=== design 1 ===
**src/rtl/dig_ct_event_monitor.sv**
```systemverilog
// Rising-edge monitor with per-channel counters and ch0->ch1->ch2 sequence FSM.
// Optional DIG_CT_MON_SAT_EN: counters saturate and set sticky SAT flags.
module dig_ct_event_monitor #(
  parameter int CNT_W   = 8,
  parameter int TIMEOUT = 16
) (
  input  logic             CLK,
  input  logic             RST,
  input  logic [2:0]       SIG_IN,
  input  logic             CLR,
  input  logic [1:0]       CNT_SEL,
  output logic [CNT_W-1:0] CNT_OUT,
  output logic [2:0]       EDGE_OUT,
  output logic             MATCH,
  output logic [3:0]       SAT
);

  typedef enum logic [1:0] {
    IDLE,
    GOT0,
    GOT1
  } state_t;

  localparam logic [15:0] TMAX = 16'(TIMEOUT - 1);

  state_t           state;
  state_t           state_n;
  logic [15:0]      timer;
  logic [15:0]      timer_n;
  logic             match_n;
  logic [2:0]       s_q;
  logic             primed;
  logic [2:0]       e;
  logic [3:0]       inc;
  logic [CNT_W-1:0] cnt [4];

  assign e   = SIG_IN & ~s_q & {3{primed}};
  assign inc = {match_n, e};

  // previous-sample register and registered edge/match pulses
  always_ff @(posedge CLK) begin
    if (RST) begin
      s_q      <= '0;
      primed   <= 1'b0;
      EDGE_OUT <= '0;
      MATCH    <= 1'b0;
    end else begin
      s_q      <= SIG_IN;
      primed   <= 1'b1;
      EDGE_OUT <= e;
      MATCH    <= match_n;
    end
  end

  // sequence state and idle timer
  always_ff @(posedge CLK) begin
    if (RST) begin
      state <= IDLE;
      timer <= '0;
    end else begin
      state <= state_n;
      timer <= timer_n;
    end
  end

  // next state: only single-bit edge vectors can advance
  always_comb begin
    state_n = state;
    timer_n = '0;
    match_n = 1'b0;
    unique case (state)
      IDLE: begin
        if (e == 3'b001) state_n = GOT0;
      end
      GOT0: begin
        if (e == 3'b000) begin
          if (timer == TMAX) state_n = IDLE;
          else timer_n = timer + 16'd1;
        end else if (e == 3'b001) begin
          state_n = GOT0;
        end else if (e == 3'b010) begin
          state_n = GOT1;
        end else begin
          state_n = IDLE;
        end
      end
      GOT1: begin
        if (e == 3'b000) begin
          if (timer == TMAX) state_n = IDLE;
          else timer_n = timer + 16'd1;
        end else if (e == 3'b001) begin
          state_n = GOT0;
        end else if (e == 3'b100) begin
          state_n = IDLE;
          match_n = 1'b1;
        end else begin
          state_n = IDLE;
        end
      end
      default: state_n = IDLE;
    endcase
  end

`ifdef DIG_CT_MON_SAT_EN
  logic [3:0] sat_q;
  assign SAT = sat_q;

  // saturating counters; clear wins over a same-cycle increment
  always_ff @(posedge CLK) begin
    if (RST || CLR) begin
      sat_q <= '0;
      for (int i = 0; i < 4; i++) cnt[i] <= '0;
    end else begin
      for (int i = 0; i < 4; i++) begin
        if (inc[i]) begin
          if (cnt[i] == {CNT_W{1'b1}}) sat_q[i] <= 1'b1;
          else cnt[i] <= cnt[i] + CNT_W'(1);
        end
      end
    end
  end
`else
  assign SAT = 4'b0000;

  // wrapping counters; clear wins over a same-cycle increment
  always_ff @(posedge CLK) begin
    if (RST || CLR) begin
      for (int i = 0; i < 4; i++) cnt[i] <= '0;
    end else begin
      for (int i = 0; i < 4; i++) begin
        if (inc[i]) cnt[i] <= cnt[i] + CNT_W'(1);
      end
    end
  end
`endif

  assign CNT_OUT = cnt[CNT_SEL];

endmodule

```
**config.mk**
```make
export PLATFORM = sky130hd
export DESIGN_NAME = dig_ct_event_monitor
export DESIGN_NICKNAME = d
export VERILOG_FILES = /design/src/rtl/dig_ct_event_monitor.sv
export SDC_FILE = /design/constraint.sdc
export NUM_CORES = 1
export LEC_CHECK = 0
export ABC_AREA = 1
export CAP_MARGIN = 20
export CORE_UTILIZATION = 45
export DETAILED_ROUTE_END_ITERATION = 8
export SYNTH_ARGS = -nofsm -noshare
export SYNTH_HDL_FRONTEND = slang
export SYNTH_SLANG_ARGS = --single-unit
```
**constraint.sdc**
```tcl
create_clock -name CLK -period 2.4 [get_ports CLK]
set_input_delay 0.48 -clock CLK [delete_from_list [all_inputs] [get_ports CLK]]
set_output_delay 0.48 -clock CLK [all_outputs]
set_load 0.03 [all_outputs]
```
=== design 2 ===
### config.mk
export PLATFORM = sky130hd
export DESIGN_NAME = plab5_mcore_mem_req_split
export DESIGN_NICKNAME = d
export VERILOG_FILES = /design/src/rtl/plab5_mcore_mem_req_split_pkg.sv /design/src/rtl/plab5_mcore_dom_queue2.sv /design/src/rtl/plab5_mcore_mem_req_split.sv
export SDC_FILE = /design/constraint.sdc
export NUM_CORES = 1
export LEC_CHECK = 0
export ABC_AREA = 1
export CAP_MARGIN = 30
export CORE_MARGIN = 2
export CORE_UTILIZATION = 56
export DETAILED_ROUTE_END_ITERATION = 6
export PLACE_DENSITY = 0.95
export SYNTH_ARGS = -nofsm -noshare
export SYNTH_HDL_FRONTEND = slang
export SYNTH_SLANG_ARGS = --single-unit
### constraint.sdc
create_clock -name clk -period 2.9 [get_ports clk]
set_input_delay 0.58 -clock clk [delete_from_list [all_inputs] [get_ports clk]]
set_output_delay 0.58 -clock clk [all_outputs]
set_load 0.005 [all_outputs]
### src/rtl/plab5_mcore_mem_req_split_pkg.sv
// Shared definitions for the memory-request splitter.
//   - request type encodings carried in the top bits of every memory request
//   - field-width helpers for the type/opaque/addr/len control fields
//   - control message width derived from the opaque/addr/data widths
package plab5_mcore_mem_req_split_pkg;

    localparam int unsigned TYPE_NBITS  = 3;
    localparam int unsigned QUEUE_DEPTH = 2;

    typedef enum logic [TYPE_NBITS-1:0] {
        MEMREQ_READ    = 3'd0,
        MEMREQ_WRITE   = 3'd1,
        MEMREQ_AMO_ADD = 3'd2,
        MEMREQ_AMO_AND = 3'd3,
        MEMREQ_AMO_OR  = 3'd4
    } memreq_type_e;

    // len counts bytes within one data beat
    function automatic int unsigned len_nbits(input int unsigned data_nbits);
        return $clog2(data_nbits / 8);
    endfunction

    // control message = {type, opaque, addr, len}
    function automatic int unsigned ctrl_nbits(input int unsigned opaque_nbits,
                                               input int unsigned addr_nbits,
                                               input int unsigned data_nbits);
        return TYPE_NBITS + opaque_nbits + addr_nbits + len_nbits(data_nbits);
    endfunction

endpackage

### src/rtl/plab5_mcore_dom_queue2.sv
// Two-entry FIFO with a security-domain bit stored alongside every entry.
// Outputs are forced to zero whenever the queue is empty so a stale entry
// left in storage by another domain can never be observed downstream.
//   clk, reset      : clock, asynchronous active-low reset
//   enq_val_i/rdy_o : enqueue handshake, enq_msg_i/enq_domain_i payload
//   deq_val_o/rdy_i : dequeue handshake, deq_msg_o/deq_domain_o head entry
module plab5_mcore_dom_queue2
    import plab5_mcore_mem_req_split_pkg::*;
#(
    parameter int unsigned p_nbits = 32
) (
    input  logic               clk,
    input  logic               reset,
    input  logic               enq_val_i,
    output logic               enq_rdy_o,
    input  logic [p_nbits-1:0] enq_msg_i,
    input  logic               enq_domain_i,
    output logic               deq_val_o,
    input  logic               deq_rdy_i,
    output logic [p_nbits-1:0] deq_msg_o,
    output logic               deq_domain_o
);

    logic [p_nbits-1:0] msg_q [QUEUE_DEPTH];
    logic [QUEUE_DEPTH-1:0] dom_q;
    logic enq_ptr_q, enq_ptr_d;
    logic deq_ptr_q, deq_ptr_d;
    logic [1:0] count_q, count_d;
    logic enq_fire, deq_fire;

    // Full blocks enqueue even when a dequeue happens in the same cycle.
    assign enq_rdy_o = (count_q != 2'(QUEUE_DEPTH));
    assign deq_val_o = (count_q != 2'd0);
    assign enq_fire  = enq_val_i && enq_rdy_o;
    assign deq_fire  = deq_val_o && deq_rdy_i;

    assign deq_msg_o    = deq_val_o ? msg_q[deq_ptr_q] : '0;
    assign deq_domain_o = deq_val_o ? dom_q[deq_ptr_q] : 1'b0;

    always_comb begin
        // 1-bit pointers wrap 1 -> 0 on their own
        enq_ptr_d = enq_ptr_q ^ enq_fire;
        deq_ptr_d = deq_ptr_q ^ deq_fire;
        count_d   = count_q;
        case ({enq_fire, deq_fire})
            2'b10:   count_d = count_q + 2'd1;
            2'b01:   count_d = count_q - 2'd1;
            default: count_d = count_q;
        endcase
    end

    always_ff @(posedge clk or negedge reset) begin
        if (!reset) begin
            enq_ptr_q <= 1'b0;
            deq_ptr_q <= 1'b0;
            count_q   <= 2'd0;
            dom_q     <= '0;
            for (int i = 0; i < QUEUE_DEPTH; i++) begin
                msg_q[i] <= '0;
            end
        end else begin
            enq_ptr_q <= enq_ptr_d;
            deq_ptr_q <= deq_ptr_d;
            count_q   <= count_d;
            if (enq_fire) begin
                msg_q[enq_ptr_q] <= enq_msg_i;
                dom_q[enq_ptr_q] <= enq_domain_i;
            end
        end
    end

endmodule

### src/rtl/plab5_mcore_mem_req_split.sv
// Splits a full memory request {type, opaque, addr, len, data} into a
// control message and, for every non-read type, a data beat. Each part is
// buffered in its own 2-entry domain-tagged queue.
//   clk, reset                          : clock, asynchronous active-low reset
//   memreq_val/rdy/msg/domain           : full request in
//   ctrl_val/rdy/msg/domain             : control message out
//   data_val/rdy/msg/domain             : data beat out
module plab5_mcore_mem_req_split
    import plab5_mcore_mem_req_split_pkg::*;
#(
    parameter  int unsigned p_opaque_nbits = 8,
    parameter  int unsigned p_addr_nbits   = 32,
    parameter  int unsigned p_data_nbits   = 32,
    localparam int unsigned c_nbits        = ctrl_nbits(p_opaque_nbits, p_addr_nbits, p_data_nbits),
    localparam int unsigned req_nbits      = c_nbits + p_data_nbits
) (
    input  logic                    clk,
    input  logic                    reset,
    input  logic                    memreq_val,
    output logic                    memreq_rdy,
    input  logic [req_nbits-1:0]    memreq_msg,
    input  logic                    memreq_domain,
    output logic                    ctrl_val,
    input  logic                    ctrl_rdy,
    output logic [c_nbits-1:0]      ctrl_msg,
    output logic                    ctrl_domain,
    output logic                    data_val,
    input  logic                    data_rdy,
    output logic [p_data_nbits-1:0] data_msg,
    output logic                    data_domain
);

    memreq_type_e      req_type;
    logic              req_fire;
    logic              ctrl_enq_rdy, data_enq_rdy;
    logic              data_enq_val;

    assign req_type = memreq_type_e'(memreq_msg[req_nbits-1 -: TYPE_NBITS]);

    // Both queues must have room, so a data queue full of write beats also
    // stalls reads. Depends on queue state only.
    assign memreq_rdy   = ctrl_enq_rdy && data_enq_rdy;
    assign req_fire     = memreq_val && memreq_rdy;
    assign data_enq_val = req_fire && (req_type != MEMREQ_READ);

    plab5_mcore_dom_queue2 #(
        .p_nbits (c_nbits)
    ) u_ctrl_q (
        .clk          (clk),
        .reset        (reset),
        .enq_val_i    (req_fire),
        .enq_rdy_o    (ctrl_enq_rdy),
        .enq_msg_i    (memreq_msg[req_nbits-1:p_data_nbits]),
        .enq_domain_i (memreq_domain),
        .deq_val_o    (ctrl_val),
        .deq_rdy_i    (ctrl_rdy),
        .deq_msg_o    (ctrl_msg),
        .deq_domain_o (ctrl_domain)
    );

    plab5_mcore_dom_queue2 #(
        .p_nbits (p_data_nbits)
    ) u_data_q (
        .clk          (clk),
        .reset        (reset),
        .enq_val_i    (data_enq_val),
        .enq_rdy_o    (data_enq_rdy),
        .enq_msg_i    (memreq_msg[p_data_nbits-1:0]),
        .enq_domain_i (memreq_domain),
        .deq_val_o    (data_val),
        .deq_rdy_i    (data_rdy),
        .deq_msg_o    (data_msg),
        .deq_domain_o (data_domain)
    );

endmodule

=== design 3 ===
$ cat src/rtl/fsbm_search_ctrl_if.sv
`default_nettype none
// ============================================================================
//  Module   : fsbm_search_ctrl_if
//  Purpose  : Bundles the control, compare-stage and result signals of the
//             full-search block-matching sequencer.
//  Signals  : start        - one-cycle pass request
//             row_valid    - SAD array presents a valid sum row
//             cmp_enable   - compare-stage enable
//             cmp_ctr_word - compare-stage y tag
//             cmp_out      - compare result {SAD[19:8], x[7:4], y[3:0]}
//             busy, done   - pass status / completion pulse
//             best_sad, best_mv, early_exit - pass result
//  Modports : master - the sequencer
//             slave  - SAD array, compare stage and consumer side
//  Revision : 1.0 - initial release
// ============================================================================
interface fsbm_search_ctrl_if;
   logic        start;
   logic        row_valid;
   logic        cmp_enable;
   logic [3:0]  cmp_ctr_word;
   logic [19:0] cmp_out;
   logic        busy;
   logic        done;
   logic [11:0] best_sad;
   logic [7:0]  best_mv;
   logic        early_exit;

   modport master (
      input  start, row_valid, cmp_out,
      output cmp_enable, cmp_ctr_word, busy, done, best_sad, best_mv, early_exit
   );

   modport slave (
      output start, row_valid, cmp_out,
      input  cmp_enable, cmp_ctr_word, busy, done, best_sad, best_mv, early_exit
   );
endinterface
`default_nettype wire

$ cat src/rtl/fsbm_search_ctrl.sv
`default_nettype none
// ============================================================================
//  Module   : fsbm_search_ctrl
//  Purpose  : Sequences one full-search block-matching pass. Issues one
//             compare enable per search row, tags each row with its y index,
//             tracks the minimum SAD and its motion vector, then reports the
//             result with a one-cycle done pulse.
//  Ports    : clk  - clock, rising edge
//             rst  - synchronous active-high reset
//             bus  - fsbm_search_ctrl_if.master (start, row_valid, cmp_*,
//                    busy, done, best_sad, best_mv, early_exit)
//  Options  : FSBM_EARLY_EXIT_EN - when defined, a captured SAD <= EARLY_THR
//             during issue stops further enables and flags early_exit.
//  Revision : 1.0 - initial release
// ============================================================================
module fsbm_search_ctrl #(
   parameter int          ROWS      = 16,
   parameter int          CMP_LAT   = 2,
   parameter logic [11:0] EARLY_THR = 12'd0
) (
   input  logic                 clk,
   input  logic                 rst,
   fsbm_search_ctrl_if.master   bus
);

   localparam int                ROW_W    = 4;
   localparam logic [ROW_W-1:0]  LAST_ROW = ROW_W'(ROWS - 1);

   localparam logic [1:0] S_IDLE  = 2'd0;
   localparam logic [1:0] S_ISSUE = 2'd1;
   localparam logic [1:0] S_DRAIN = 2'd2;
   localparam logic [1:0] S_DONE  = 2'd3;

   logic [1:0]        r_state;
   logic [ROW_W-1:0]  r_row;
   logic [ROW_W-1:0]  r_tag1;
   logic [CMP_LAT:1]  r_vld;
   logic [11:0]       r_best_sad;
   logic [7:0]        r_best_mv;
   logic              r_first;
   logic              r_early;

   logic              w_en;
   logic              w_cap;
   logic [11:0]       w_cap_sad;
   logic              w_load;
   logic              w_hit;

   assign w_cap     = r_vld[CMP_LAT];
   assign w_cap_sad = bus.cmp_out[19:8];
   // Strict compare keeps the earlier (lower y) row on a tie.
   assign w_load    = w_cap & (r_first | (w_cap_sad < r_best_sad));

`ifdef FSBM_EARLY_EXIT_EN
   assign w_hit = (r_state == S_ISSUE) & w_cap & (w_cap_sad <= EARLY_THR);

   always_ff @(posedge clk) begin
      if (rst) begin
         r_early <= 1'b0;
      end else if ((r_state == S_IDLE) && bus.start) begin
         r_early <= 1'b0;
      end else if (w_hit) begin
         r_early <= 1'b1;
      end
   end
`else
   assign w_hit   = 1'b0;
   assign r_early = 1'b0;
`endif

   // A hit suppresses the enable in the same cycle, so only rows already
   // sampled by the compare stage remain in flight.
   assign w_en = (r_state == S_ISSUE) & bus.row_valid & ~w_hit;

   // Valid pipe: stage k is set k cycles after the enable was sampled; the
   // last stage marks the cycle in which cmp_out carries that row's result.
   generate
      if (CMP_LAT == 1) begin : g_vld_single
         always_ff @(posedge clk) begin
            if (rst) r_vld <= '0;
            else     r_vld <= w_en;
         end
      end else begin : g_vld_shift
         always_ff @(posedge clk) begin
            if (rst) r_vld <= '0;
            else     r_vld <= {r_vld[CMP_LAT-1:1], w_en};
         end
      end
   endgenerate

   always_ff @(posedge clk) begin
      if (rst) begin
         r_state    <= S_IDLE;
         r_row      <= '0;
         r_tag1     <= '0;
         r_best_sad <= 12'hFFF;
         r_best_mv  <= 8'h00;
         r_first    <= 1'b0;
      end else begin
         // Stage-1 tag only moves on an enable, so it stays put through
         // row_valid gaps and lines up with the compare's delayed enable.
         if (w_en) r_tag1 <= r_row;

         if (w_load) begin
            r_best_sad <= w_cap_sad;
            r_best_mv  <= bus.cmp_out[7:0];
         end
         if (w_cap) r_first <= 1'b0;

         case (r_state)
            S_IDLE: begin
               if (bus.start) begin
                  r_state    <= S_ISSUE;
                  r_best_sad <= 12'hFFF;
                  r_row      <= '0;
                  r_first    <= 1'b1;
               end
            end
            S_ISSUE: begin
               if (w_hit) begin
                  r_state <= S_DRAIN;
               end else if (w_en) begin
                  if (r_row == LAST_ROW) r_state <= S_DRAIN;
                  else                   r_row   <= r_row + 1'b1;
               end
            end
            S_DRAIN: begin
               if (~|r_vld) r_state <= S_DONE;
            end
            S_DONE: begin
               r_state <= S_IDLE;
            end
            default: begin
               r_state <= S_IDLE;
            end
         endcase
      end
   end

   assign bus.cmp_enable   = w_en;
   assign bus.cmp_ctr_word = r_tag1;
   assign bus.busy         = (r_state != S_IDLE);
   assign bus.done         = (r_state == S_DONE);
   assign bus.best_sad     = r_best_sad;
   assign bus.best_mv      = r_best_mv;
   assign bus.early_exit   = r_early;

endmodule
`default_nettype wire

$ cat src/flat_wrapper.sv
// flat-port wrapper written by rule: the top's interface ports become plain ports
module fsbm_search_ctrl_flat 
#(
   parameter int          ROWS      = 16,
   parameter int          CMP_LAT   = 2,
   parameter logic [11:0] EARLY_THR = 12'd0
)
  (clk, rst, bus_start, bus_row_valid, bus_cmp_out, bus_cmp_enable, bus_cmp_ctr_word, bus_busy, bus_done, bus_best_sad, bus_best_mv, bus_early_exit);
  fsbm_search_ctrl_if bus_i ();
  input  logic clk;
  input  logic rst;
  input wire logic [$bits(bus_i.start)-1:0] bus_start;
  input wire logic [$bits(bus_i.row_valid)-1:0] bus_row_valid;
  input wire logic [$bits(bus_i.cmp_out)-1:0] bus_cmp_out;
  output wire logic [$bits(bus_i.cmp_enable)-1:0] bus_cmp_enable;
  output wire logic [$bits(bus_i.cmp_ctr_word)-1:0] bus_cmp_ctr_word;
  output wire logic [$bits(bus_i.busy)-1:0] bus_busy;
  output wire logic [$bits(bus_i.done)-1:0] bus_done;
  output wire logic [$bits(bus_i.best_sad)-1:0] bus_best_sad;
  output wire logic [$bits(bus_i.best_mv)-1:0] bus_best_mv;
  output wire logic [$bits(bus_i.early_exit)-1:0] bus_early_exit;
  assign bus_i.start = bus_start;
  assign bus_i.row_valid = bus_row_valid;
  assign bus_i.cmp_out = bus_cmp_out;
  assign bus_cmp_enable = bus_i.cmp_enable;
  assign bus_cmp_ctr_word = bus_i.cmp_ctr_word;
  assign bus_busy = bus_i.busy;
  assign bus_done = bus_i.done;
  assign bus_best_sad = bus_i.best_sad;
  assign bus_best_mv = bus_i.best_mv;
  assign bus_early_exit = bus_i.early_exit;
  fsbm_search_ctrl #(.ROWS(ROWS), .CMP_LAT(CMP_LAT), .EARLY_THR(EARLY_THR)) u_core (.clk(clk), .rst(rst), .bus(bus_i));
endmodule
$ cat config.mk
export PLATFORM = sky130hd
export DESIGN_NAME = fsbm_search_ctrl_flat
export DESIGN_NICKNAME = d
export VERILOG_FILES = /design/src/rtl/fsbm_search_ctrl_if.sv /design/src/rtl/fsbm_search_ctrl.sv /design/src/flat_wrapper.sv
export SDC_FILE = /design/constraint.sdc
export NUM_CORES = 1
export LEC_CHECK = 0
export ABC_AREA = 1
export CAP_MARGIN = 20
export CORE_ASPECT_RATIO = 0.7
export CORE_UTILIZATION = 26
export DETAILED_ROUTE_END_ITERATION = 6
export PLACE_DENSITY_LB_ADDON = 0.25
export SYNTH_ARGS = -nofsm -noshare
export SYNTH_HDL_FRONTEND = slang
export SYNTH_SLANG_ARGS = --single-unit
$ cat constraint.sdc
create_clock -name clk -period 4.5 [get_ports clk]
set_clock_uncertainty 0.1 [all_clocks]
set_input_delay 0.9 -clock clk [delete_from_list [all_inputs] [get_ports clk]]
set_output_delay 0.9 -clock clk [all_outputs]
set_load 0.05 [all_outputs]
**Design 1: cell sizes after repair**

Bar = 20 um.
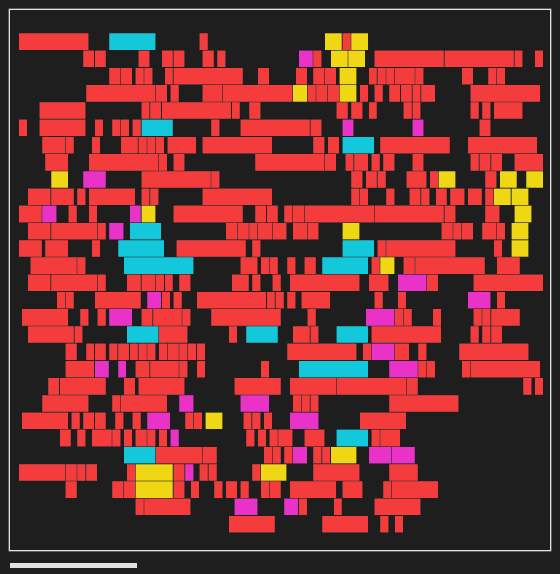
legend:
  x2:
    colour: magenta
    cells: 27
    share: 6.8%
  x3 and x4:
    colour: yellow
    cells: 24
    share: 6.0%
  x6 and larger:
    colour: cyan
    cells: 14
    share: 3.5%
  x1 and smaller:
    colour: red
    cells: 335
    share: 84%
design area: 3610 sq um
Non-CTS buffers: 26
layout overhead on the synthesized area: 15.9%
post-route worst setup slack: 0.167 ns

==> impl_metrics.ini, design 1 <==
; implementation run metrics
[global_routing]
met1_usage = 0.262
maximum_number_of_pins_on_one_net_before_global_route_repair = 14
grt_remaining_overflow = 0

[layout]
clock_buffers = 10
post_route_cells_drive_above_1_share = 0.163
antenna_cells = 0
finalNetCount = 412

[run]
warning_count = 29

[critical_path]
setup.worst_path.start_class = input port
worst-endpoint-required_ns = 1.92

[routing]
wire_length_on_met2_mm = 2.65
detailedRoute.firstPassIterationCount = 5

[synthesis]
prevailing_logic_family_in_the_synthesized_netlist = simple AND/OR/NAND/NOR gates
dominantRegCellSynth = edfxtp_1

[cts]
htree_levels = 3

[final_timing]
fin_worst_skew_ns = 0.00880
holdWs_ns = 0.463

[run_status]
run_status = finished clean

[floorplan]
fp_util = 0.477
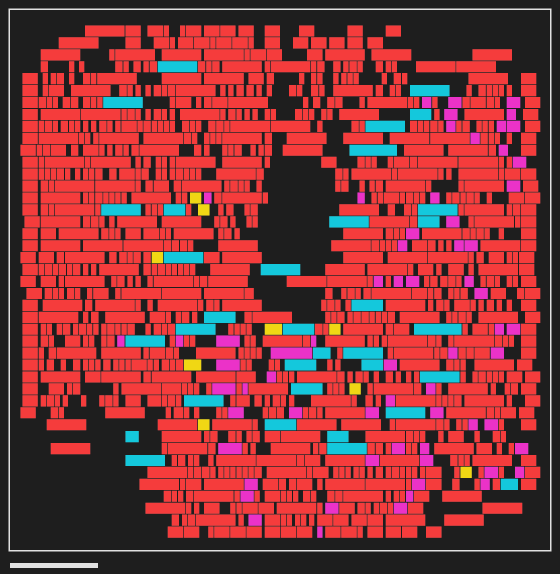
**Above:** design 2 (cell sizes after repair).
Bar = 20 um.
legend:
  x3 and x4:
    colour: yellow
    cells: 9
    share: 0.79%
  x2:
    colour: magenta
    cells: 64
    share: 5.6%
  x1 and smaller:
    colour: red
    cells: 1035
    share: 91%
  x6 and larger:
    colour: cyan
    cells: 33
    share: 2.9%
layout overhead on the synthesized area: 28.9%
design area: 10200 sq um
Non-CTS buffers: 177
post-route worst setup slack: 0.0571 ns

==> impl_metrics.ini, design 2 <==
; implementation run metrics
[synthesis]
yosysChipArea_sq_um = 7940

[floorplan]
floorplan.die.height_um = 123
taps = 180
die_w_um = 123

[critical_path]
worstPathArrival_ns = 2.26

[power]
power_leader = combinational logic
total_power_w = 0.0121
seq_cell_power_w = 0.00415
p_seq_frac = 0.344

[global_routing]
maximum_number_of_pins_on_one_net_before_global_route_repair = 80
first_pass_grt_wire_length_mm = 31.7
grt_use_total = 0.269
met2_usage = 0.445

[cts]
clkSlewWorstSetupHoldPaths_ns = 0.06
tritoncts = done
clk_root_buffer_cell = clkbuf_16
cts_made_buffers = 17

[run_status]
run_status = finished with violations
violated_checks = DRC

[routing]
route.detailed.drc = 2

[layout]
clock_tree_area_fraction = 0.0577
post_route_cells_drive_above_1_share = 0.0929
final_cell_mix = nand2_1 (310), inv_1 (174), dfrtp_1 (165)

[final_timing]
post_route_clock_period_utilization = 0.980
**Design 3: routing congestion**

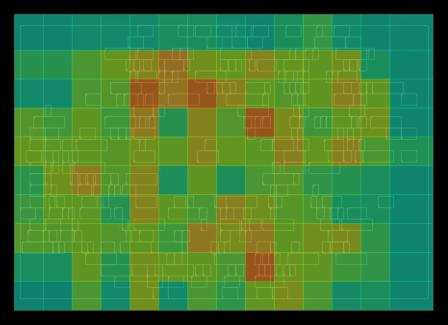
met3 Resource Use GR: 0.0455
Wirelength per Cell: 10.6 um
global routing usage summed across all routing layers: 0.117
M2 GR Usage: 0.172
utilization after layout: 0.379

==> impl_metrics.ini, design 3 <==
; implementation run metrics
[layout]
layout.comb_gates.multi_input = 151
combAreaFraction = 0.355
logic_area_sq_um = 856
reg_area_sq_um = 661
layout_top_cell_excl_fill_tap = clkdlybuf4s50_1

[cts]
htree_levels = 2

[placed_design]
detailedPlacementHpwl_mm = 2.92

[min_path]
kind_of_path_behind_the_tightest_hold_check = reg -> reg

[critical_path]
worstPathArrival_ns = 2.42
r2r_start = u_core.bus.best_sad[11]$_SDFF_PP1_

[floorplan]
coreArea_sq_um = 6370

[global_routing]
via_count_of_the_first_global_routing_pass = 1423

[routing]
dr.max_layer_used = met4
met1_length_mm = 2.14
met3_length_um = 236

[run_status]
run_status = finished clean

[power]
pwr_density_cell_nw_per_um2 = 418
clockPowerShare = 0.244

[synthesis]
dominantRegCellSynth = dfxtp_1

==> notes/layouts.md <==
Pictures saved along the way, in no particular order.

M2 wires.
Bar = 20 um.
Plate I
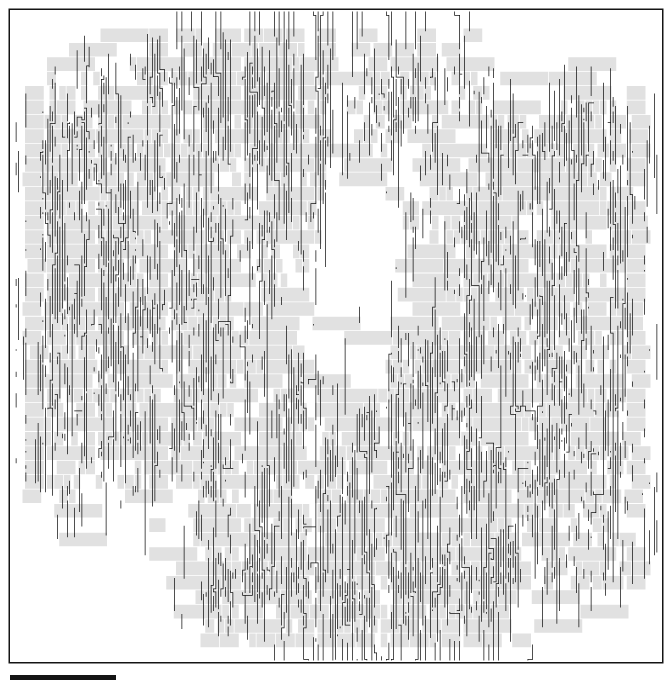
Plate II
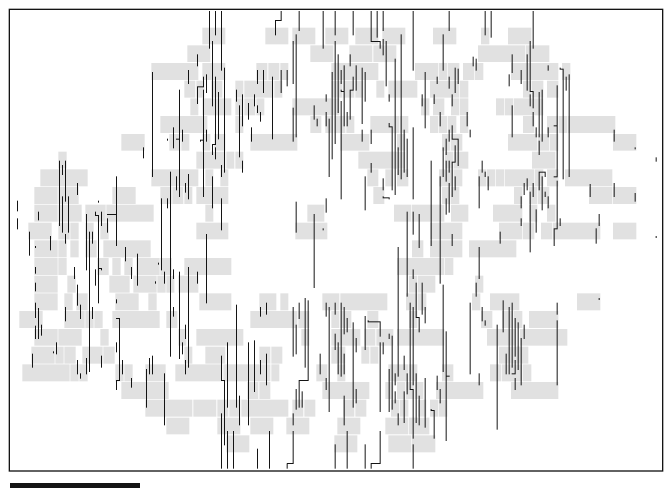
Plate III
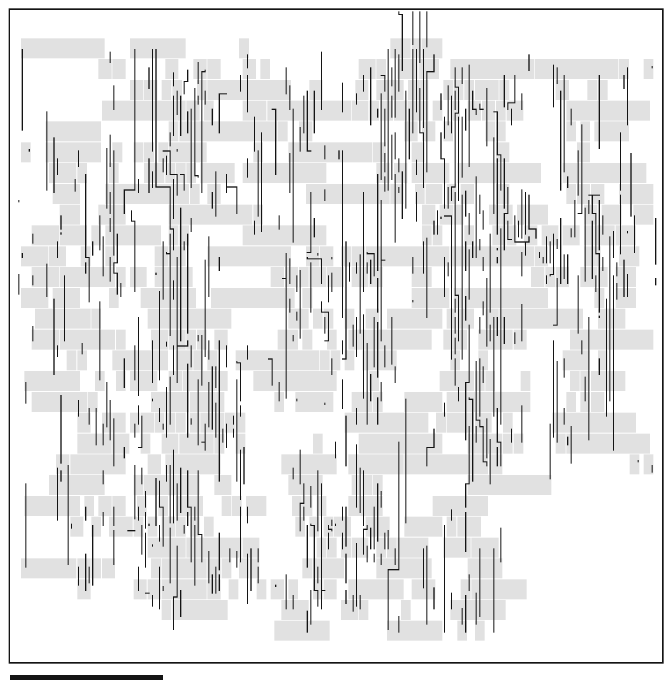
Plate II: design 3
Plate III: design 1
Plate I: design 2


=== design 4 ===
**Design 4: cell sizes after repair**

Bar = 50 um.
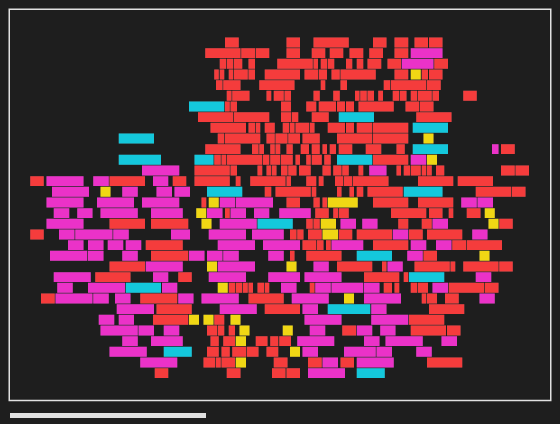

`config.mk`:
```
export PLATFORM = sky130hd
export DESIGN_NAME = mask_scan_ctrl
export DESIGN_NICKNAME = d
export VERILOG_FILES = /design/src/rtl/mask_scan_ctrl.sv
export SDC_FILE = /design/constraint.sdc
export NUM_CORES = 1
export LEC_CHECK = 0
export ABC_CLOCK_PERIOD_IN_PS = 3900
export CAP_MARGIN = 20
export CORE_ASPECT_RATIO = 0.7
export CORE_MARGIN = 5
export CORE_UTILIZATION = 40
export DETAILED_ROUTE_END_ITERATION = 8
export PLACE_DENSITY = 0.68
export SETUP_SLACK_MARGIN = 0.1
export SLEW_MARGIN = 10
export SYNTH_ARGS = -nofsm -noshare
export SYNTH_HDL_FRONTEND = slang
export SYNTH_SLANG_ARGS = --single-unit
```
`constraint.sdc`:
```
create_clock -name clk -period 3.9 [get_ports clk]
set_input_delay 0.975 -clock clk [delete_from_list [all_inputs] [get_ports clk]]
set_output_delay 0.975 -clock clk [all_outputs]
set_load 0.01 [all_outputs]
```
`src/rtl/mask_scan_ctrl.sv`:
```
// Masked channel scan sequencer. An accepted start latches one mask from a
// small programmable table, then samples only the enabled channels, one per
// clock in ascending order, into a result vector and a hit count.
module mask_scan_ctrl #(
  parameter int N_CH      = 8,
  parameter int IDX_W     = 3,
  parameter int TBL_DEPTH = 8,
  parameter int TBL_AW    = 3,
  parameter int CNT_W     = 4
) (
  input  logic              clk,
  input  logic              reset,
  input  logic              start,
  input  logic [TBL_AW-1:0] cfg_addr,
  input  logic              cfg_we,
  input  logic [TBL_AW-1:0] cfg_waddr,
  input  logic [N_CH-1:0]   cfg_wdata,
  input  logic [N_CH-1:0]   ch_in,
  output logic              busy,
  output logic              done,
  output logic [IDX_W-1:0]  cur_ch,
  output logic [N_CH-1:0]   result,
  output logic [CNT_W-1:0]  hit_count
);

  typedef enum logic [1:0] {IDLE, SCAN, DONE} state_t;

  state_t                         state, state_nxt;
  logic [TBL_DEPTH-1:0][N_CH-1:0] tbl;
  logic [N_CH-1:0]                mask_q;
  logic [N_CH-1:0]                eff_mask;
  logic                           start_hit, next_hit;
  logic [IDX_W-1:0]               start_ch, next_ch;
  logic [IDX_W:0]                 scan_from;

  // Lowest set bit of m at index >= lo; MSB of the return flags "found".
  function automatic logic [IDX_W:0] first_set(input logic [N_CH-1:0] m,
                                               input logic [IDX_W:0]  lo);
    logic [IDX_W:0] r;
    r = '0;
    for (int i = N_CH - 1; i >= 0; i--)
      if (m[i] && (i >= int'(lo))) r = {1'b1, IDX_W'(i)};
    return r;
  endfunction

  // A write to the entry being started wins, so software can retarget a scan
  // in the same cycle it launches it.
  assign eff_mask  = (cfg_we && (cfg_waddr == cfg_addr)) ? cfg_wdata : tbl[cfg_addr];
  assign scan_from = {1'b0, cur_ch} + {{IDX_W{1'b0}}, 1'b1};
  assign {start_hit, start_ch} = first_set(eff_mask, '0);
  assign {next_hit, next_ch}   = first_set(mask_q, scan_from);

  // Mask table: thermometer defaults on reset, writable in any state.
  always_ff @(posedge clk or posedge reset) begin
    if (reset) begin
      for (int i = 0; i < TBL_DEPTH; i++)
        for (int j = 0; j < N_CH; j++)
          tbl[i][j] <= (j <= i);
    end else if (cfg_we) begin
      tbl[cfg_waddr] <= cfg_wdata;
    end
  end

  // State register.
  always_ff @(posedge clk or posedge reset) begin
    if (reset) state <= IDLE;
    else       state <= state_nxt;
  end

  // Next-state and status outputs; start outside IDLE is simply dropped.
  always_comb begin
    state_nxt = state;
    busy      = 1'b0;
    done      = 1'b0;
    case (state)
      IDLE: if (start) state_nxt = start_hit ? SCAN : DONE;
      SCAN: begin
        busy = 1'b1;
        if (!next_hit) state_nxt = DONE;
      end
      DONE: begin
        done      = 1'b1;
        state_nxt = IDLE;
      end
      default: state_nxt = IDLE;
    endcase
  end

  // Scan datapath: latch mask on start, then sample one enabled channel per edge.
  always_ff @(posedge clk or posedge reset) begin
    if (reset) begin
      mask_q    <= '0;
      cur_ch    <= '0;
      result    <= '0;
      hit_count <= '0;
    end else begin
      case (state)
        IDLE: if (start) begin
          mask_q    <= eff_mask;
          result    <= '0;
          hit_count <= '0;
          if (start_hit) cur_ch <= start_ch;
        end
        SCAN: begin
          result[cur_ch] <= ch_in[cur_ch];
          hit_count      <= hit_count + CNT_W'(ch_in[cur_ch]);
          if (next_hit) cur_ch <= next_ch;
        end
        default: ;
      endcase
    end
  end

endmodule
```
=== design 5 ===
<file path="src/rtl/board_checkout_pkg.sv">
`default_nettype none
// ============================================================================
// Module      : board_checkout_pkg
// Description : Shared definitions for the board checkout reporter: default
//               checkout parameters, frame constants, the reporter FSM state
//               type and the frame checksum helper.
// Revision    : 1.0 - initial release
// ============================================================================
package board_checkout_pkg;

    localparam int DEFAULT_NUM_RESULTS  = 4;
    localparam int DEFAULT_CLKS_PER_BIT = 564;   // 65 MHz / 115200 baud

    localparam logic [7:0] SYNC_BYTE   = 8'hA5;
    localparam int         FRAME_BYTES = 8;

    typedef enum logic [1:0] {
        ST_IDLE = 2'd0,
        ST_LOAD = 2'd1,
        ST_SEND = 2'd2
    } report_state_t;

    // Mod-256 sum of the first seven frame bytes.
    function automatic logic [7:0] frame_checksum(input logic [7:0]  idx,
                                                  input logic [7:0]  flags,
                                                  input logic [31:0] data);
        logic [7:0] sum;
        sum = SYNC_BYTE + idx;
        sum = sum + flags;
        sum = sum + data[31:24];
        sum = sum + data[23:16];
        sum = sum + data[15:8];
        sum = sum + data[7:0];
        return sum;
    endfunction

endpackage
`default_nettype wire

</file>
<file path="src/rtl/board_uart_tx.sv">
`default_nettype none
// ============================================================================
// Module      : board_uart_tx
// Description : UART 8N1 transmitter. Accepts a byte whenever ready is high;
//               ready is also asserted on the last cycle of the stop bit so a
//               new byte can follow with no idle gap.
// Ports       : clk, rst_n (async, active-low)
//               data[7:0], valid  - byte to send and its strobe
//               ready             - transmitter can take a byte this cycle
//               tx                - serial line, idles high
// Revision    : 1.0 - initial release
// ============================================================================
module board_uart_tx #(
    parameter int CLKS_PER_BIT = 564
) (
    input  logic       clk,
    input  logic       rst_n,
    input  logic [7:0] data,
    input  logic       valid,
    output logic       ready,
    output logic       tx
);

    localparam int                 c_CNT_W    = $clog2(CLKS_PER_BIT);
    localparam logic [c_CNT_W-1:0] c_CNT_LAST = c_CNT_W'(CLKS_PER_BIT - 1);
    localparam logic [3:0]         c_STOP_IDX = 4'd9;  // 0 = start, 1..8 = data

    logic               r_active;
    logic [c_CNT_W-1:0] r_cnt;
    logic [3:0]         r_bit;
    logic [8:0]         r_shift;   // remaining data bits with the stop bit on top
    logic               r_tx;
    logic               w_bit_end;

    assign w_bit_end = (r_cnt == c_CNT_LAST);
    assign ready     = !r_active || ((r_bit == c_STOP_IDX) && w_bit_end);
    assign tx        = r_tx;

    always_ff @(posedge clk or negedge rst_n) begin
        if (!rst_n) begin
            r_active <= 1'b0;
            r_cnt    <= '0;
            r_bit    <= 4'd0;
            r_shift  <= '1;
            r_tx     <= 1'b1;
        end else if (valid && ready) begin
            r_active <= 1'b1;
            r_cnt    <= '0;
            r_bit    <= 4'd0;
            r_shift  <= {1'b1, data};
            r_tx     <= 1'b0;
        end else if (r_active) begin
            if (w_bit_end) begin
                r_cnt <= '0;
                if (r_bit == c_STOP_IDX) begin
                    r_active <= 1'b0;
                    r_tx     <= 1'b1;
                end else begin
                    r_tx    <= r_shift[0];
                    r_shift <= {1'b1, r_shift[8:1]};
                    r_bit   <= r_bit + 4'd1;
                end
            end else begin
                r_cnt <= r_cnt + 1'b1;
            end
        end
    end

endmodule
`default_nettype wire

</file>
<file path="src/rtl/board_checkout_reporter.sv">
`default_nettype none
// ============================================================================
// Module      : board_checkout_reporter
// Description : Latches 32-bit checkout results per channel and, on each
//               report tick, sends one 8-byte frame per channel back to back
//               over UART 8N1:  A5, index, flags, data[31:0] MSB first, sum.
// Ports       : clk, rst_n (async, active-low)
//               report_tick       - one-cycle sweep request
//               result_valid[N]   - per-channel latch strobe
//               result_data[32*N] - channel i at [32*i +: 32]
//               tx                - UART line
//               busy              - sweep in progress
//               overrun           - sticky: tick seen while busy
// Revision    : 1.0 - initial release
// ============================================================================
module board_checkout_reporter
    import board_checkout_pkg::*;
#(
    parameter int NUM_RESULTS  = DEFAULT_NUM_RESULTS,
    parameter int CLKS_PER_BIT = DEFAULT_CLKS_PER_BIT
) (
    input  logic                      clk,
    input  logic                      rst_n,
    input  logic                      report_tick,
    input  logic [NUM_RESULTS-1:0]    result_valid,
    input  logic [32*NUM_RESULTS-1:0] result_data,
    output logic                      tx,
    output logic                      busy,
    output logic                      overrun
);

    localparam logic [7:0] c_LAST_CH   = 8'(NUM_RESULTS - 1);
    localparam logic [3:0] c_FRAME_END = 4'(FRAME_BYTES);

    report_state_t r_state, w_state_next;

    logic [31:0]            r_latch [NUM_RESULTS];
    logic [NUM_RESULTS-1:0] r_fresh;
    logic [7:0]             r_ptr;
    logic [3:0]             r_byte_idx;   // bytes of the current frame already handed to the UART
    logic                   r_overrun;

    logic [7:0]  r_snap_idx;
    logic [7:0]  r_snap_flags;
    logic [31:0] r_snap_data;
    logic [7:0]  r_snap_chk;

    logic        w_snap_take;
    logic [7:0]  w_snap_sel;
    logic [31:0] w_sel_data;
    logic        w_sel_fresh;
    logic        w_uart_valid;
    logic        w_uart_ready;
    logic [7:0]  w_uart_data;
    logic [7:0]  w_frame_byte;

    assign busy    = (r_state != ST_IDLE);
    assign overrun = r_overrun;

    // Result bank. A strobe wins over the snapshot clear, so a collision
    // leaves fresh set while the snapshot still sees the pre-strobe values.
    always_ff @(posedge clk or negedge rst_n) begin
        if (!rst_n) begin
            for (int i = 0; i < NUM_RESULTS; i++) r_latch[i] <= '0;
            r_fresh <= '0;
        end else begin
            for (int i = 0; i < NUM_RESULTS; i++) begin
                if (result_valid[i]) begin
                    r_latch[i] <= result_data[32*i +: 32];
                    r_fresh[i] <= 1'b1;
                end else if (w_snap_take && (w_snap_sel == 8'(i))) begin
                    r_fresh[i] <= 1'b0;
                end
            end
        end
    end

    always_comb begin
        w_sel_data  = '0;
        w_sel_fresh = 1'b0;
        for (int i = 0; i < NUM_RESULTS; i++) begin
            if (w_snap_sel == 8'(i)) begin
                w_sel_data  = r_latch[i];
                w_sel_fresh = r_fresh[i];
            end
        end
    end

    // Snapshot of the frame in flight; later strobes only touch the bank.
    always_ff @(posedge clk or negedge rst_n) begin
        if (!rst_n) begin
            r_snap_idx   <= '0;
            r_snap_flags <= '0;
            r_snap_data  <= '0;
            r_snap_chk   <= '0;
        end else if (w_snap_take) begin
            r_snap_idx   <= w_snap_sel;
            r_snap_flags <= {7'd0, w_sel_fresh};
            r_snap_data  <= w_sel_data;
            r_snap_chk   <= frame_checksum(w_snap_sel, {7'd0, w_sel_fresh}, w_sel_data);
        end
    end

    always_comb begin
        case (r_byte_idx)
            4'd1:    w_frame_byte = r_snap_idx;
            4'd2:    w_frame_byte = r_snap_flags;
            4'd3:    w_frame_byte = r_snap_data[31:24];
            4'd4:    w_frame_byte = r_snap_data[23:16];
            4'd5:    w_frame_byte = r_snap_data[15:8];
            4'd6:    w_frame_byte = r_snap_data[7:0];
            4'd7:    w_frame_byte = r_snap_chk;
            default: w_frame_byte = SYNC_BYTE;
        endcase
    end

    // The sync byte of every frame is issued in the same cycle as that
    // frame's snapshot, which keeps the line gap-free between frames.
    always_comb begin
        w_state_next = r_state;
        w_uart_valid = 1'b0;
        w_uart_data  = SYNC_BYTE;
        w_snap_take  = 1'b0;
        w_snap_sel   = r_ptr;
        case (r_state)
            ST_IDLE: begin
                if (report_tick) w_state_next = ST_LOAD;
            end
            ST_LOAD: begin
                w_uart_valid = 1'b1;
                w_snap_take  = 1'b1;
                w_snap_sel   = 8'd0;
                w_state_next = ST_SEND;
            end
            ST_SEND: begin
                if (w_uart_ready) begin
                    if (r_byte_idx < c_FRAME_END) begin
                        w_uart_valid = 1'b1;
                        w_uart_data  = w_frame_byte;
                    end else if (r_ptr < c_LAST_CH) begin
                        w_uart_valid = 1'b1;
                        w_snap_take  = 1'b1;
                        w_snap_sel   = r_ptr + 8'd1;
                    end else begin
                        w_state_next = ST_IDLE;
                    end
                end
            end
            default: w_state_next = ST_IDLE;
        endcase
    end

    always_ff @(posedge clk or negedge rst_n) begin
        if (!rst_n) begin
            r_state    <= ST_IDLE;
            r_ptr      <= '0;
            r_byte_idx <= '0;
            r_overrun  <= 1'b0;
        end else begin
            r_state <= w_state_next;
            if (report_tick && busy) r_overrun <= 1'b1;
            if ((r_state == ST_IDLE) && report_tick) r_ptr <= '0;
            if (r_state == ST_LOAD) begin
                r_byte_idx <= 4'd1;
            end else if ((r_state == ST_SEND) && w_uart_valid) begin
                if (w_snap_take) begin
                    r_ptr      <= w_snap_sel;
                    r_byte_idx <= 4'd1;
                end else begin
                    r_byte_idx <= r_byte_idx + 4'd1;
                end
            end
        end
    end

    board_uart_tx #(
        .CLKS_PER_BIT (CLKS_PER_BIT)
    ) u_uart_tx (
        .clk   (clk),
        .rst_n (rst_n),
        .data  (w_uart_data),
        .valid (w_uart_valid),
        .ready (w_uart_ready),
        .tx    (tx)
    );

endmodule
`default_nettype wire

</file>
<file path="config.mk">
export PLATFORM = sky130hd
export DESIGN_NAME = board_checkout_reporter
export DESIGN_NICKNAME = d
export VERILOG_FILES = /design/src/rtl/board_checkout_pkg.sv /design/src/rtl/board_uart_tx.sv /design/src/rtl/board_checkout_reporter.sv
export SDC_FILE = /design/constraint.sdc
export NUM_CORES = 1
export LEC_CHECK = 0
export CAP_MARGIN = 40
export CORE_MARGIN = 2
export CORE_UTILIZATION = 56
export CTS_CLUSTER_SIZE = 14
export DETAILED_ROUTE_END_ITERATION = 10
export HOLD_SLACK_MARGIN = 0.12
export PLACE_DENSITY_LB_ADDON = 0.2
export SYNTH_ARGS = -nofsm -noshare
export SYNTH_HDL_FRONTEND = slang
export SYNTH_HIERARCHICAL = 1
export SYNTH_SLANG_ARGS = --single-unit
</file>
<file path="constraint.sdc">
create_clock -name clk -period 6.8 [get_ports clk]
set_input_delay 2.04 -clock clk [delete_from_list [all_inputs] [get_ports clk]]
set_output_delay 2.04 -clock clk [all_outputs]
set_load 0.01 [all_outputs]
</file>
=== design 6 ===
[src/rtl/srcu_control_sequencer.sv]
// Mini SRC control sequencer: fetch with memory handshake, decode and execute stepping.
// Optional fetch-hold IDLE state is enabled by defining CU_STOP_EN.
module srcu_control_sequencer #(
   parameter int MEM_WAIT_MAX = 15
) (
   input  logic        Clock,
   input  logic        Clear,
   input  logic [31:0] IR,
   input  logic        Mem_Done,
   input  logic        Stop,
   output logic [15:0] Rin,
   output logic [15:0] Rout,
   output logic [12:0] AluOp,
   output logic [16:0] Ctl,
   output logic        Run,
   output logic        Fault
);

   localparam int CTL_PCOUT    = 0;
   localparam int CTL_PCIN     = 1;
   localparam int CTL_INCPC    = 2;
   localparam int CTL_MARIN    = 3;
   localparam int CTL_ZIN      = 4;
   localparam int CTL_ZLOWOUT  = 5;
   localparam int CTL_ZHIGHOUT = 6;
   localparam int CTL_MDRIN    = 7;
   localparam int CTL_MDROUT   = 8;
   localparam int CTL_READ     = 9;
   localparam int CTL_RAMREAD  = 10;
   localparam int CTL_IRIN     = 11;
   localparam int CTL_YIN      = 12;
   localparam int CTL_LOIN     = 13;
   localparam int CTL_LOOUT    = 14;
   localparam int CTL_HIIN     = 15;
   localparam int CTL_HIOUT    = 16;

   localparam int ALU_ADD  = 0;
   localparam int ALU_SUB  = 1;
   localparam int ALU_MUL  = 2;
   localparam int ALU_DIV  = 3;
   localparam int ALU_SHR  = 4;
   localparam int ALU_SHRA = 5;
   localparam int ALU_SHL  = 6;
   localparam int ALU_ROR  = 7;
   localparam int ALU_ROL  = 8;
   localparam int ALU_AND  = 9;
   localparam int ALU_OR   = 10;
   localparam int ALU_NEG  = 11;
   localparam int ALU_NOT  = 12;

   localparam logic [7:0] WAIT_LAST = 8'(MEM_WAIT_MAX - 1);

   typedef enum logic [3:0] {
      S_T0   = 4'd0,
      S_T1   = 4'd1,
      S_T2   = 4'd2,
      S_T3   = 4'd3,
      S_T4   = 4'd4,
      S_T5   = 4'd5,
      S_T6   = 4'd6,
      S_HALT = 4'd7
`ifdef CU_STOP_EN
      , S_IDLE = 4'd8
`endif
   } state_t;

   typedef enum logic [2:0] {
      C_ALU, C_MULDIV, C_UNARY, C_MFHI, C_MFLO, C_NOP, C_HALT, C_ILL
   } cls_t;

   state_t      state, next_state;
   cls_t        cls;
   logic [12:0] alu_sel;
   logic [7:0]  wait_cnt;
   logic        timeout;
   logic        hold_fetch;
   logic [3:0]  ra, rb, rc;
   logic [15:0] rin_ra;
   logic        unused_ir;

   assign ra        = IR[26:23];
   assign rb        = IR[22:19];
   assign rc        = IR[18:15];
   assign unused_ir = ^IR[14:0];

   function automatic logic [15:0] onehot16(input logic [3:0] sel);
      onehot16 = 16'd1 << sel;
   endfunction

   // R0 is hard-wired, so a write aimed at it is simply dropped.
   assign rin_ra = onehot16(ra) & 16'hFFFE;

`ifdef CU_STOP_EN
   assign hold_fetch = Stop;
`else
   logic unused_stop;
   assign unused_stop = Stop;
   assign hold_fetch  = 1'b0;
`endif

   // Timeout fires on the cycle whose increment would bring the count to MEM_WAIT_MAX.
   assign timeout = (state == S_T1) && !Mem_Done && (wait_cnt == WAIT_LAST);

   // NOTE: every variable in a combinational block gets a default first, so no latch is inferred.
   always_comb begin
      cls     = C_ILL;
      alu_sel = '0;
      case (IR[31:27])
         5'b00000: begin cls = C_ALU;    alu_sel[ALU_ADD]  = 1'b1; end
         5'b00001: begin cls = C_ALU;    alu_sel[ALU_SUB]  = 1'b1; end
         5'b00010: begin cls = C_ALU;    alu_sel[ALU_AND]  = 1'b1; end
         5'b00011: begin cls = C_ALU;    alu_sel[ALU_OR]   = 1'b1; end
         5'b00100: begin cls = C_ALU;    alu_sel[ALU_SHR]  = 1'b1; end
         5'b00101: begin cls = C_ALU;    alu_sel[ALU_SHRA] = 1'b1; end
         5'b00110: begin cls = C_ALU;    alu_sel[ALU_SHL]  = 1'b1; end
         5'b00111: begin cls = C_ALU;    alu_sel[ALU_ROR]  = 1'b1; end
         5'b01000: begin cls = C_ALU;    alu_sel[ALU_ROL]  = 1'b1; end
         5'b01111: begin cls = C_MULDIV; alu_sel[ALU_MUL]  = 1'b1; end
         5'b10000: begin cls = C_MULDIV; alu_sel[ALU_DIV]  = 1'b1; end
         5'b10001: begin cls = C_UNARY;  alu_sel[ALU_NEG]  = 1'b1; end
         5'b10010: begin cls = C_UNARY;  alu_sel[ALU_NOT]  = 1'b1; end
         5'b11000: cls = C_MFHI;
         5'b11001: cls = C_MFLO;
         5'b11010: cls = C_NOP;
         5'b11011: cls = C_HALT;
         default:  cls = C_ILL;
      endcase
   end

   // NOTE: sequential state uses non-blocking assignments only, so all flops update together.
   always_ff @(posedge Clock) begin
      if (Clear) begin
         state    <= S_T0;
         wait_cnt <= '0;
         Fault    <= 1'b0;
      end else begin
         state <= next_state;
         if (state != S_T1)
            wait_cnt <= '0;
         else if (!Mem_Done)
            wait_cnt <= wait_cnt + 8'd1;
         if (timeout || (state == S_T3 && cls == C_ILL))
            Fault <= 1'b1;
      end
   end

   always_comb begin
      next_state = state;
      case (state)
         S_T0: begin
`ifdef CU_STOP_EN
            if (hold_fetch) next_state = S_IDLE;
            else            next_state = S_T1;
`else
            next_state = S_T1;
`endif
         end
         S_T1: begin
            if (Mem_Done)     next_state = S_T2;
            else if (timeout) next_state = S_HALT;
         end
         S_T2: next_state = S_T3;
         S_T3: begin
            case (cls)
               C_ALU, C_MULDIV, C_UNARY: next_state = S_T4;
               C_MFHI, C_MFLO, C_NOP:    next_state = S_T0;
               default:                  next_state = S_HALT;
            endcase
         end
         S_T4: next_state = (cls == C_UNARY)  ? S_T0 : S_T5;
         S_T5: next_state = (cls == C_MULDIV) ? S_T6 : S_T0;
         S_T6: next_state = S_T0;
`ifdef CU_STOP_EN
         S_IDLE: next_state = Stop ? S_IDLE : S_T0;
`endif
         default: next_state = S_HALT;
      endcase
   end

   always_comb begin
      Rin   = '0;
      Rout  = '0;
      AluOp = '0;
      Ctl   = '0;
      Run   = 1'b0;
      // Clear overrides everything, abandoning any instruction in flight.
      if (!Clear) begin
         Run = (state != S_HALT)
`ifdef CU_STOP_EN
               && (state != S_IDLE)
`endif
               ;
         case (state)
            S_T0: begin
               if (!hold_fetch) begin
                  Ctl[CTL_PCOUT] = 1'b1;
                  Ctl[CTL_MARIN] = 1'b1;
                  Ctl[CTL_INCPC] = 1'b1;
                  Ctl[CTL_ZIN]   = 1'b1;
               end
            end
            S_T1: begin
               Ctl[CTL_ZLOWOUT] = 1'b1;
               Ctl[CTL_RAMREAD] = 1'b1;
               Ctl[CTL_READ]    = 1'b1;
               Ctl[CTL_MDRIN]   = 1'b1;
               Ctl[CTL_PCIN]    = (wait_cnt == 8'd0);
            end
            S_T2: begin
               Ctl[CTL_MDROUT] = 1'b1;
               Ctl[CTL_IRIN]   = 1'b1;
            end
            S_T3: begin
               case (cls)
                  C_ALU:    begin Rout = onehot16(rb); Ctl[CTL_YIN] = 1'b1; end
                  C_MULDIV: begin Rout = onehot16(ra); Ctl[CTL_YIN] = 1'b1; end
                  C_UNARY:  begin Rout = onehot16(rb); AluOp = alu_sel; Ctl[CTL_ZIN] = 1'b1; end
                  C_MFHI:   begin Rin = rin_ra; Ctl[CTL_HIOUT] = 1'b1; end
                  C_MFLO:   begin Rin = rin_ra; Ctl[CTL_LOOUT] = 1'b1; end
                  default:  ;
               endcase
            end
            S_T4: begin
               case (cls)
                  C_ALU:    begin Rout = onehot16(rc); AluOp = alu_sel; Ctl[CTL_ZIN] = 1'b1; end
                  C_MULDIV: begin Rout = onehot16(rb); AluOp = alu_sel; Ctl[CTL_ZIN] = 1'b1; end
                  C_UNARY:  begin Rin = rin_ra; Ctl[CTL_ZLOWOUT] = 1'b1; end
                  default:  ;
               endcase
            end
            S_T5: begin
               Ctl[CTL_ZLOWOUT] = 1'b1;
               if (cls == C_MULDIV) Ctl[CTL_LOIN] = 1'b1;
               else                 Rin = rin_ra;
            end
            S_T6: begin
               Ctl[CTL_ZHIGHOUT] = 1'b1;
               Ctl[CTL_HIIN]     = 1'b1;
            end
            default: ;
         endcase
      end
   end

endmodule

[config.mk]
export PLATFORM = sky130hd
export DESIGN_NAME = srcu_control_sequencer
export DESIGN_NICKNAME = d
export VERILOG_FILES = /design/src/rtl/srcu_control_sequencer.sv
export SDC_FILE = /design/constraint.sdc
export NUM_CORES = 1
export LEC_CHECK = 0
export CORE_MARGIN = 5
export CORE_UTILIZATION = 37
export DETAILED_ROUTE_END_ITERATION = 7
export PLACE_DENSITY = 0.77
export SETUP_SLACK_MARGIN = 0.5
export SLEW_MARGIN = 20
export SYNTH_ARGS = -nofsm -noshare
export SYNTH_HDL_FRONTEND = slang
export SYNTH_SLANG_ARGS = --single-unit
[constraint.sdc]
create_clock -name Clock -period 2.4 [get_ports Clock]
set_clock_uncertainty 0.15 [all_clocks]
set_input_delay 0.6 -clock Clock [delete_from_list [all_inputs] [get_ports Clock]]
set_output_delay 0.6 -clock Clock [all_outputs]
set_load 0.01 [all_outputs]
=== design 7 ===
<file path="config.mk">
export PLATFORM = sky130hd
export DESIGN_NAME = edsac_lcd_text_feeder
export DESIGN_NICKNAME = d
export VERILOG_FILES = /design/src/rtl/edsac_lcd_text_feeder.sv
export SDC_FILE = /design/constraint.sdc
export NUM_CORES = 1
export LEC_CHECK = 0
export ABC_CLOCK_PERIOD_IN_PS = 3440
export CORE_MARGIN = 2
export CORE_UTILIZATION = 45
export DETAILED_ROUTE_END_ITERATION = 6
export HOLD_SLACK_MARGIN = 0.1
export PLACE_DENSITY = 0.67
export SYNTH_ARGS = -nofsm -noshare
export SYNTH_HDL_FRONTEND = slang
export SYNTH_SLANG_ARGS = --single-unit
</file>
<file path="constraint.sdc">
create_clock -name clk -period 3.44 [get_ports clk]
set_clock_uncertainty 0.2 [all_clocks]
set_input_delay 0.688 -clock clk [delete_from_list [all_inputs] [get_ports clk]]
set_output_delay 0.688 -clock clk [all_outputs]
set_load 0.03 [all_outputs]
</file>
<file path="src/rtl/edsac_lcd_text_feeder.sv">
// EDSAC teleprinter code FIFO + letter/figure decoder feeding an HD44780 byte stream.
// Optional: define EDSAC_LCD_AUTOSCROLL_EN to clear the display whenever the cursor wraps past the last row.
module edsac_lcd_text_feeder #(
  parameter int FIFO_DEPTH = 8,
  parameter int COLS       = 16,
  parameter int ROWS       = 2
) (
  input  logic                     clk,
  input  logic                     rst,
  input  logic                     in_valid,
  input  logic [4:0]               in_code,
  output logic                     in_ready,
  output logic                     out_valid,
  output logic                     out_rs,
  output logic [7:0]               out_data,
  input  logic                     out_ready,
  output logic                     fig_mode,
  output logic [$clog2(COLS)-1:0]  cur_col,
  output logic [1:0]               cur_row
);
  localparam int AW = $clog2(FIFO_DEPTH);
  localparam int CW = $clog2(COLS);
  // First character of each string is code 0 (MSB end of the packed literal).
  localparam logic [255:0] LETS = "PQWERTYUIOJ#SZK*.F@D!HNM&LXGABCV";
  localparam logic [255:0] FIGS = {"0123456789?#", 8'h22, "+(*.$@;!#,.&)/#-?:="};

  typedef enum logic [1:0] {
    S_IDLE,
    S_CHAR,
    S_ADDR
`ifdef EDSAC_LCD_AUTOSCROLL_EN
    , S_CLEAR
`endif
  } state_t;

  state_t      state;
  logic [4:0]  mem [FIFO_DEPTH];
  logic [AW:0] wr_ptr, rd_ptr;
  logic        empty, full, push, last_row, last_col;
  logic [4:0]  head;
  logic [7:0]  char_byte;

  function automatic logic [7:0] ddram(input logic [1:0] row, input logic [CW-1:0] col);
    logic [6:0] base;
    case (row)
      2'd0:    base = 7'h00;
      2'd1:    base = 7'h40;
      2'd2:    base = 7'h14;
      default: base = 7'h54;
    endcase
    return 8'h80 | {1'b0, base + 7'(col)};
  endfunction

  assign empty     = (wr_ptr == rd_ptr);
  assign full      = (wr_ptr[AW] != rd_ptr[AW]) && (wr_ptr[AW-1:0] == rd_ptr[AW-1:0]);
  assign in_ready  = !full;
  assign push      = in_valid && in_ready;
  assign head      = mem[rd_ptr[AW-1:0]];
  assign last_row  = (cur_row == 2'(ROWS-1));
  assign last_col  = (cur_col == CW'(COLS-1));
  assign char_byte = (head == 5'd20) ? 8'h20 :
                     fig_mode ? FIGS[255-8*int'(head) -: 8] : LETS[255-8*int'(head) -: 8];

  always_ff @(posedge clk) begin
    if (push) mem[wr_ptr[AW-1:0]] <= in_code;
  end

  // Decode happens in the same cycle as the pop so one item leaves every two clocks.
  always_ff @(posedge clk) begin
    if (rst) begin
      wr_ptr    <= '0;
      rd_ptr    <= '0;
      state     <= S_IDLE;
      out_valid <= 1'b0;
      out_rs    <= 1'b0;
      out_data  <= 8'h00;
      fig_mode  <= 1'b0;
      cur_col   <= '0;
      cur_row   <= 2'd0;
    end else begin
      if (push) wr_ptr <= wr_ptr + 1'b1;
      case (state)
        S_IDLE: if (!empty) begin
          rd_ptr <= rd_ptr + 1'b1;
          case (head)
            5'd11: fig_mode <= 1'b1;
            5'd15: fig_mode <= 1'b0;
            5'd16: if (fig_mode) begin
              out_valid <= 1'b1;
              out_rs    <= 1'b1;
              out_data  <= char_byte;
              state     <= S_CHAR;
            end
            5'd18: begin
              cur_col   <= '0;
              out_valid <= 1'b1;
              out_rs    <= 1'b0;
              out_data  <= ddram(cur_row, '0);
              state     <= S_ADDR;
            end
            5'd24: begin
              out_valid <= 1'b1;
              out_rs    <= 1'b0;
              if (last_row) begin
`ifdef EDSAC_LCD_AUTOSCROLL_EN
                out_data <= 8'h01;
                state    <= S_CLEAR;
`else
                cur_row  <= 2'd0;
                out_data <= ddram(2'd0, cur_col);
                state    <= S_ADDR;
`endif
              end else begin
                cur_row  <= cur_row + 2'd1;
                out_data <= ddram(cur_row + 2'd1, cur_col);
                state    <= S_ADDR;
              end
            end
            default: begin
              out_valid <= 1'b1;
              out_rs    <= 1'b1;
              out_data  <= char_byte;
              state     <= S_CHAR;
            end
          endcase
        end
        S_CHAR: if (out_ready) begin
          if (last_col) begin
            cur_col <= '0;
            out_rs  <= 1'b0;
            if (last_row) begin
`ifdef EDSAC_LCD_AUTOSCROLL_EN
              out_data <= 8'h01;
              state    <= S_CLEAR;
`else
              cur_row  <= 2'd0;
              out_data <= ddram(2'd0, '0);
              state    <= S_ADDR;
`endif
            end else begin
              cur_row  <= cur_row + 2'd1;
              out_data <= ddram(cur_row + 2'd1, '0);
              state    <= S_ADDR;
            end
          end else begin
            cur_col   <= cur_col + 1'b1;
            out_valid <= 1'b0;
            state     <= S_IDLE;
          end
        end
        S_ADDR: if (out_ready) begin
          out_valid <= 1'b0;
          state     <= S_IDLE;
        end
`ifdef EDSAC_LCD_AUTOSCROLL_EN
        S_CLEAR: if (out_ready) begin
          cur_col  <= '0;
          cur_row  <= 2'd0;
          out_rs   <= 1'b0;
          out_data <= 8'h80;
          state    <= S_ADDR;
        end
`endif
        default: state <= S_IDLE;
      endcase
    end
  end
endmodule

</file>
**Design 5: layout detail**

Bar = 10 um. Window x 52 to 92, y 23 to 63 um. Cells in grey, sequential cells in the stronger grey; small squares are vias.
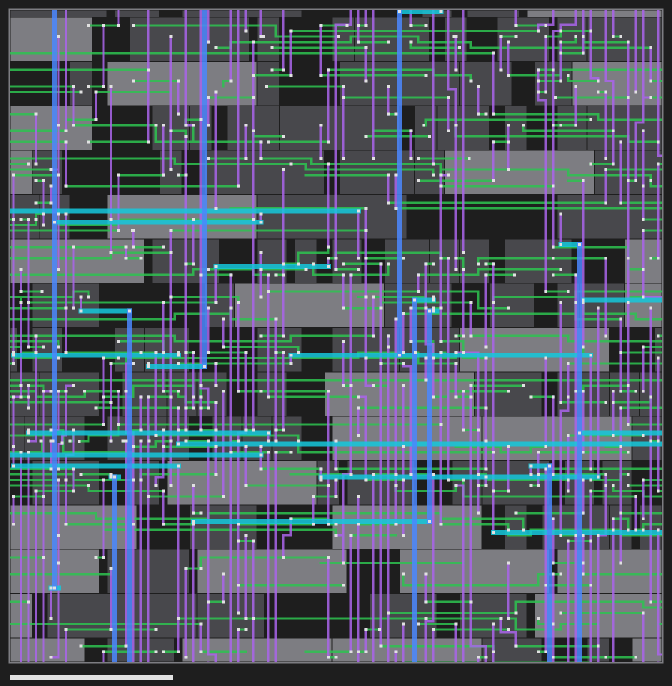
legend:
  M2:
    colour: purple
  M4:
    colour: blue
  M1:
    colour: green
  M3:
    colour: cyan
cells with their middle in the window: 111
sequential cells in the window: 22
most frequent: dfrtp_1 (22), mux2_2 (16), a21oi_1 (13)
netlist names of flops here include: `r_latch` (16), `r_snap_data` (6)

==> impl_metrics.ini, design 5 <==
; implementation run metrics
[run_status]
run_status = finished clean

[cts]
tritoncts = done
cts.repair_timing.setup_buffer_count = 0
htree_levels = 1

[global_routing]
first_pass_grt_wire_length_mm = 44.7

[synthesis]
dominant_cell_type_by_area_after_synthesis = dfrtp_1
cells_taking_the_most_area_after_synthesis = dfrtp_1 (48%), mux2_2 (16%), fa_1 (3.8%), nand2_1 (3.0%), ha_1 (2.5%)
area_fraction_in_xor_and_xnor_cells = 0.0170
ys_sh_aoi = 0.136

[min_path]
hold_sp = r_snap_chk[3]$_DFFE_PN0P_

[critical_path]
worstSetupPathDepth = 22

[floorplan]
row_count = 51
taps = 265
ios = 138

[final_timing]
finalWorstSetupSlack_ns = 0.418

[layout]
nonClockBufferCount = 157
final_cell_mix = dfrtp_1 (211), mux2_2 (155), clkdlybuf4s50_1 (135)
largest_reg_flops = 128
design_area_sq_um = 13500
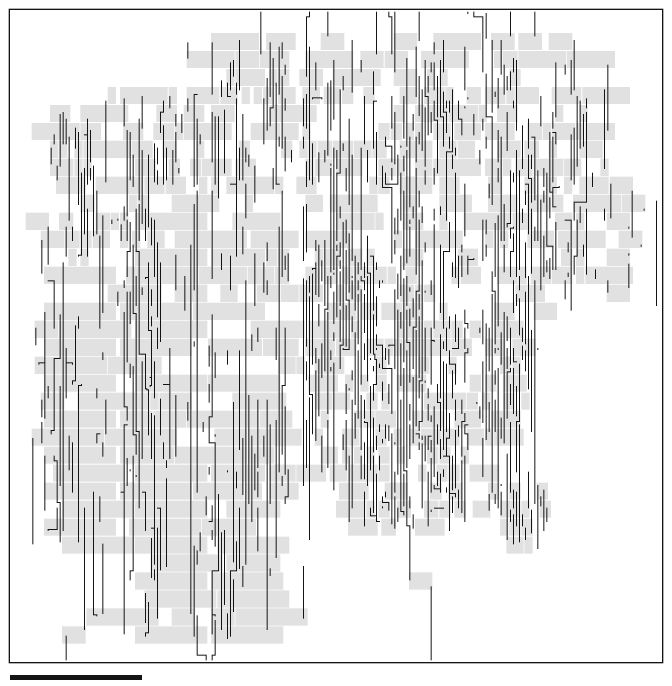
**Above:** design 7 (M2 wires).
Bar = 20 um.
wire length on this layer: 4660 um
main direction: vertical
share of all routed wire: 49%
nets with wire on the layer: 388
routed vias: 3185
Total Wirelength: 9.44 mm
M2 GR Usage: 0.342

==> impl_metrics.ini, design 7 <==
; implementation run metrics
[power]
p_seq_frac = 0.293

[cts]
clkSlewWorstSetupHoldPaths_ns = 0.08
clock_insertion_delay_worst_skew_ns = 0.35
htree_levels = 3

[critical_path]
worst-endpoint-required_ns = 3.47
worstReg2RegEnd = out_data[3]$_SDFFE_PP0P_
cp_cell_sequence = mux4_2 -> mux2_2 -> buf_4 -> ha_1 -> nand2_1 -> nand2_1 -> o221a_1 -> a2111oi_0 -> buf_4 -> o41ai_2

[global_routing]
maximum_number_of_pins_on_one_net_before_global_route_repair = 30

[final_timing]
rsz_0062_raised_after_global_routing = false

[layout]
flop_share_of_the_area = 0.382
post_route_cells_drive_above_1_share = 0.144
clock_buffers = 9

[floorplan]
ios = 27
row_count = 34

[min_path]
hold_sp = out_rs$_SDFFE_PP0P_

[run_status]
run_status = finished clean

[synthesis]
netlist.top_cell.by_instances = nor2_1
synth_cell_types = 64
**Design 6: cell sizes after repair**

Bar = 20 um.
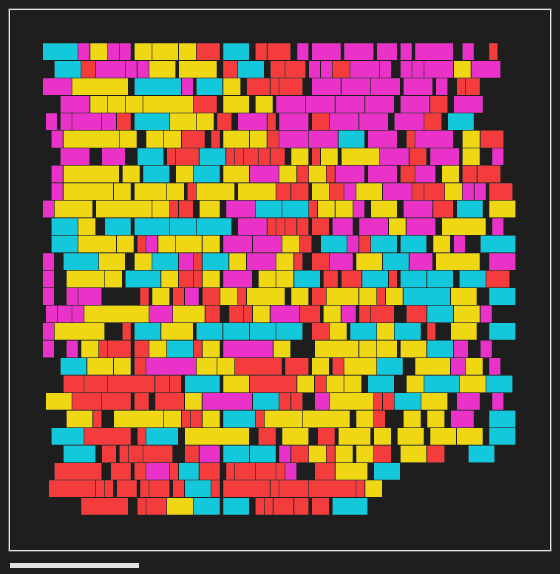
legend:
  x2:
    colour: magenta
    cells: 115
    share: 24%
  x3 and x4:
    colour: yellow
    cells: 141
    share: 29%
  x6 and larger:
    colour: cyan
    cells: 72
    share: 15%
  x1 and smaller:
    colour: red
    cells: 156
    share: 32%
Non-CTS buffers: 205
post-route worst setup slack: -0.645 ns

==> impl_metrics.ini, design 6 <==
; implementation run metrics
[critical_path]
cp_common_cell = buf_6
crit_end = Rin[15]
critical_path.max_fanout = 6

[cts]
cts_hold_buffers = 0
clkSlewWorstSetupHoldPaths_ns = 0.06

[synthesis]
synth_adder_area_share = 0.0235
yosys.area_share.simple = 0.436
dominantRegCellSynth = dfxtp_1
cells_taking_the_most_area_after_synthesis = dfxtp_1 (12%), a22oi_1 (10%), nor2_1 (8.7%), o22ai_1 (5.9%), nand2b_1 (5.2%)

[final_timing]
post_route_clock_period_utilization = 1.27
tns_ns = -22.79
number_of_setup_violations_in_the_final_report = 53
finalWorstSetupSlack_ns = -0.645

[power]
seq_cell_power_w = 0.000220
power_leader = combinational logic

[floorplan]
taps = 72
die_w_um = 84.0

[layout]
area_delta_synth_final_pct = 128
finalNetCount = 524
layout_top_cell_excl_fill_tap = buf_4
design_area_sq_um = 4630

[routing]
wl_per_cell_um = 22.0
wl_mm = 12.2

[run]
warning_count = 47

[min_path]
kind_of_path_behind_the_tightest_hold_check = reg -> reg

[run_status]
run_status = finished with violations
violated_checks = setup timing
**Design 4: M2 wires**

Bar = 50 um.
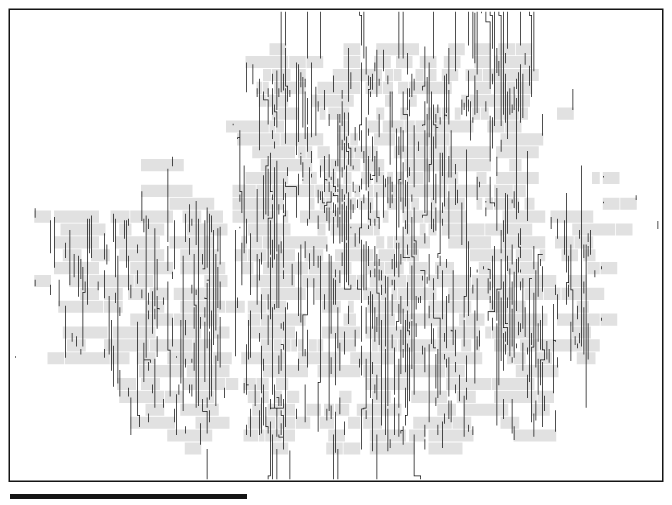
main direction: vertical
wire length on this layer: 4820 um
longest straight run: 39.4 um
nets with wire on the layer: 405
share of all routed wire: 46%
Total Wirelength: 10.4 mm
M2 GR Usage: 0.244
routed vias: 3128

## Picture notes: 'cell sizes after repair' of design 4
legend:
  x2:
    colour: magenta
    cells: 113
    share: 26%
  x3 and x4:
    colour: yellow
    cells: 25
    share: 5.8%
  x1 and smaller:
    colour: red
    cells: 274
    share: 64%
  x6 and larger:
    colour: cyan
    cells: 17
    share: 4.0%
layout overhead on the synthesized area: 24.1%
design area: 5670 sq um
Non-CTS buffers: 66
post-route worst setup slack: 0.425 ns

==> impl_metrics.ini, design 4 <==
; implementation run metrics
[cts]
clock_insertion_delay_worst_skew_ns = 0.35
numClockSinks = 89
clk_root_buffer_cell = clkbuf_16
cts.repair_timing.setup_buffer_count = 0

[power]
static-leakage-power_nw = 2.38
p_seq_frac = 0.390
combinationalPower_w = 0.00123

[synthesis]
synthCells = 366
netlist.top_cell.by_instances = mux2_2
synth_cell_types = 46
yosys.area_share.simple = 0.105
yosysChipArea_sq_um = 4570

[critical_path]
worstReg2RegEnd = cur_ch[1]$_DFFE_PP0P_
worstSetupPathDepth = 9
largest_delay_share_family_worst_path = multiplexers

[layout]
reg_area_sq_um = 2270

[run_status]
run_status = finished clean

[floorplan]
fp_util = 0.412

[final_timing]
rsz_0062_raised_after_global_routing = false

=== design 8 ===
**Design 8: metal 1**

Bar = 20 um. Supply wires on this layer in grey.
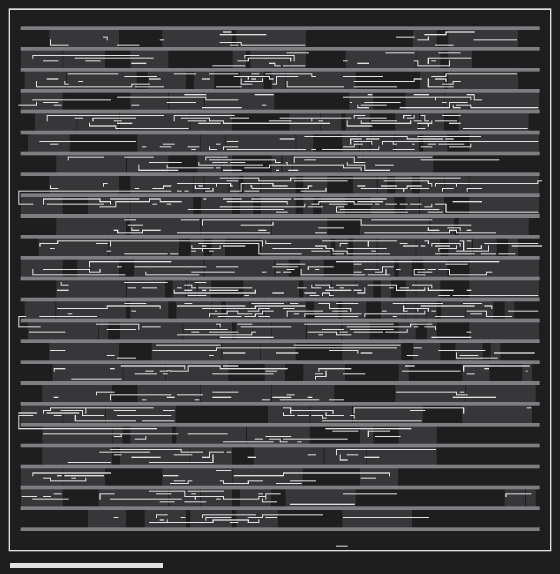

===== src/rtl/bcd_serial_adder_pkg.sv =====
// Shared definitions for the digit-serial BCD adder and its digit slice.
// The subtractor datapath reuses the same constants and the same slice.
package bcd_serial_adder_pkg;

    typedef enum logic [1:0] {
        S_IDLE = 2'd0,
        S_RUN  = 2'd1,
        S_DONE = 2'd2
    } state_t;

    localparam logic [3:0] BCD_MAX  = 4'd9;
    localparam logic [3:0] BCD_CORR = 4'd6;

    function automatic logic is_bcd(input logic [3:0] d);
        return d <= BCD_MAX;
    endfunction

endpackage


===== src/rtl/bcd_serial_adder_if.sv =====
// Operand/result bundle for bcd_serial_adder; the master side requests, the slave side computes.
interface bcd_serial_adder_if #(
    parameter int NDIG = 4
);
    logic                start;
    logic [4*NDIG-1:0]   a;
    logic [4*NDIG-1:0]   b;
    logic                cin;
    logic [4*NDIG-1:0]   sum;
    logic                cout;
    logic                busy;
    logic                done;
    logic                err;

    modport master (output start, a, b, cin, input sum, cout, busy, done, err);
    modport slave  (input start, a, b, cin, output sum, cout, busy, done, err);
endinterface


===== src/rtl/bcd_serial_adder_digit_add.sv =====
// One decimal digit of BCD addition with carry; also flags non-BCD operand digits.
// Invalid digits are corrected with the same rule, not saturated.
module bcd_digit_add
    import bcd_serial_adder_pkg::*;
(
    input  logic [3:0] a_d,
    input  logic [3:0] b_d,
    input  logic       c_in,
    output logic [3:0] d,
    output logic       c_out,
    output logic       bad
);
    logic [4:0] t;
    logic [4:0] t_corr;

    assign t      = {1'b0, a_d} + {1'b0, b_d} + {4'b0, c_in};
    assign t_corr = t + {1'b0, BCD_CORR};

    always_comb begin
        d     = t[3:0];
        c_out = 1'b0;
        if (t > {1'b0, BCD_MAX}) begin
            d     = t_corr[3:0];
            c_out = 1'b1;
        end
    end

    assign bad = !is_bcd(a_d) || !is_bcd(b_d);
endmodule


===== src/rtl/bcd_serial_adder.sv =====
// Digit-serial packed-BCD adder: one digit per clock, LS digit first, start/done handshake.
// Operands are captured on acceptance so the requester may change them freely afterwards.
module bcd_serial_adder
    import bcd_serial_adder_pkg::*;
#(
    parameter int NDIG = 4
) (
    input  logic              clk,
    input  logic              rst,
    bcd_serial_adder_if.slave bus
);
    localparam int IW = (NDIG > 1) ? $clog2(NDIG) : 1;
    localparam logic [IW-1:0] LAST_IDX = IW'(NDIG - 1);

    state_t                   state_reg;
    logic [NDIG-1:0][3:0]     a_reg;
    logic [NDIG-1:0][3:0]     b_reg;
    logic [NDIG-1:0][3:0]     sum_reg;
    logic [IW-1:0]            idx_reg;
    logic                     carry_reg;
    logic                     cout_reg;
    logic                     busy_reg;
    logic                     done_reg;
    logic                     err_reg;

    logic [3:0]               dig_next;
    logic                     carry_next;
    logic                     bad_next;

    bcd_digit_add u_digit (
        .a_d   (a_reg[idx_reg]),
        .b_d   (b_reg[idx_reg]),
        .c_in  (carry_reg),
        .d     (dig_next),
        .c_out (carry_next),
        .bad   (bad_next)
    );

    always_ff @(posedge clk or posedge rst) begin
        if (rst) begin
            state_reg <= S_IDLE;
            a_reg     <= '0;
            b_reg     <= '0;
            sum_reg   <= '0;
            idx_reg   <= '0;
            carry_reg <= 1'b0;
            cout_reg  <= 1'b0;
            busy_reg  <= 1'b0;
            done_reg  <= 1'b0;
            err_reg   <= 1'b0;
        end else begin
            case (state_reg)
                S_IDLE: begin
                    if (bus.start) begin
                        a_reg     <= bus.a;
                        b_reg     <= bus.b;
                        carry_reg <= bus.cin;
                        idx_reg   <= '0;
                        sum_reg   <= '0;
                        cout_reg  <= 1'b0;
                        err_reg   <= 1'b0;
                        busy_reg  <= 1'b1;
                        state_reg <= S_RUN;
                    end
                end
                S_RUN: begin
                    sum_reg[idx_reg] <= dig_next;
                    carry_reg        <= carry_next;
                    err_reg          <= err_reg | bad_next;
                    // Index parks on the last digit rather than wrapping.
                    if (idx_reg == LAST_IDX) begin
                        cout_reg  <= carry_next;
                        busy_reg  <= 1'b0;
                        done_reg  <= 1'b1;
                        state_reg <= S_DONE;
                    end else begin
                        idx_reg <= idx_reg + 1'b1;
                    end
                end
                S_DONE: begin
                    done_reg  <= 1'b0;
                    state_reg <= S_IDLE;
                end
                default: begin
                    busy_reg  <= 1'b0;
                    done_reg  <= 1'b0;
                    state_reg <= S_IDLE;
                end
            endcase
        end
    end

    assign bus.sum  = sum_reg;
    assign bus.cout = cout_reg;
    assign bus.busy = busy_reg;
    assign bus.done = done_reg;
    assign bus.err  = err_reg;
endmodule


===== src/flat_wrapper.sv =====
// flat-port wrapper written by rule: the top's interface ports become plain ports
module bcd_serial_adder_flat import bcd_serial_adder_pkg::*;
#(
    parameter int NDIG = 4
)
  (clk, rst, bus_start, bus_a, bus_b, bus_cin, bus_sum, bus_cout, bus_busy, bus_done, bus_err);
  bcd_serial_adder_if #(.NDIG(NDIG)) bus_i ();
  input  logic clk;
  input  logic rst;
  input wire logic [$bits(bus_i.start)-1:0] bus_start;
  input wire logic [$bits(bus_i.a)-1:0] bus_a;
  input wire logic [$bits(bus_i.b)-1:0] bus_b;
  input wire logic [$bits(bus_i.cin)-1:0] bus_cin;
  output wire logic [$bits(bus_i.sum)-1:0] bus_sum;
  output wire logic [$bits(bus_i.cout)-1:0] bus_cout;
  output wire logic [$bits(bus_i.busy)-1:0] bus_busy;
  output wire logic [$bits(bus_i.done)-1:0] bus_done;
  output wire logic [$bits(bus_i.err)-1:0] bus_err;
  assign bus_i.start = bus_start;
  assign bus_i.a = bus_a;
  assign bus_i.b = bus_b;
  assign bus_i.cin = bus_cin;
  assign bus_sum = bus_i.sum;
  assign bus_cout = bus_i.cout;
  assign bus_busy = bus_i.busy;
  assign bus_done = bus_i.done;
  assign bus_err = bus_i.err;
  bcd_serial_adder #(.NDIG(NDIG)) u_core (.clk(clk), .rst(rst), .bus(bus_i));
endmodule

===== config.mk =====
export PLATFORM = sky130hd
export DESIGN_NAME = bcd_serial_adder_flat
export DESIGN_NICKNAME = d
export VERILOG_FILES = /design/src/rtl/bcd_serial_adder_pkg.sv /design/src/rtl/bcd_serial_adder_if.sv /design/src/rtl/bcd_serial_adder_digit_add.sv /design/src/rtl/bcd_serial_adder.sv /design/src/flat_wrapper.sv
export SDC_FILE = /design/constraint.sdc
export NUM_CORES = 1
export LEC_CHECK = 0
export CORE_UTILIZATION = 63
export CTS_CLUSTER_SIZE = 14
export DETAILED_ROUTE_END_ITERATION = 12
export DONT_BUFFER_PORTS = 1
export PLACE_DENSITY = 0.87
export SLEW_MARGIN = 25
export SYNTH_ARGS = -nofsm -noshare
export SYNTH_HDL_FRONTEND = slang
export SYNTH_HIERARCHICAL = 1
export SYNTH_SLANG_ARGS = --single-unit

===== constraint.sdc =====
create_clock -name clk -period 5.1 [get_ports clk]
set_input_delay 0.51 -clock clk [delete_from_list [all_inputs] [get_ports clk]]
set_output_delay 0.51 -clock clk [all_outputs]
set_load 0.1 [all_outputs]

=== design 9 ===
==> src/rtl/timer_sched_pkg.sv <==
// Shared types and defaults for the timer compare scheduler.
package timer_sched_pkg;

  typedef enum logic [1:0] {
    IDLE = 2'd0,
    SCAN = 2'd1,
    ARM  = 2'd2,
    WAIT = 2'd3
  } state_t;

  localparam int NUM_CH_DEF = 4;
  localparam int CNT_W_DEF  = 64;

  // Ceiling log2, used for the scan pointer / winner index width.
  function automatic int clog2(input int n);
    int r;
    r = 0;
    for (int i = 0; i < 31; i++) begin
      if ((1 << i) < n) r = i + 1;
    end
    return r;
  endfunction

endpackage

==> src/rtl/timer_sched_slot.sv <==
// One requester slot: valid bit plus absolute deadline, with accept/cancel/clear.
module timer_sched_slot
  import timer_sched_pkg::*;
#(
  parameter int CNT_W = CNT_W_DEF
) (
  input  logic             clk,
  input  logic             rst,
  input  logic             req_valid,
  input  logic [CNT_W-1:0] req_deadline,
  input  logic             cancel,
  input  logic             clear,
  output logic             req_ready,
  output logic             valid,
  output logic [CNT_W-1:0] deadline
);

  // A cancel in the same cycle as a request blocks the handshake.
  assign req_ready = !valid && !cancel;

  always_ff @(posedge clk) begin
    if (rst) begin
      valid    <= 1'b0;
      deadline <= '0;
    end else if (cancel || clear) begin
      valid <= 1'b0;
    end else if (req_valid && req_ready) begin
      valid    <= 1'b1;
      deadline <= req_deadline;
    end
  end

endmodule

==> src/rtl/timer_cmp_sched.sv <==
// Shares one timer compare among NUM_CH alarm channels: earliest deadline wins.
// Optional TIMER_SCHED_HALT_EN adds dbg_halt to freeze matching/rescans in WAIT.
module timer_cmp_sched
  import timer_sched_pkg::*;
#(
  parameter int NUM_CH = NUM_CH_DEF,
  parameter int CNT_W  = CNT_W_DEF
) (
  input  logic                    clk,
  input  logic                    rst,
`ifdef TIMER_SCHED_HALT_EN
  input  logic                    dbg_halt,
`endif
  input  logic [NUM_CH-1:0]       req_valid,
  input  logic [NUM_CH*CNT_W-1:0] req_deadline,
  output logic [NUM_CH-1:0]       req_ready,
  input  logic [NUM_CH-1:0]       cancel,
  input  logic [CNT_W-1:0]        cnt_value,
  output logic [CNT_W-1:0]        cmp_value,
  output logic                    cmp_valid,
  output logic                    cmp_load,
  output logic [NUM_CH-1:0]       fire,
  output logic [NUM_CH-1:0]       pending,
  output logic                    busy
);

  localparam int IDX_W = clog2(NUM_CH);
  localparam logic [IDX_W-1:0] LAST_IDX = IDX_W'(NUM_CH - 1);

  state_t            state;
  logic [IDX_W-1:0]  scan_idx;
  logic [IDX_W-1:0]  run_win;
  logic [IDX_W-1:0]  win;
  logic [CNT_W-1:0]  run_min;
  logic              run_found;
  logic              dirty;

  logic [NUM_CH-1:0] slot_valid;
  logic [CNT_W-1:0]  slot_dl [NUM_CH];
  logic [NUM_CH-1:0] clear;
  logic [NUM_CH-1:0] accept;
  logic              halted;
  logic              cur_take;
  logic [CNT_W-1:0]  cur_dl;
  logic              match;
  logic              event_any;

  for (genvar g = 0; g < NUM_CH; g++) begin : g_slot
    timer_sched_slot #(.CNT_W(CNT_W)) u_slot (
      .clk          (clk),
      .rst          (rst),
      .req_valid    (req_valid[g]),
      .req_deadline (req_deadline[g*CNT_W +: CNT_W]),
      .cancel       (cancel[g]),
      .clear        (clear[g]),
      .req_ready    (req_ready[g]),
      .valid        (slot_valid[g]),
      .deadline     (slot_dl[g])
    );
  end

`ifdef TIMER_SCHED_HALT_EN
  assign halted = dbg_halt;
`else
  assign halted = 1'b0;
`endif

  assign accept  = req_valid & req_ready;
  assign pending = slot_valid;
  assign busy    = (state != IDLE);

  always_comb begin
    cur_dl    = slot_dl[scan_idx];
    // Strict less-than while scanning upward gives ties to the lower index.
    cur_take  = slot_valid[scan_idx] && (!run_found || (cur_dl < run_min));
    event_any = (|accept) || (|cancel);
    // A cancel of the armed winner beats its match; a stale winner never fires.
    match     = (state == WAIT) && !halted && cmp_valid && (cnt_value >= cmp_value)
                && slot_valid[win] && !cancel[win];
    clear     = '0;
    if (match) clear = NUM_CH'(1) << win;
  end

  always_ff @(posedge clk) begin
    if (rst) begin
      state     <= IDLE;
      scan_idx  <= '0;
      run_win   <= '0;
      run_min   <= '0;
      run_found <= 1'b0;
      win       <= '0;
      dirty     <= 1'b0;
      cmp_value <= '0;
      cmp_valid <= 1'b0;
      cmp_load  <= 1'b0;
      fire      <= '0;
    end else begin
      cmp_load <= 1'b0;
      fire     <= '0;
      case (state)
        IDLE: begin
          cmp_valid <= 1'b0;
          if (|slot_valid) begin
            state     <= SCAN;
            scan_idx  <= '0;
            run_found <= 1'b0;
            dirty     <= 1'b0;
          end
        end
        SCAN: begin
          // Changes behind the scan pointer force one more pass from WAIT.
          if (event_any) dirty <= 1'b1;
          if (cur_take) begin
            run_min   <= cur_dl;
            run_win   <= scan_idx;
            run_found <= 1'b1;
          end
          if (scan_idx == LAST_IDX) state <= (run_found || cur_take) ? ARM : IDLE;
          else scan_idx <= scan_idx + 1'b1;
        end
        ARM: begin
          if (event_any) dirty <= 1'b1;
          cmp_value <= run_min;
          cmp_valid <= 1'b1;
          cmp_load  <= 1'b1;
          win       <= run_win;
          state     <= WAIT;
        end
        WAIT: begin
          if (match) begin
            fire      <= clear;
            cmp_valid <= 1'b0;
            state     <= SCAN;
            scan_idx  <= '0;
            run_found <= 1'b0;
            dirty     <= 1'b0;
          end else if (halted) begin
            if (event_any) dirty <= 1'b1;
          end else if (event_any || dirty) begin
            cmp_valid <= 1'b0;
            state     <= SCAN;
            scan_idx  <= '0;
            run_found <= 1'b0;
            dirty     <= 1'b0;
          end
        end
        default: state <= IDLE;
      endcase
    end
  end

endmodule

==> config.mk <==
export PLATFORM = sky130hd
export DESIGN_NAME = timer_cmp_sched
export DESIGN_NICKNAME = d
export VERILOG_FILES = /design/src/rtl/timer_sched_pkg.sv /design/src/rtl/timer_sched_slot.sv /design/src/rtl/timer_cmp_sched.sv
export SDC_FILE = /design/constraint.sdc
export NUM_CORES = 1
export LEC_CHECK = 0
export CAP_MARGIN = 30
export CELL_PAD_IN_SITES_DETAIL_PLACEMENT = 1
export CELL_PAD_IN_SITES_GLOBAL_PLACEMENT = 1
export CORE_MARGIN = 4
export CORE_UTILIZATION = 34
export CTS_CLUSTER_SIZE = 8
export DETAILED_ROUTE_END_ITERATION = 8
export GPL_ROUTABILITY_DRIVEN = 0
export GPL_TIMING_DRIVEN = 0
export MAX_ROUTING_LAYER = met4
export PLACE_DENSITY = 0.77
export SYNTH_ARGS = -nofsm -noshare
export SYNTH_HDL_FRONTEND = slang
export SYNTH_SLANG_ARGS = --single-unit
export TNS_END_PERCENT = 10
==> constraint.sdc <==
create_clock -name clk -period 6.9 [get_ports clk]
set_input_delay 1.725 -clock clk [delete_from_list [all_inputs] [get_ports clk]]
set_output_delay 1.725 -clock clk [all_outputs]
set_load 0.02 [all_outputs]
=== design 10 ===
**config.mk**
```make
export PLATFORM = sky130hd
export DESIGN_NAME = pll_lock_seq
export DESIGN_NICKNAME = d
export VERILOG_FILES = /design/src/rtl/pll_lock_seq.sv
export SDC_FILE = /design/constraint.sdc
export NUM_CORES = 1
export LEC_CHECK = 0
export CORE_UTILIZATION = 37
export DETAILED_ROUTE_END_ITERATION = 7
export PLACE_DENSITY = 0.68
export RECOVER_POWER = 100
export SLEW_MARGIN = 20
export SYNTH_ARGS = -nofsm -noshare
export SYNTH_HDL_FRONTEND = slang
export SYNTH_SLANG_ARGS = --single-unit
```
**constraint.sdc**
```tcl
create_clock -name clk -period 2.1 [get_ports clk]
set_clock_uncertainty 0.1 [all_clocks]
set_input_delay 0.63 -clock clk [delete_from_list [all_inputs] [get_ports clk]]
set_output_delay 0.63 -clock clk [all_outputs]
set_load 0.02 [all_outputs]
```
**src/rtl/pll_lock_seq.sv**
```systemverilog
// pll_lock_seq: reset/lock sequencer for the DDR3 core PLL wrapper.
// Holds the PLL in reset and then waits for a synchronized, stable lock.
// It then enables CLKOUT0 and finally releases the downstream DDR reset.
// A lock timeout or a loss of lock re-sequences the PLL automatically.
// Optional feature macro: PLL_LOCK_SEQ_LOSS_CNT_EN adds lock_loss_cnt and
// lock_lost_sticky, which track GATE/RUN lock losses.
module pll_lock_seq #(
  parameter int RST_CYCLES    = 16,
  parameter int LOCK_TIMEOUT  = 65535,
  parameter int STABLE_CYCLES = 1024,
  parameter int GATE_DLY      = 8,
  parameter int CNT_W         = 17
) (
  input  logic       clk,
  input  logic       rst,
  input  logic       pll_lock,
  output logic       pll_rst,
  output logic       clkout0_gate,
  output logic       ddr_rst,
  output logic       seq_done,
  output logic [3:0] retry_cnt,
  output logic [2:0] state_o
`ifdef PLL_LOCK_SEQ_LOSS_CNT_EN
  ,
  output logic [7:0] lock_loss_cnt,
  output logic       lock_lost_sticky
`endif
);

  typedef enum logic [2:0] {
    PLL_RST   = 3'd0,
    WAIT_LOCK = 3'd1,
    STABLE    = 3'd2,
    GATE      = 3'd3,
    RUN       = 3'd4
  } state_t;

  localparam logic [CNT_W-1:0] CNT_ONE      = CNT_W'(1);
  localparam logic [CNT_W-1:0] RST_LAST     = CNT_W'(RST_CYCLES - 1);
  localparam logic [CNT_W-1:0] TIMEOUT_LAST = CNT_W'(LOCK_TIMEOUT - 1);
  localparam logic [CNT_W-1:0] STABLE_LAST  = CNT_W'(STABLE_CYCLES - 1);
  localparam logic [CNT_W-1:0] GATE_LAST    = CNT_W'(GATE_DLY - 1);

  state_t           state_q, state_d;
  logic [CNT_W-1:0] cnt_q, cnt_d;
  logic [3:0]       retryCnt_q, retryCnt_d;
  logic             lockSync_q, lockS_q;
  logic             pllRst_q, pllRst_d;
  logic             gate_q, gate_d;
  logic             ddrRst_q, ddrRst_d;
  logic             seqDone_q, seqDone_d;
  logic             lossEvent;

  // Two-flop synchronizer for the asynchronous PLL lock; rst clears it.
  always_ff @(posedge clk) begin
    if (rst) begin
      lockSync_q <= 1'b0;
      lockS_q    <= 1'b0;
    end else begin
      lockSync_q <= pll_lock;
      lockS_q    <= lockSync_q;
    end
  end

  // Next-state logic for the sequencer. The outputs are derived from the
  // next state, so every output register changes together with the state.
  // The STABLE compare uses >=. With STABLE_CYCLES=1 the entry value of 1
  // is already past the limit, so the count still completes.
  always_comb begin
    state_d    = state_q;
    cnt_d      = cnt_q;
    retryCnt_d = retryCnt_q;
    lossEvent  = 1'b0;
    case (state_q)
      PLL_RST: begin
        if (cnt_q == RST_LAST) begin
          state_d = WAIT_LOCK;
          cnt_d   = '0;
        end else begin
          cnt_d = cnt_q + CNT_ONE;
        end
      end
      WAIT_LOCK: begin
        if (lockS_q) begin
          state_d = STABLE;
          cnt_d   = CNT_ONE;
        end else if (cnt_q == TIMEOUT_LAST) begin
          state_d = PLL_RST;
          cnt_d   = '0;
          if (retryCnt_q != 4'hF) begin
            retryCnt_d = retryCnt_q + 4'd1;
          end
        end else begin
          cnt_d = cnt_q + CNT_ONE;
        end
      end
      STABLE: begin
        if (!lockS_q) begin
          state_d = WAIT_LOCK;
          cnt_d   = '0;
        end else if (cnt_q >= STABLE_LAST) begin
          state_d = GATE;
          cnt_d   = '0;
        end else begin
          cnt_d = cnt_q + CNT_ONE;
        end
      end
      GATE: begin
        if (!lockS_q) begin
          state_d   = PLL_RST;
          cnt_d     = '0;
          lossEvent = 1'b1;
        end else if (cnt_q == GATE_LAST) begin
          state_d = RUN;
          cnt_d   = '0;
        end else begin
          cnt_d = cnt_q + CNT_ONE;
        end
      end
      RUN: begin
        cnt_d = '0;
        if (!lockS_q) begin
          state_d   = PLL_RST;
          lossEvent = 1'b1;
        end
      end
      default: begin
        state_d = PLL_RST;
        cnt_d   = '0;
      end
    endcase

    pllRst_d  = (state_d == PLL_RST);
    gate_d    = (state_d == GATE) || (state_d == RUN);
    ddrRst_d  = (state_d != RUN);
    seqDone_d = (state_d == RUN);
  end

  // State, counter, retry count and output registers.
  always_ff @(posedge clk) begin
    if (rst) begin
      state_q    <= PLL_RST;
      cnt_q      <= '0;
      retryCnt_q <= 4'd0;
      pllRst_q   <= 1'b1;
      gate_q     <= 1'b0;
      ddrRst_q   <= 1'b1;
      seqDone_q  <= 1'b0;
    end else begin
      state_q    <= state_d;
      cnt_q      <= cnt_d;
      retryCnt_q <= retryCnt_d;
      pllRst_q   <= pllRst_d;
      gate_q     <= gate_d;
      ddrRst_q   <= ddrRst_d;
      seqDone_q  <= seqDone_d;
    end
  end

  assign pll_rst      = pllRst_q;
  assign clkout0_gate = gate_q;
  assign ddr_rst      = ddrRst_q;
  assign seq_done     = seqDone_q;
  assign retry_cnt    = retryCnt_q;
  assign state_o      = state_q;

`ifdef PLL_LOCK_SEQ_LOSS_CNT_EN
  logic [7:0] lossCnt_q;
  logic       lossSticky_q;

  // Count GATE/RUN lock losses, saturating, and remember that one happened.
  always_ff @(posedge clk) begin
    if (rst) begin
      lossCnt_q    <= 8'd0;
      lossSticky_q <= 1'b0;
    end else if (lossEvent) begin
      if (lossCnt_q != 8'hFF) begin
        lossCnt_q <= lossCnt_q + 8'd1;
      end
      lossSticky_q <= 1'b1;
    end
  end

  assign lock_loss_cnt    = lossCnt_q;
  assign lock_lost_sticky = lossSticky_q;
`else
  logic unusedLoss;
  assign unusedLoss = lossEvent;
`endif

endmodule
```
=== design 11 ===
## src/rtl/sample_capture_if.sv

```systemverilog
// rtl/sample_capture_if.sv - capture controller control/sample/RAM-write bundle (SAMPLE_CAPTURE_TRIGGER_EN adds iTrigger)
interface sample_capture_if #(
    parameter int ADDR_WIDTH  = 16,
    parameter int DATA_WIDTH  = 8,
    parameter int CHANNELS    = 1,
    parameter int DECIM_WIDTH = 8
);
    logic                             iStart;
    logic                             iAbort;
    logic                             iContinuous;
    logic [DECIM_WIDTH-1:0]           iDecim;
    logic                             iSampleValid;
    logic [CHANNELS*DATA_WIDTH-1:0]   iSample;
`ifdef SAMPLE_CAPTURE_TRIGGER_EN
    logic                             iTrigger;
`endif
    logic                             oWrEn;
    logic [ADDR_WIDTH-1:0]            oWrAddr;
    logic [CHANNELS*DATA_WIDTH-1:0]   oWrData;
    logic                             oBusy;
    logic                             oFinished;
    logic                             oAborted;
    logic                             oWrapped;

    // Host/sample source side
    modport master (
        output iStart, iAbort, iContinuous, iDecim, iSampleValid, iSample,
`ifdef SAMPLE_CAPTURE_TRIGGER_EN
        output iTrigger,
`endif
        input  oWrEn, oWrAddr, oWrData, oBusy, oFinished, oAborted, oWrapped
    );

    // Capture controller side
    modport slave (
        input  iStart, iAbort, iContinuous, iDecim, iSampleValid, iSample,
`ifdef SAMPLE_CAPTURE_TRIGGER_EN
        input  iTrigger,
`endif
        output oWrEn, oWrAddr, oWrData, oBusy, oFinished, oAborted, oWrapped
    );
endinterface

```

## src/rtl/sample_capture.sv

```systemverilog
// rtl/sample_capture.sv - decimating single-shot/ring-buffer sample capture controller (optional SAMPLE_CAPTURE_TRIGGER_EN)
module sample_capture #(
    parameter int ADDR_WIDTH  = 16,
    parameter int DEPTH       = 65536,
    parameter int DATA_WIDTH  = 8,
    parameter int CHANNELS    = 1,
    parameter int DECIM_WIDTH = 8
) (
    input  logic               iClock,
    input  logic               iReset_n,
    sample_capture_if.slave    cap
);
    localparam int SW = CHANNELS * DATA_WIDTH;
    // Address wraps at DEPTH, which need not be a power of two
    localparam logic [ADDR_WIDTH-1:0] LAST_ADDR = ADDR_WIDTH'(DEPTH - 1);

`ifdef SAMPLE_CAPTURE_TRIGGER_EN
    typedef enum logic [1:0] {
        ST_IDLE      = 2'd0,
        ST_CAPTURE   = 2'd1,
        ST_WAIT_TRIG = 2'd2
    } state_t;
`else
    typedef enum logic [1:0] {
        ST_IDLE      = 2'd0,
        ST_CAPTURE   = 2'd1
    } state_t;
`endif

    state_t                 state_q, state_d;
    logic [ADDR_WIDTH-1:0]  addr_q, addr_d;
    logic [DECIM_WIDTH-1:0] dcnt_q, dcnt_d;
    logic [DECIM_WIDTH-1:0] decim_q, decim_d;
    logic                   cont_q, cont_d;
    logic                   wr_en_q, wr_en_d;
    logic [ADDR_WIDTH-1:0]  wr_addr_q, wr_addr_d;
    logic [SW-1:0]          wr_data_q, wr_data_d;
    logic                   busy_q, busy_d;
    logic                   finished_q, finished_d;
    logic                   aborted_q, aborted_d;
    logic                   wrapped_q, wrapped_d;

    // Next-state, counter and registered-output logic
    always_comb begin
        state_d    = state_q;
        addr_d     = addr_q;
        dcnt_d     = dcnt_q;
        decim_d    = decim_q;
        cont_d     = cont_q;
        wr_en_d    = 1'b0;
        wr_addr_d  = wr_addr_q;
        wr_data_d  = wr_data_q;
        finished_d = 1'b0;
        aborted_d  = 1'b0;
        wrapped_d  = 1'b0;

        case (state_q)
            ST_IDLE: begin
                addr_d = '0;
                dcnt_d = '0;
                // Abort has priority over a simultaneous start
                if (cap.iStart && !cap.iAbort) begin
                    decim_d = cap.iDecim;
                    cont_d  = cap.iContinuous;
`ifdef SAMPLE_CAPTURE_TRIGGER_EN
                    state_d = ST_WAIT_TRIG;
`else
                    state_d = ST_CAPTURE;
`endif
                end
            end
`ifdef SAMPLE_CAPTURE_TRIGGER_EN
            ST_WAIT_TRIG: begin
                if (cap.iAbort) begin
                    state_d   = ST_IDLE;
                    aborted_d = 1'b1;
                end else if (cap.iTrigger) begin
                    state_d = ST_CAPTURE;
                end
            end
`endif
            ST_CAPTURE: begin
                if (cap.iAbort) begin
                    // Abort suppresses any write this cycle
                    state_d   = ST_IDLE;
                    aborted_d = 1'b1;
                    addr_d    = '0;
                    dcnt_d    = '0;
                end else if (cap.iSampleValid) begin
                    if (dcnt_q == '0) begin
                        wr_en_d   = 1'b1;
                        wr_addr_d = addr_q;
                        wr_data_d = cap.iSample;
                        dcnt_d    = decim_q;
                        if (addr_q == LAST_ADDR) begin
                            addr_d = '0;
                            if (cont_q) begin
                                wrapped_d = 1'b1;
                            end else begin
                                finished_d = 1'b1;
                                state_d    = ST_IDLE;
                                dcnt_d     = '0;
                            end
                        end else begin
                            addr_d = addr_q + ADDR_WIDTH'(1);
                        end
                    end else begin
                        dcnt_d = dcnt_q - DECIM_WIDTH'(1);
                    end
                end
            end
            default: begin
                state_d = ST_IDLE;
            end
        endcase

        busy_d = (state_d != ST_IDLE);
    end

    // State, counters and outputs; async reset clears everything
    always_ff @(posedge iClock or negedge iReset_n) begin
        if (!iReset_n) begin
            state_q    <= ST_IDLE;
            addr_q     <= '0;
            dcnt_q     <= '0;
            decim_q    <= '0;
            cont_q     <= 1'b0;
            wr_en_q    <= 1'b0;
            wr_addr_q  <= '0;
            wr_data_q  <= '0;
            busy_q     <= 1'b0;
            finished_q <= 1'b0;
            aborted_q  <= 1'b0;
            wrapped_q  <= 1'b0;
        end else begin
            state_q    <= state_d;
            addr_q     <= addr_d;
            dcnt_q     <= dcnt_d;
            decim_q    <= decim_d;
            cont_q     <= cont_d;
            wr_en_q    <= wr_en_d;
            wr_addr_q  <= wr_addr_d;
            wr_data_q  <= wr_data_d;
            busy_q     <= busy_d;
            finished_q <= finished_d;
            aborted_q  <= aborted_d;
            wrapped_q  <= wrapped_d;
        end
    end

    assign cap.oWrEn     = wr_en_q;
    assign cap.oWrAddr   = wr_addr_q;
    assign cap.oWrData   = wr_data_q;
    assign cap.oBusy     = busy_q;
    assign cap.oFinished = finished_q;
    assign cap.oAborted  = aborted_q;
    assign cap.oWrapped  = wrapped_q;
endmodule

```

## src/flat_wrapper.sv

```systemverilog
// flat-port wrapper written by rule: the top's interface ports become plain ports
module sample_capture_flat 
#(
    parameter int ADDR_WIDTH  = 16,
    parameter int DEPTH       = 65536,
    parameter int DATA_WIDTH  = 8,
    parameter int CHANNELS    = 1,
    parameter int DECIM_WIDTH = 8
)
  (iClock, iReset_n, cap_iStart, cap_iAbort, cap_iContinuous, cap_iDecim, cap_iSampleValid, cap_iSample, cap_oWrEn, cap_oWrAddr, cap_oWrData, cap_oBusy, cap_oFinished, cap_oAborted, cap_oWrapped);
  sample_capture_if #(.ADDR_WIDTH(ADDR_WIDTH), .DATA_WIDTH(DATA_WIDTH), .CHANNELS(CHANNELS), .DECIM_WIDTH(DECIM_WIDTH)) cap_i ();
  input  logic iClock;
  input  logic iReset_n;
  input wire logic [$bits(cap_i.iStart)-1:0] cap_iStart;
  input wire logic [$bits(cap_i.iAbort)-1:0] cap_iAbort;
  input wire logic [$bits(cap_i.iContinuous)-1:0] cap_iContinuous;
  input wire logic [$bits(cap_i.iDecim)-1:0] cap_iDecim;
  input wire logic [$bits(cap_i.iSampleValid)-1:0] cap_iSampleValid;
  input wire logic [$bits(cap_i.iSample)-1:0] cap_iSample;
  output wire logic [$bits(cap_i.oWrEn)-1:0] cap_oWrEn;
  output wire logic [$bits(cap_i.oWrAddr)-1:0] cap_oWrAddr;
  output wire logic [$bits(cap_i.oWrData)-1:0] cap_oWrData;
  output wire logic [$bits(cap_i.oBusy)-1:0] cap_oBusy;
  output wire logic [$bits(cap_i.oFinished)-1:0] cap_oFinished;
  output wire logic [$bits(cap_i.oAborted)-1:0] cap_oAborted;
  output wire logic [$bits(cap_i.oWrapped)-1:0] cap_oWrapped;
  assign cap_i.iStart = cap_iStart;
  assign cap_i.iAbort = cap_iAbort;
  assign cap_i.iContinuous = cap_iContinuous;
  assign cap_i.iDecim = cap_iDecim;
  assign cap_i.iSampleValid = cap_iSampleValid;
  assign cap_i.iSample = cap_iSample;
  assign cap_oWrEn = cap_i.oWrEn;
  assign cap_oWrAddr = cap_i.oWrAddr;
  assign cap_oWrData = cap_i.oWrData;
  assign cap_oBusy = cap_i.oBusy;
  assign cap_oFinished = cap_i.oFinished;
  assign cap_oAborted = cap_i.oAborted;
  assign cap_oWrapped = cap_i.oWrapped;
  sample_capture #(.ADDR_WIDTH(ADDR_WIDTH), .DEPTH(DEPTH), .DATA_WIDTH(DATA_WIDTH), .CHANNELS(CHANNELS), .DECIM_WIDTH(DECIM_WIDTH)) u_core (.iClock(iClock), .iReset_n(iReset_n), .cap(cap_i));
endmodule
```

## config.mk

```make
export PLATFORM = sky130hd
export DESIGN_NAME = sample_capture_flat
export DESIGN_NICKNAME = d
export VERILOG_FILES = /design/src/rtl/sample_capture_if.sv /design/src/rtl/sample_capture.sv /design/src/flat_wrapper.sv
export SDC_FILE = /design/constraint.sdc
export NUM_CORES = 1
export LEC_CHECK = 0
export ABC_CLOCK_PERIOD_IN_PS = 2100
export CAP_MARGIN = 40
export CORE_MARGIN = 1
export CORE_UTILIZATION = 48
export CTS_CLUSTER_DIAMETER = 40
export DETAILED_ROUTE_END_ITERATION = 10
export HOLD_SLACK_MARGIN = 0.03
export PLACE_DENSITY = 0.76
export SLEW_MARGIN = 20
export SYNTH_ARGS = -nofsm -noshare
export SYNTH_HDL_FRONTEND = slang
export SYNTH_SLANG_ARGS = --single-unit
```

## constraint.sdc

```tcl
create_clock -name iClock -period 2.1 [get_ports iClock]
set_input_delay 0.42 -clock iClock [delete_from_list [all_inputs] [get_ports iClock]]
set_output_delay 0.42 -clock iClock [all_outputs]
set_load 0.02 [all_outputs]
```


==> gallery <==
Layout detail.
picture 1
Bar = 10 um. Window x 15 to 55, y 1 to 41 um. Cells in grey, sequential cells in the stronger grey; small squares are vias.
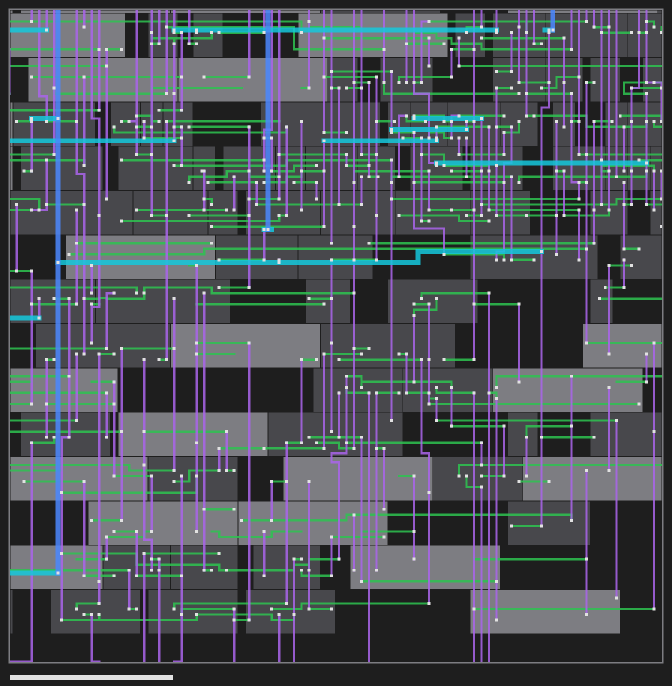
picture 2
Bar = 10 um. Window x 104 to 144, y 54 to 94 um. Cells in grey, sequential cells in the stronger grey; small squares are vias.
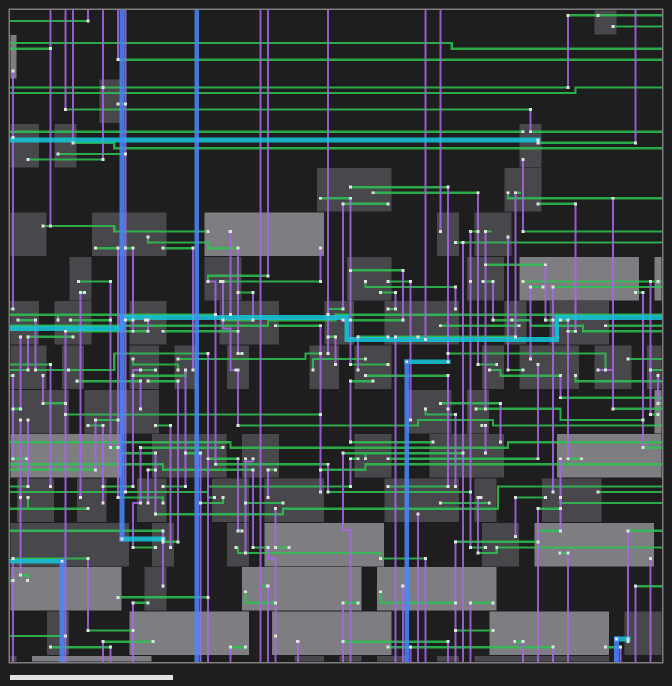
picture 3
Bar = 10 um. Window x 12 to 52, y 0 to 40 um. Cells in grey, sequential cells in the stronger grey; small squares are vias.
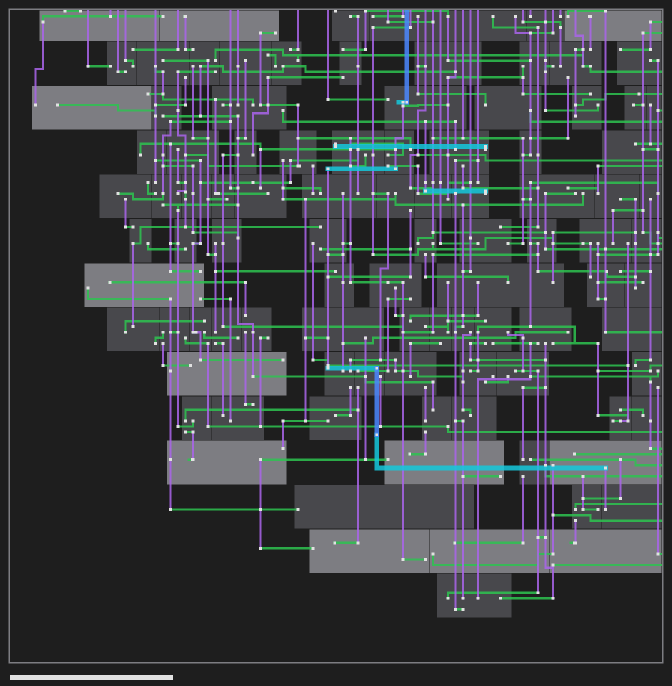
picture 4
Bar = 10 um. Window x 21 to 61, y 4 to 44 um. Cells in grey, sequential cells in the stronger grey; small squares are vias.
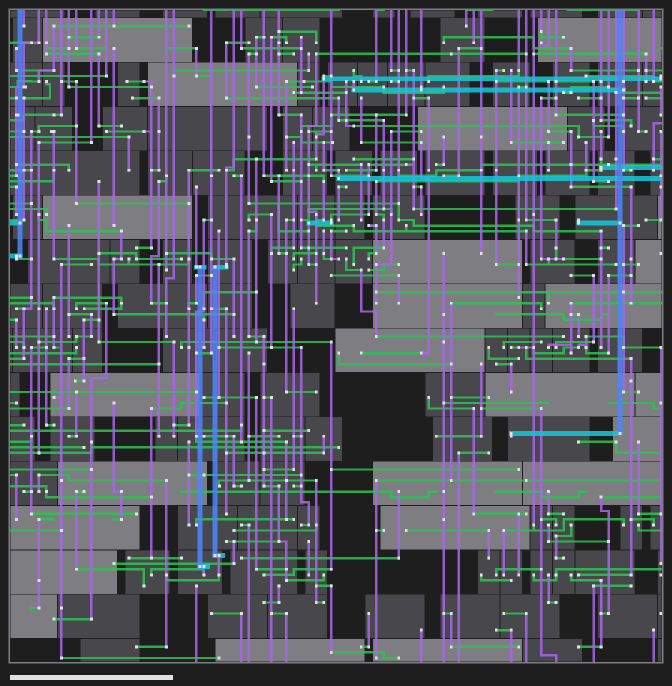
| picture | from |
|---|---|
| picture 4 | design 11 |
| picture 3 | design 10 |
| picture 1 | design 8 |
| picture 2 | design 9 |

Key to picture 4:
legend:
  M3:
    colour: cyan
  M4:
    colour: blue
  M2:
    colour: purple
  M1:
    colour: green
sequential cells in the window: 19
netlist names of flops here include: `u_core.addr_q` (6), `u_core.dcnt_q` (3), `u_core.cap.oWrData` (2)
most frequent: dfrtp_1 (19), nand2_1 (14), clkdlybuf4s50_1 (13)
cells with their middle in the window: 123

**Design 9: routing congestion**

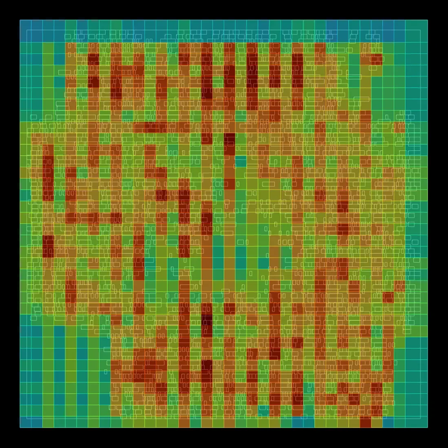
global routing usage summed across all routing layers: 0.258
M2 GR Usage: 0.446
busiest layer in global routing: met2
GRT met1 Usage: 0.306
met3 Resource Use GR: 0.0413

**Design 9: M2 wires**

Bar = 50 um.
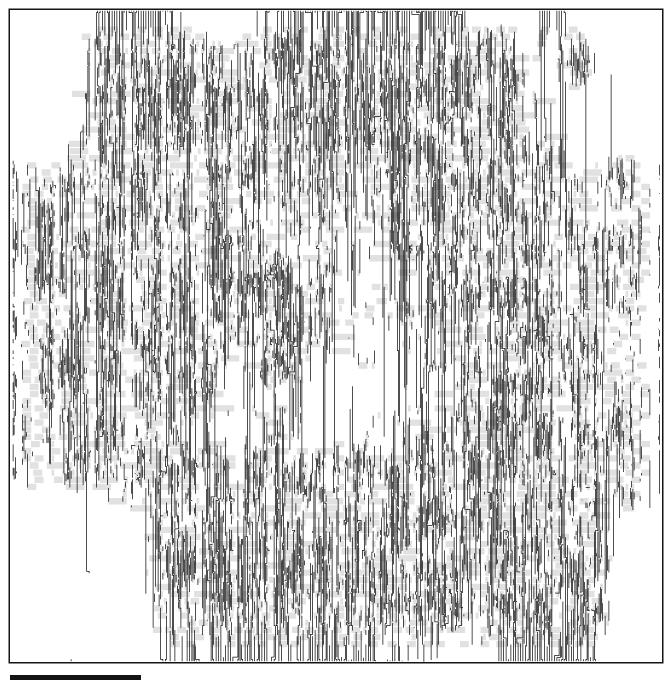
wire length on this layer: 39.8 mm
longest straight run: 106 um
Total Wirelength: 79.5 mm
routed vias: 18.1k

==> impl_metrics.ini, design 9 <==
; implementation run metrics
[min_path]
hold_sp = g_slot[2].u_slot.deadline[57]$_SDFFE_PP0P_

[routing]
dr.max_layer_used = met4
wl_per_cell_um = 22.7

[layout]
bufAreaShareNonClock = 0.186
registers.top_by_ff_count = g_slot.u_slot.deadline
clock_buffers = 61

[run_status]
run_status = finished clean

[final_timing]
maxClockFrequency_ghz = 0.195
post_route_clock_period_utilization = 0.742

[critical_path]
critical_path.max_fanout = 4
largest_delay_share_family_worst_path = buffers and inverters

[placed_design]
detailedPlacementHpwl_mm = 62.5

[synthesis]
edf_count = 0

[cts]
clkSlewWorstSetupHoldPaths_ns = 0.05

[global_routing]
first_pass_grt_wire_length_mm = 117
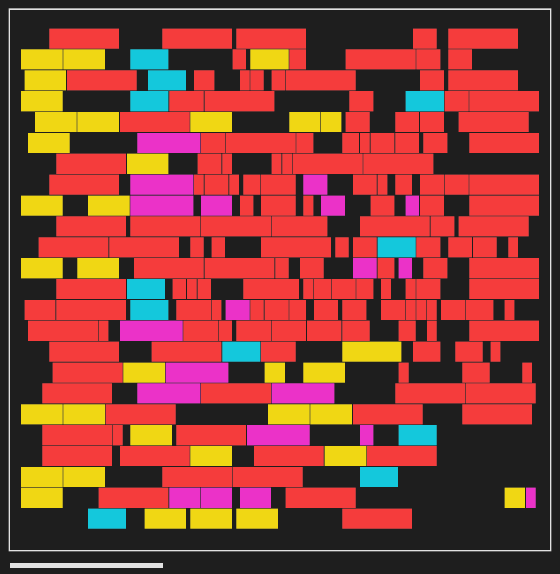
**Above:** design 8 (cell sizes after repair).
Bar = 20 um.
legend:
  x3 and x4:
    colour: yellow
    cells: 34
    share: 15%
  x1 and smaller:
    colour: red
    cells: 156
    share: 71%
  x6 and larger:
    colour: cyan
    cells: 11
    share: 5.0%
  x2:
    colour: magenta
    cells: 20
    share: 9.0%
layout overhead on the synthesized area: 6.88%
design area: 3150 sq um
Non-CTS buffers: 3

**Design 8: M2 wires**

Bar = 20 um.
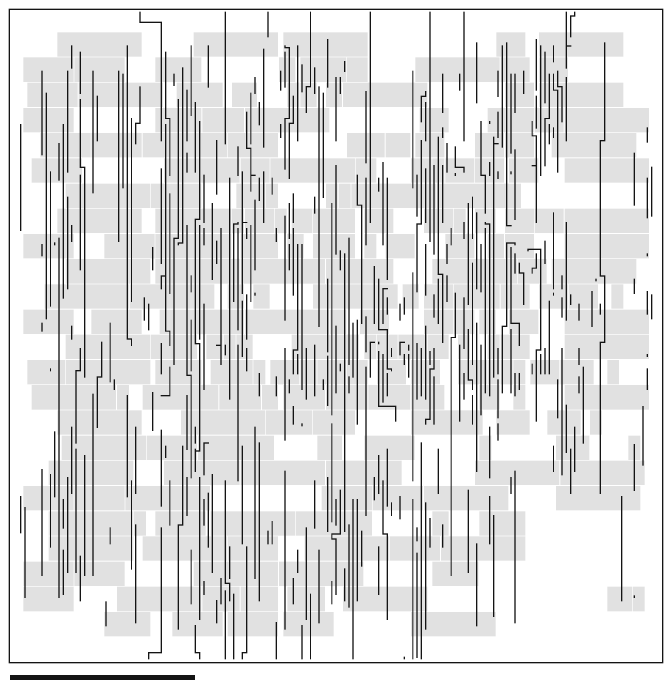
main direction: vertical
share of all routed wire: 50%
routed vias: 1699
M2 GR Usage: 0.377

## Picture notes: 'metal 1' of design 8
nets with wire on the layer: 233
main direction: horizontal
share of all routed wire: 43%
wire length on this layer: 2380 um
longest straight run: 26.7 um
GRT met1 Usage: 0.318
Total Wirelength: 5.60 mm

==> impl_metrics.ini, design 8 <==
; implementation run metrics
[run_status]
run_status = finished clean

[final_timing]
maxClockFrequency_ghz = 0.256
number_of_setup_violations_in_the_final_report = 0
holdWs_ns = 0.242
tightestPinTransition_ns = 0.951

[floorplan]
coreArea_sq_um = 4410
row_count = 24
die_area_sq_um = 4950

[critical_path]
worstSetupPathDepth = 11
path_buffers = 1
ff2ff_setup_slack_ns = 1.19
critical_path.max_fanout = 9

[synthesis]
dominant_cell_type_by_area_after_synthesis = dfrtp_1
dominantRegCellSynth = dfrtp_1

[layout]
antenna_cells = 0
combAreaFraction = 0.447

[global_routing]
via_count_of_the_first_global_routing_pass = 1733

[placed_design]
pre_cts_slack_ns = 1.22
finalWeightedCongestion = 0.912

[cts]
cts_hold_buffers = 0

[run]
max-cap-violations = 0
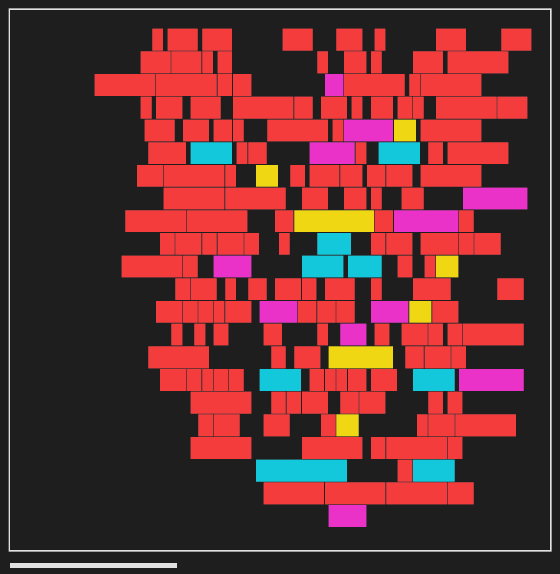
**Above:** design 10 (cell sizes after repair).
Bar = 20 um.
legend:
  x2:
    colour: magenta
    cells: 11
    share: 6.1%
  x3 and x4:
    colour: yellow
    cells: 7
    share: 3.9%
  x6 and larger:
    colour: cyan
    cells: 9
    share: 5.0%
  x1 and smaller:
    colour: red
    cells: 154
    share: 85%
design area: 1810 sq um
Non-CTS buffers: 22

**Design 10: routing congestion**

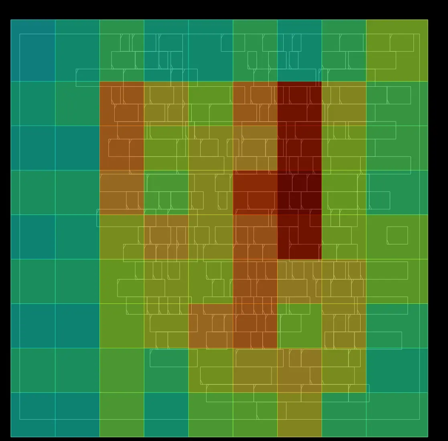
M2 GR Usage: 0.280
busiest layer in global routing: met2
met3 Resource Use GR: 0.0370

==> impl_metrics.ini, design 10 <==
; implementation run metrics
[synthesis]
netlist.top_cell.by_instances = dfxtp_1
flip_flop_and_latch_count_after_synthesis = 30
ys_seq_share = 0.412

[critical_path]
largest_delay_share_family_worst_path = buffers and inverters
path_buffers = 1
ff2ff_setup_slack_ns = 0.08
worstPathArrival_ns = 1.32
r2r_start = cnt_q[13]$_SDFF_PP0_
critical_path.endpoint_type = primary output

[final_timing]
number_of_setup_violations_in_the_final_report = 0
tns_ns = 0

[cts]
cts_hold_buffers = 0
ctsLongestPathBuffers = 2

[routing]
dr.max_layer_used = met4
wl_mm = 3.18

[layout]
logic_area_sq_um = 818
area_delta_synth_final_pct = 23.9

[floorplan]
row_count = 22
taps = 48

[min_path]
worstHoldEndpoint = lockS_q$_SDFF_PP0_

[run]
max-cap-violations = 0

[run_status]
run_status = finished clean
**Design 11: M2 wires**

Bar = 20 um.
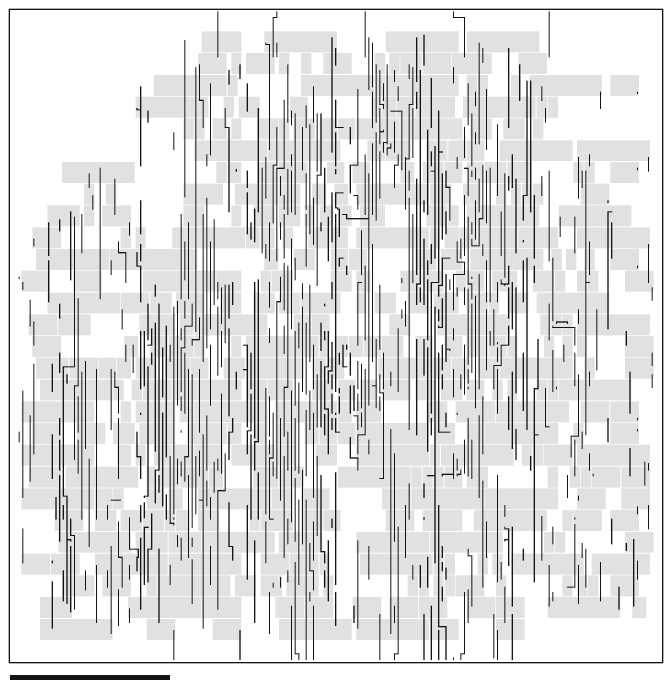
main direction: vertical
wire length on this layer: 3520 um
nets with wire on the layer: 349
Total Wirelength: 7.09 mm
M2 GR Usage: 0.396

==> impl_metrics.ini, design 11 <==
; implementation run metrics
[synthesis]
yosys.area_share.simple = 0.253
flip_flop_and_latch_count_after_synthesis = 64
netlist.top_cell.by_instances = nand2_1
synthCells = 310

[placed_design]
port_buffers = 50

[routing]
via_count = 2635

[global_routing]
grt_remaining_overflow = 0
first_pass_grt_wire_length_mm = 12.1

[run]
warning_count = 27

[final_timing]
finalHoldViolations = 0
post_route_clock_period_utilization = 0.959

[run_status]
run_status = finished clean

[critical_path]
critPathKind = reg -> reg

[layout]
layout.comb_gates.multi_input = 225
finalNetCount = 420


==> gallery <==
Cell sizes after repair.
panel A
Bar = 50 um.
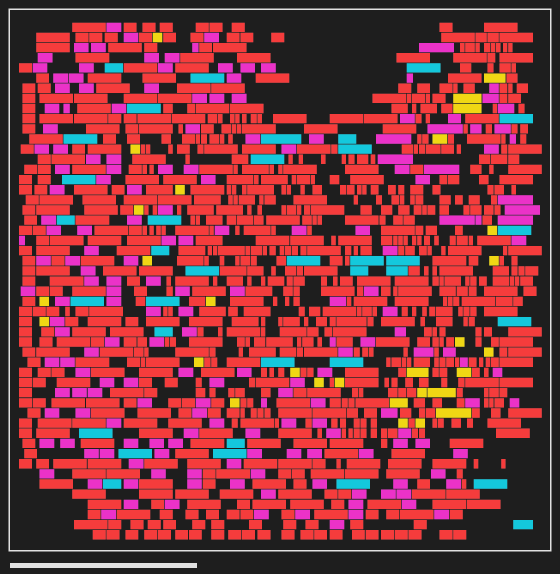
panel B
Bar = 50 um.
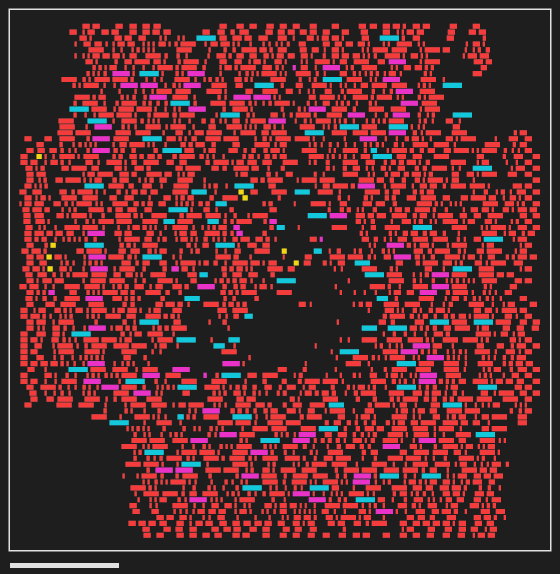
panel C
Bar = 20 um.
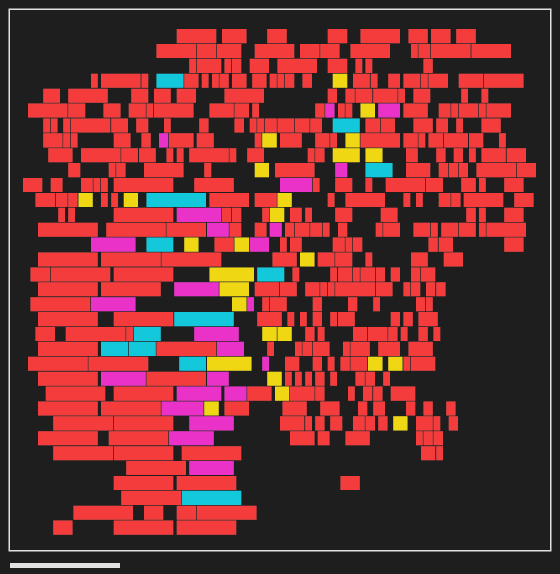
panel D
Bar = 20 um.
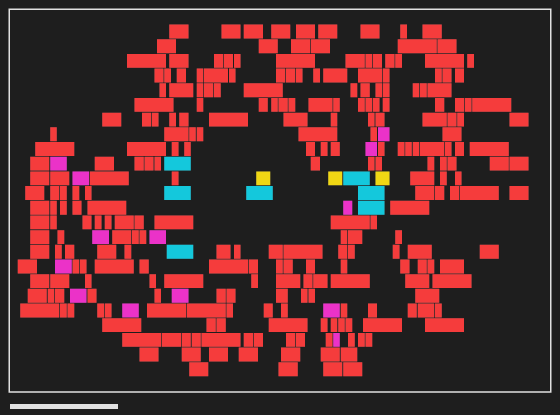
panel E
Bar = 20 um.
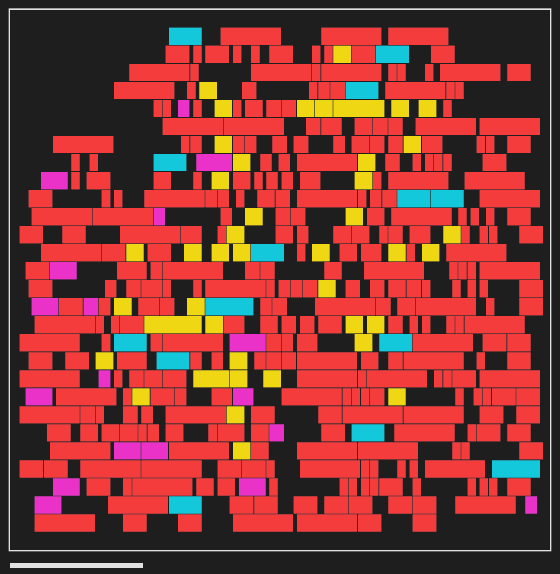
For design 9, see panel B.
For design 7, see panel C.
For design 3, see panel D.
For design 5, see panel A.
For design 11, see panel E.
Of these, fewest cells: panel D


==> gallery <==
Layout detail.
image #1
Bar = 10 um. Window x 42 to 82, y 17 to 57 um. Cells in grey, sequential cells in the stronger grey; small squares are vias.
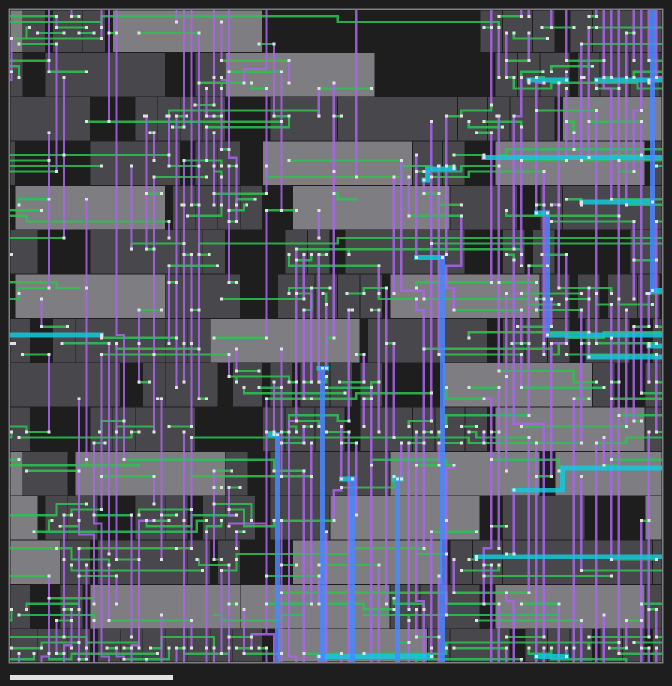
image #2
Bar = 10 um. Window x 30 to 70, y 1 to 41 um. Cells in grey, sequential cells in the stronger grey; small squares are vias.
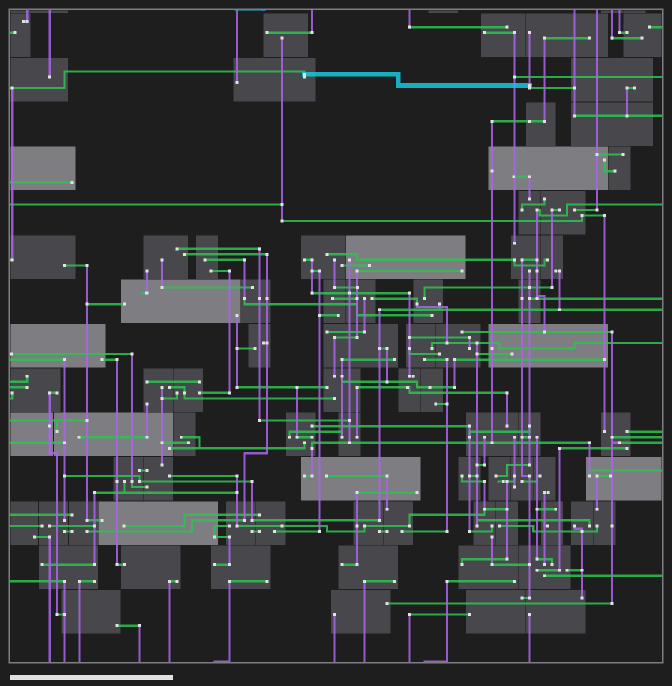
image #3
Bar = 10 um. Window x 29 to 69, y 10 to 50 um. Cells in grey, sequential cells in the stronger grey; small squares are vias.
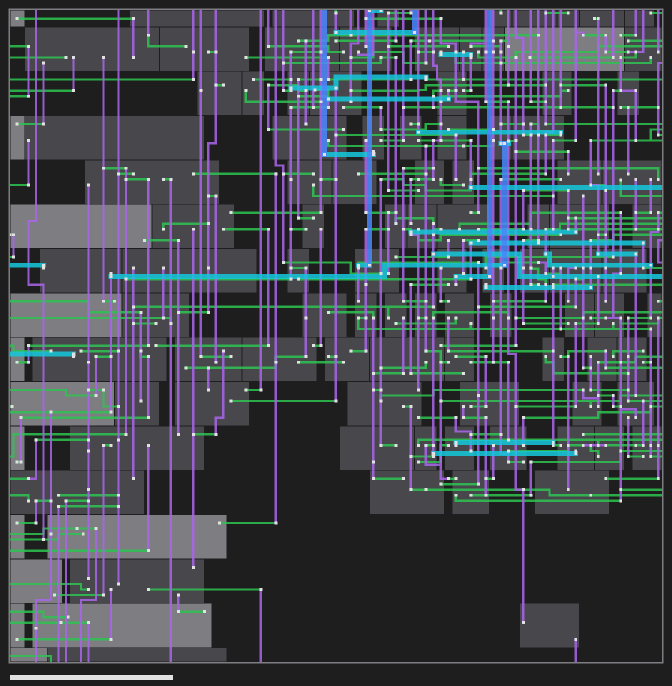
image #4
Bar = 10 um. Window x 22 to 62, y 5 to 45 um. Cells in grey, sequential cells in the stronger grey; small squares are vias.
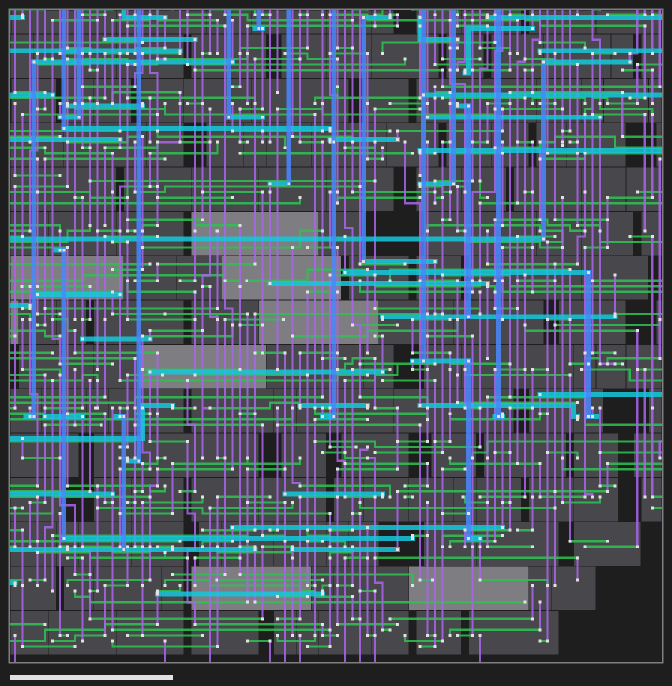
image #5
Bar = 10 um. Window x 23 to 63, y 6 to 46 um. Cells in grey, sequential cells in the stronger grey; small squares are vias.
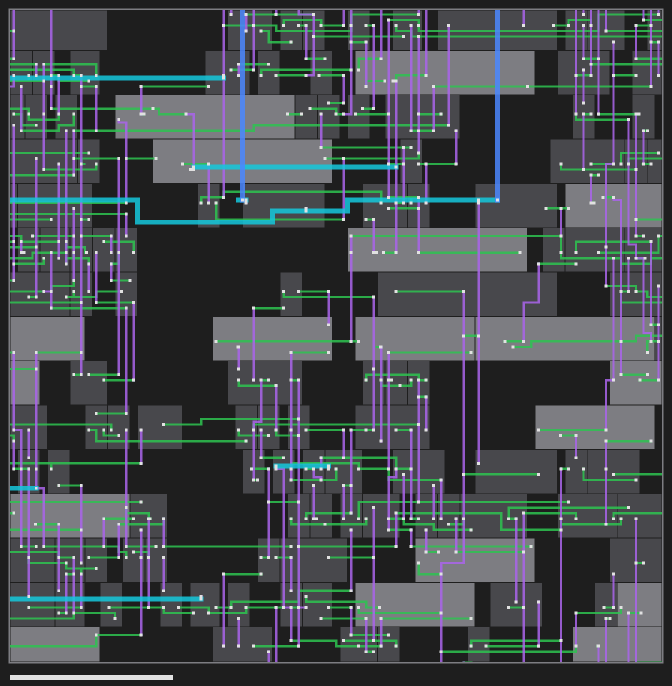
image #6
Bar = 10 um. Window x 49 to 89, y 10 to 50 um. Cells in grey, sequential cells in the stronger grey; small squares are vias.
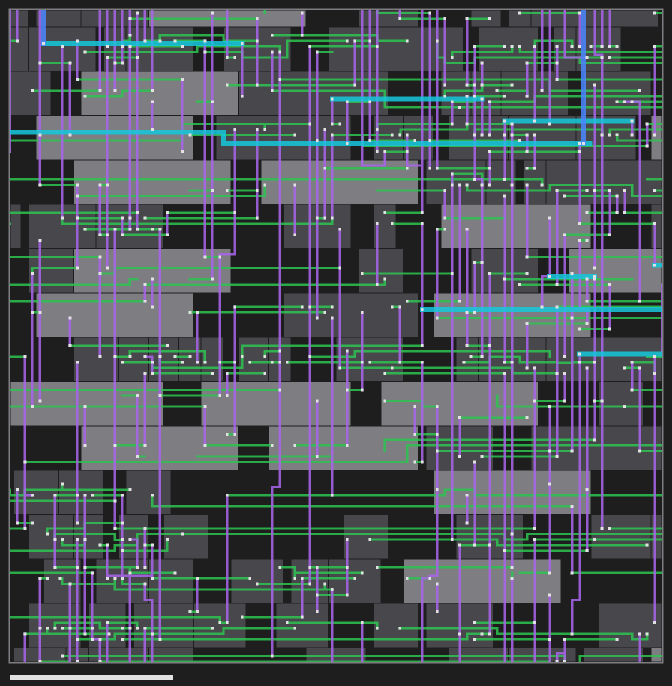
Design 6 is image #4.
Design 1 is image #5.
Design 7 is image #3.
Design 3 is image #2.
Design 4 is image #6.
Design 2 is image #1.

Key to image #5:
legend:
  M1:
    colour: green
  M2:
    colour: purple
  M3:
    colour: cyan
  M4:
    colour: blue
cells with their middle in the window: 118
sequential cells in the window: 15
netlist names of flops here include: `timer` (9), `cnt` (6)
most frequent: nand2_1 (23), nor2_1 (22), inv_1 (11)

Power figures rest on the tool's default switching activity, not on a simulated workload.
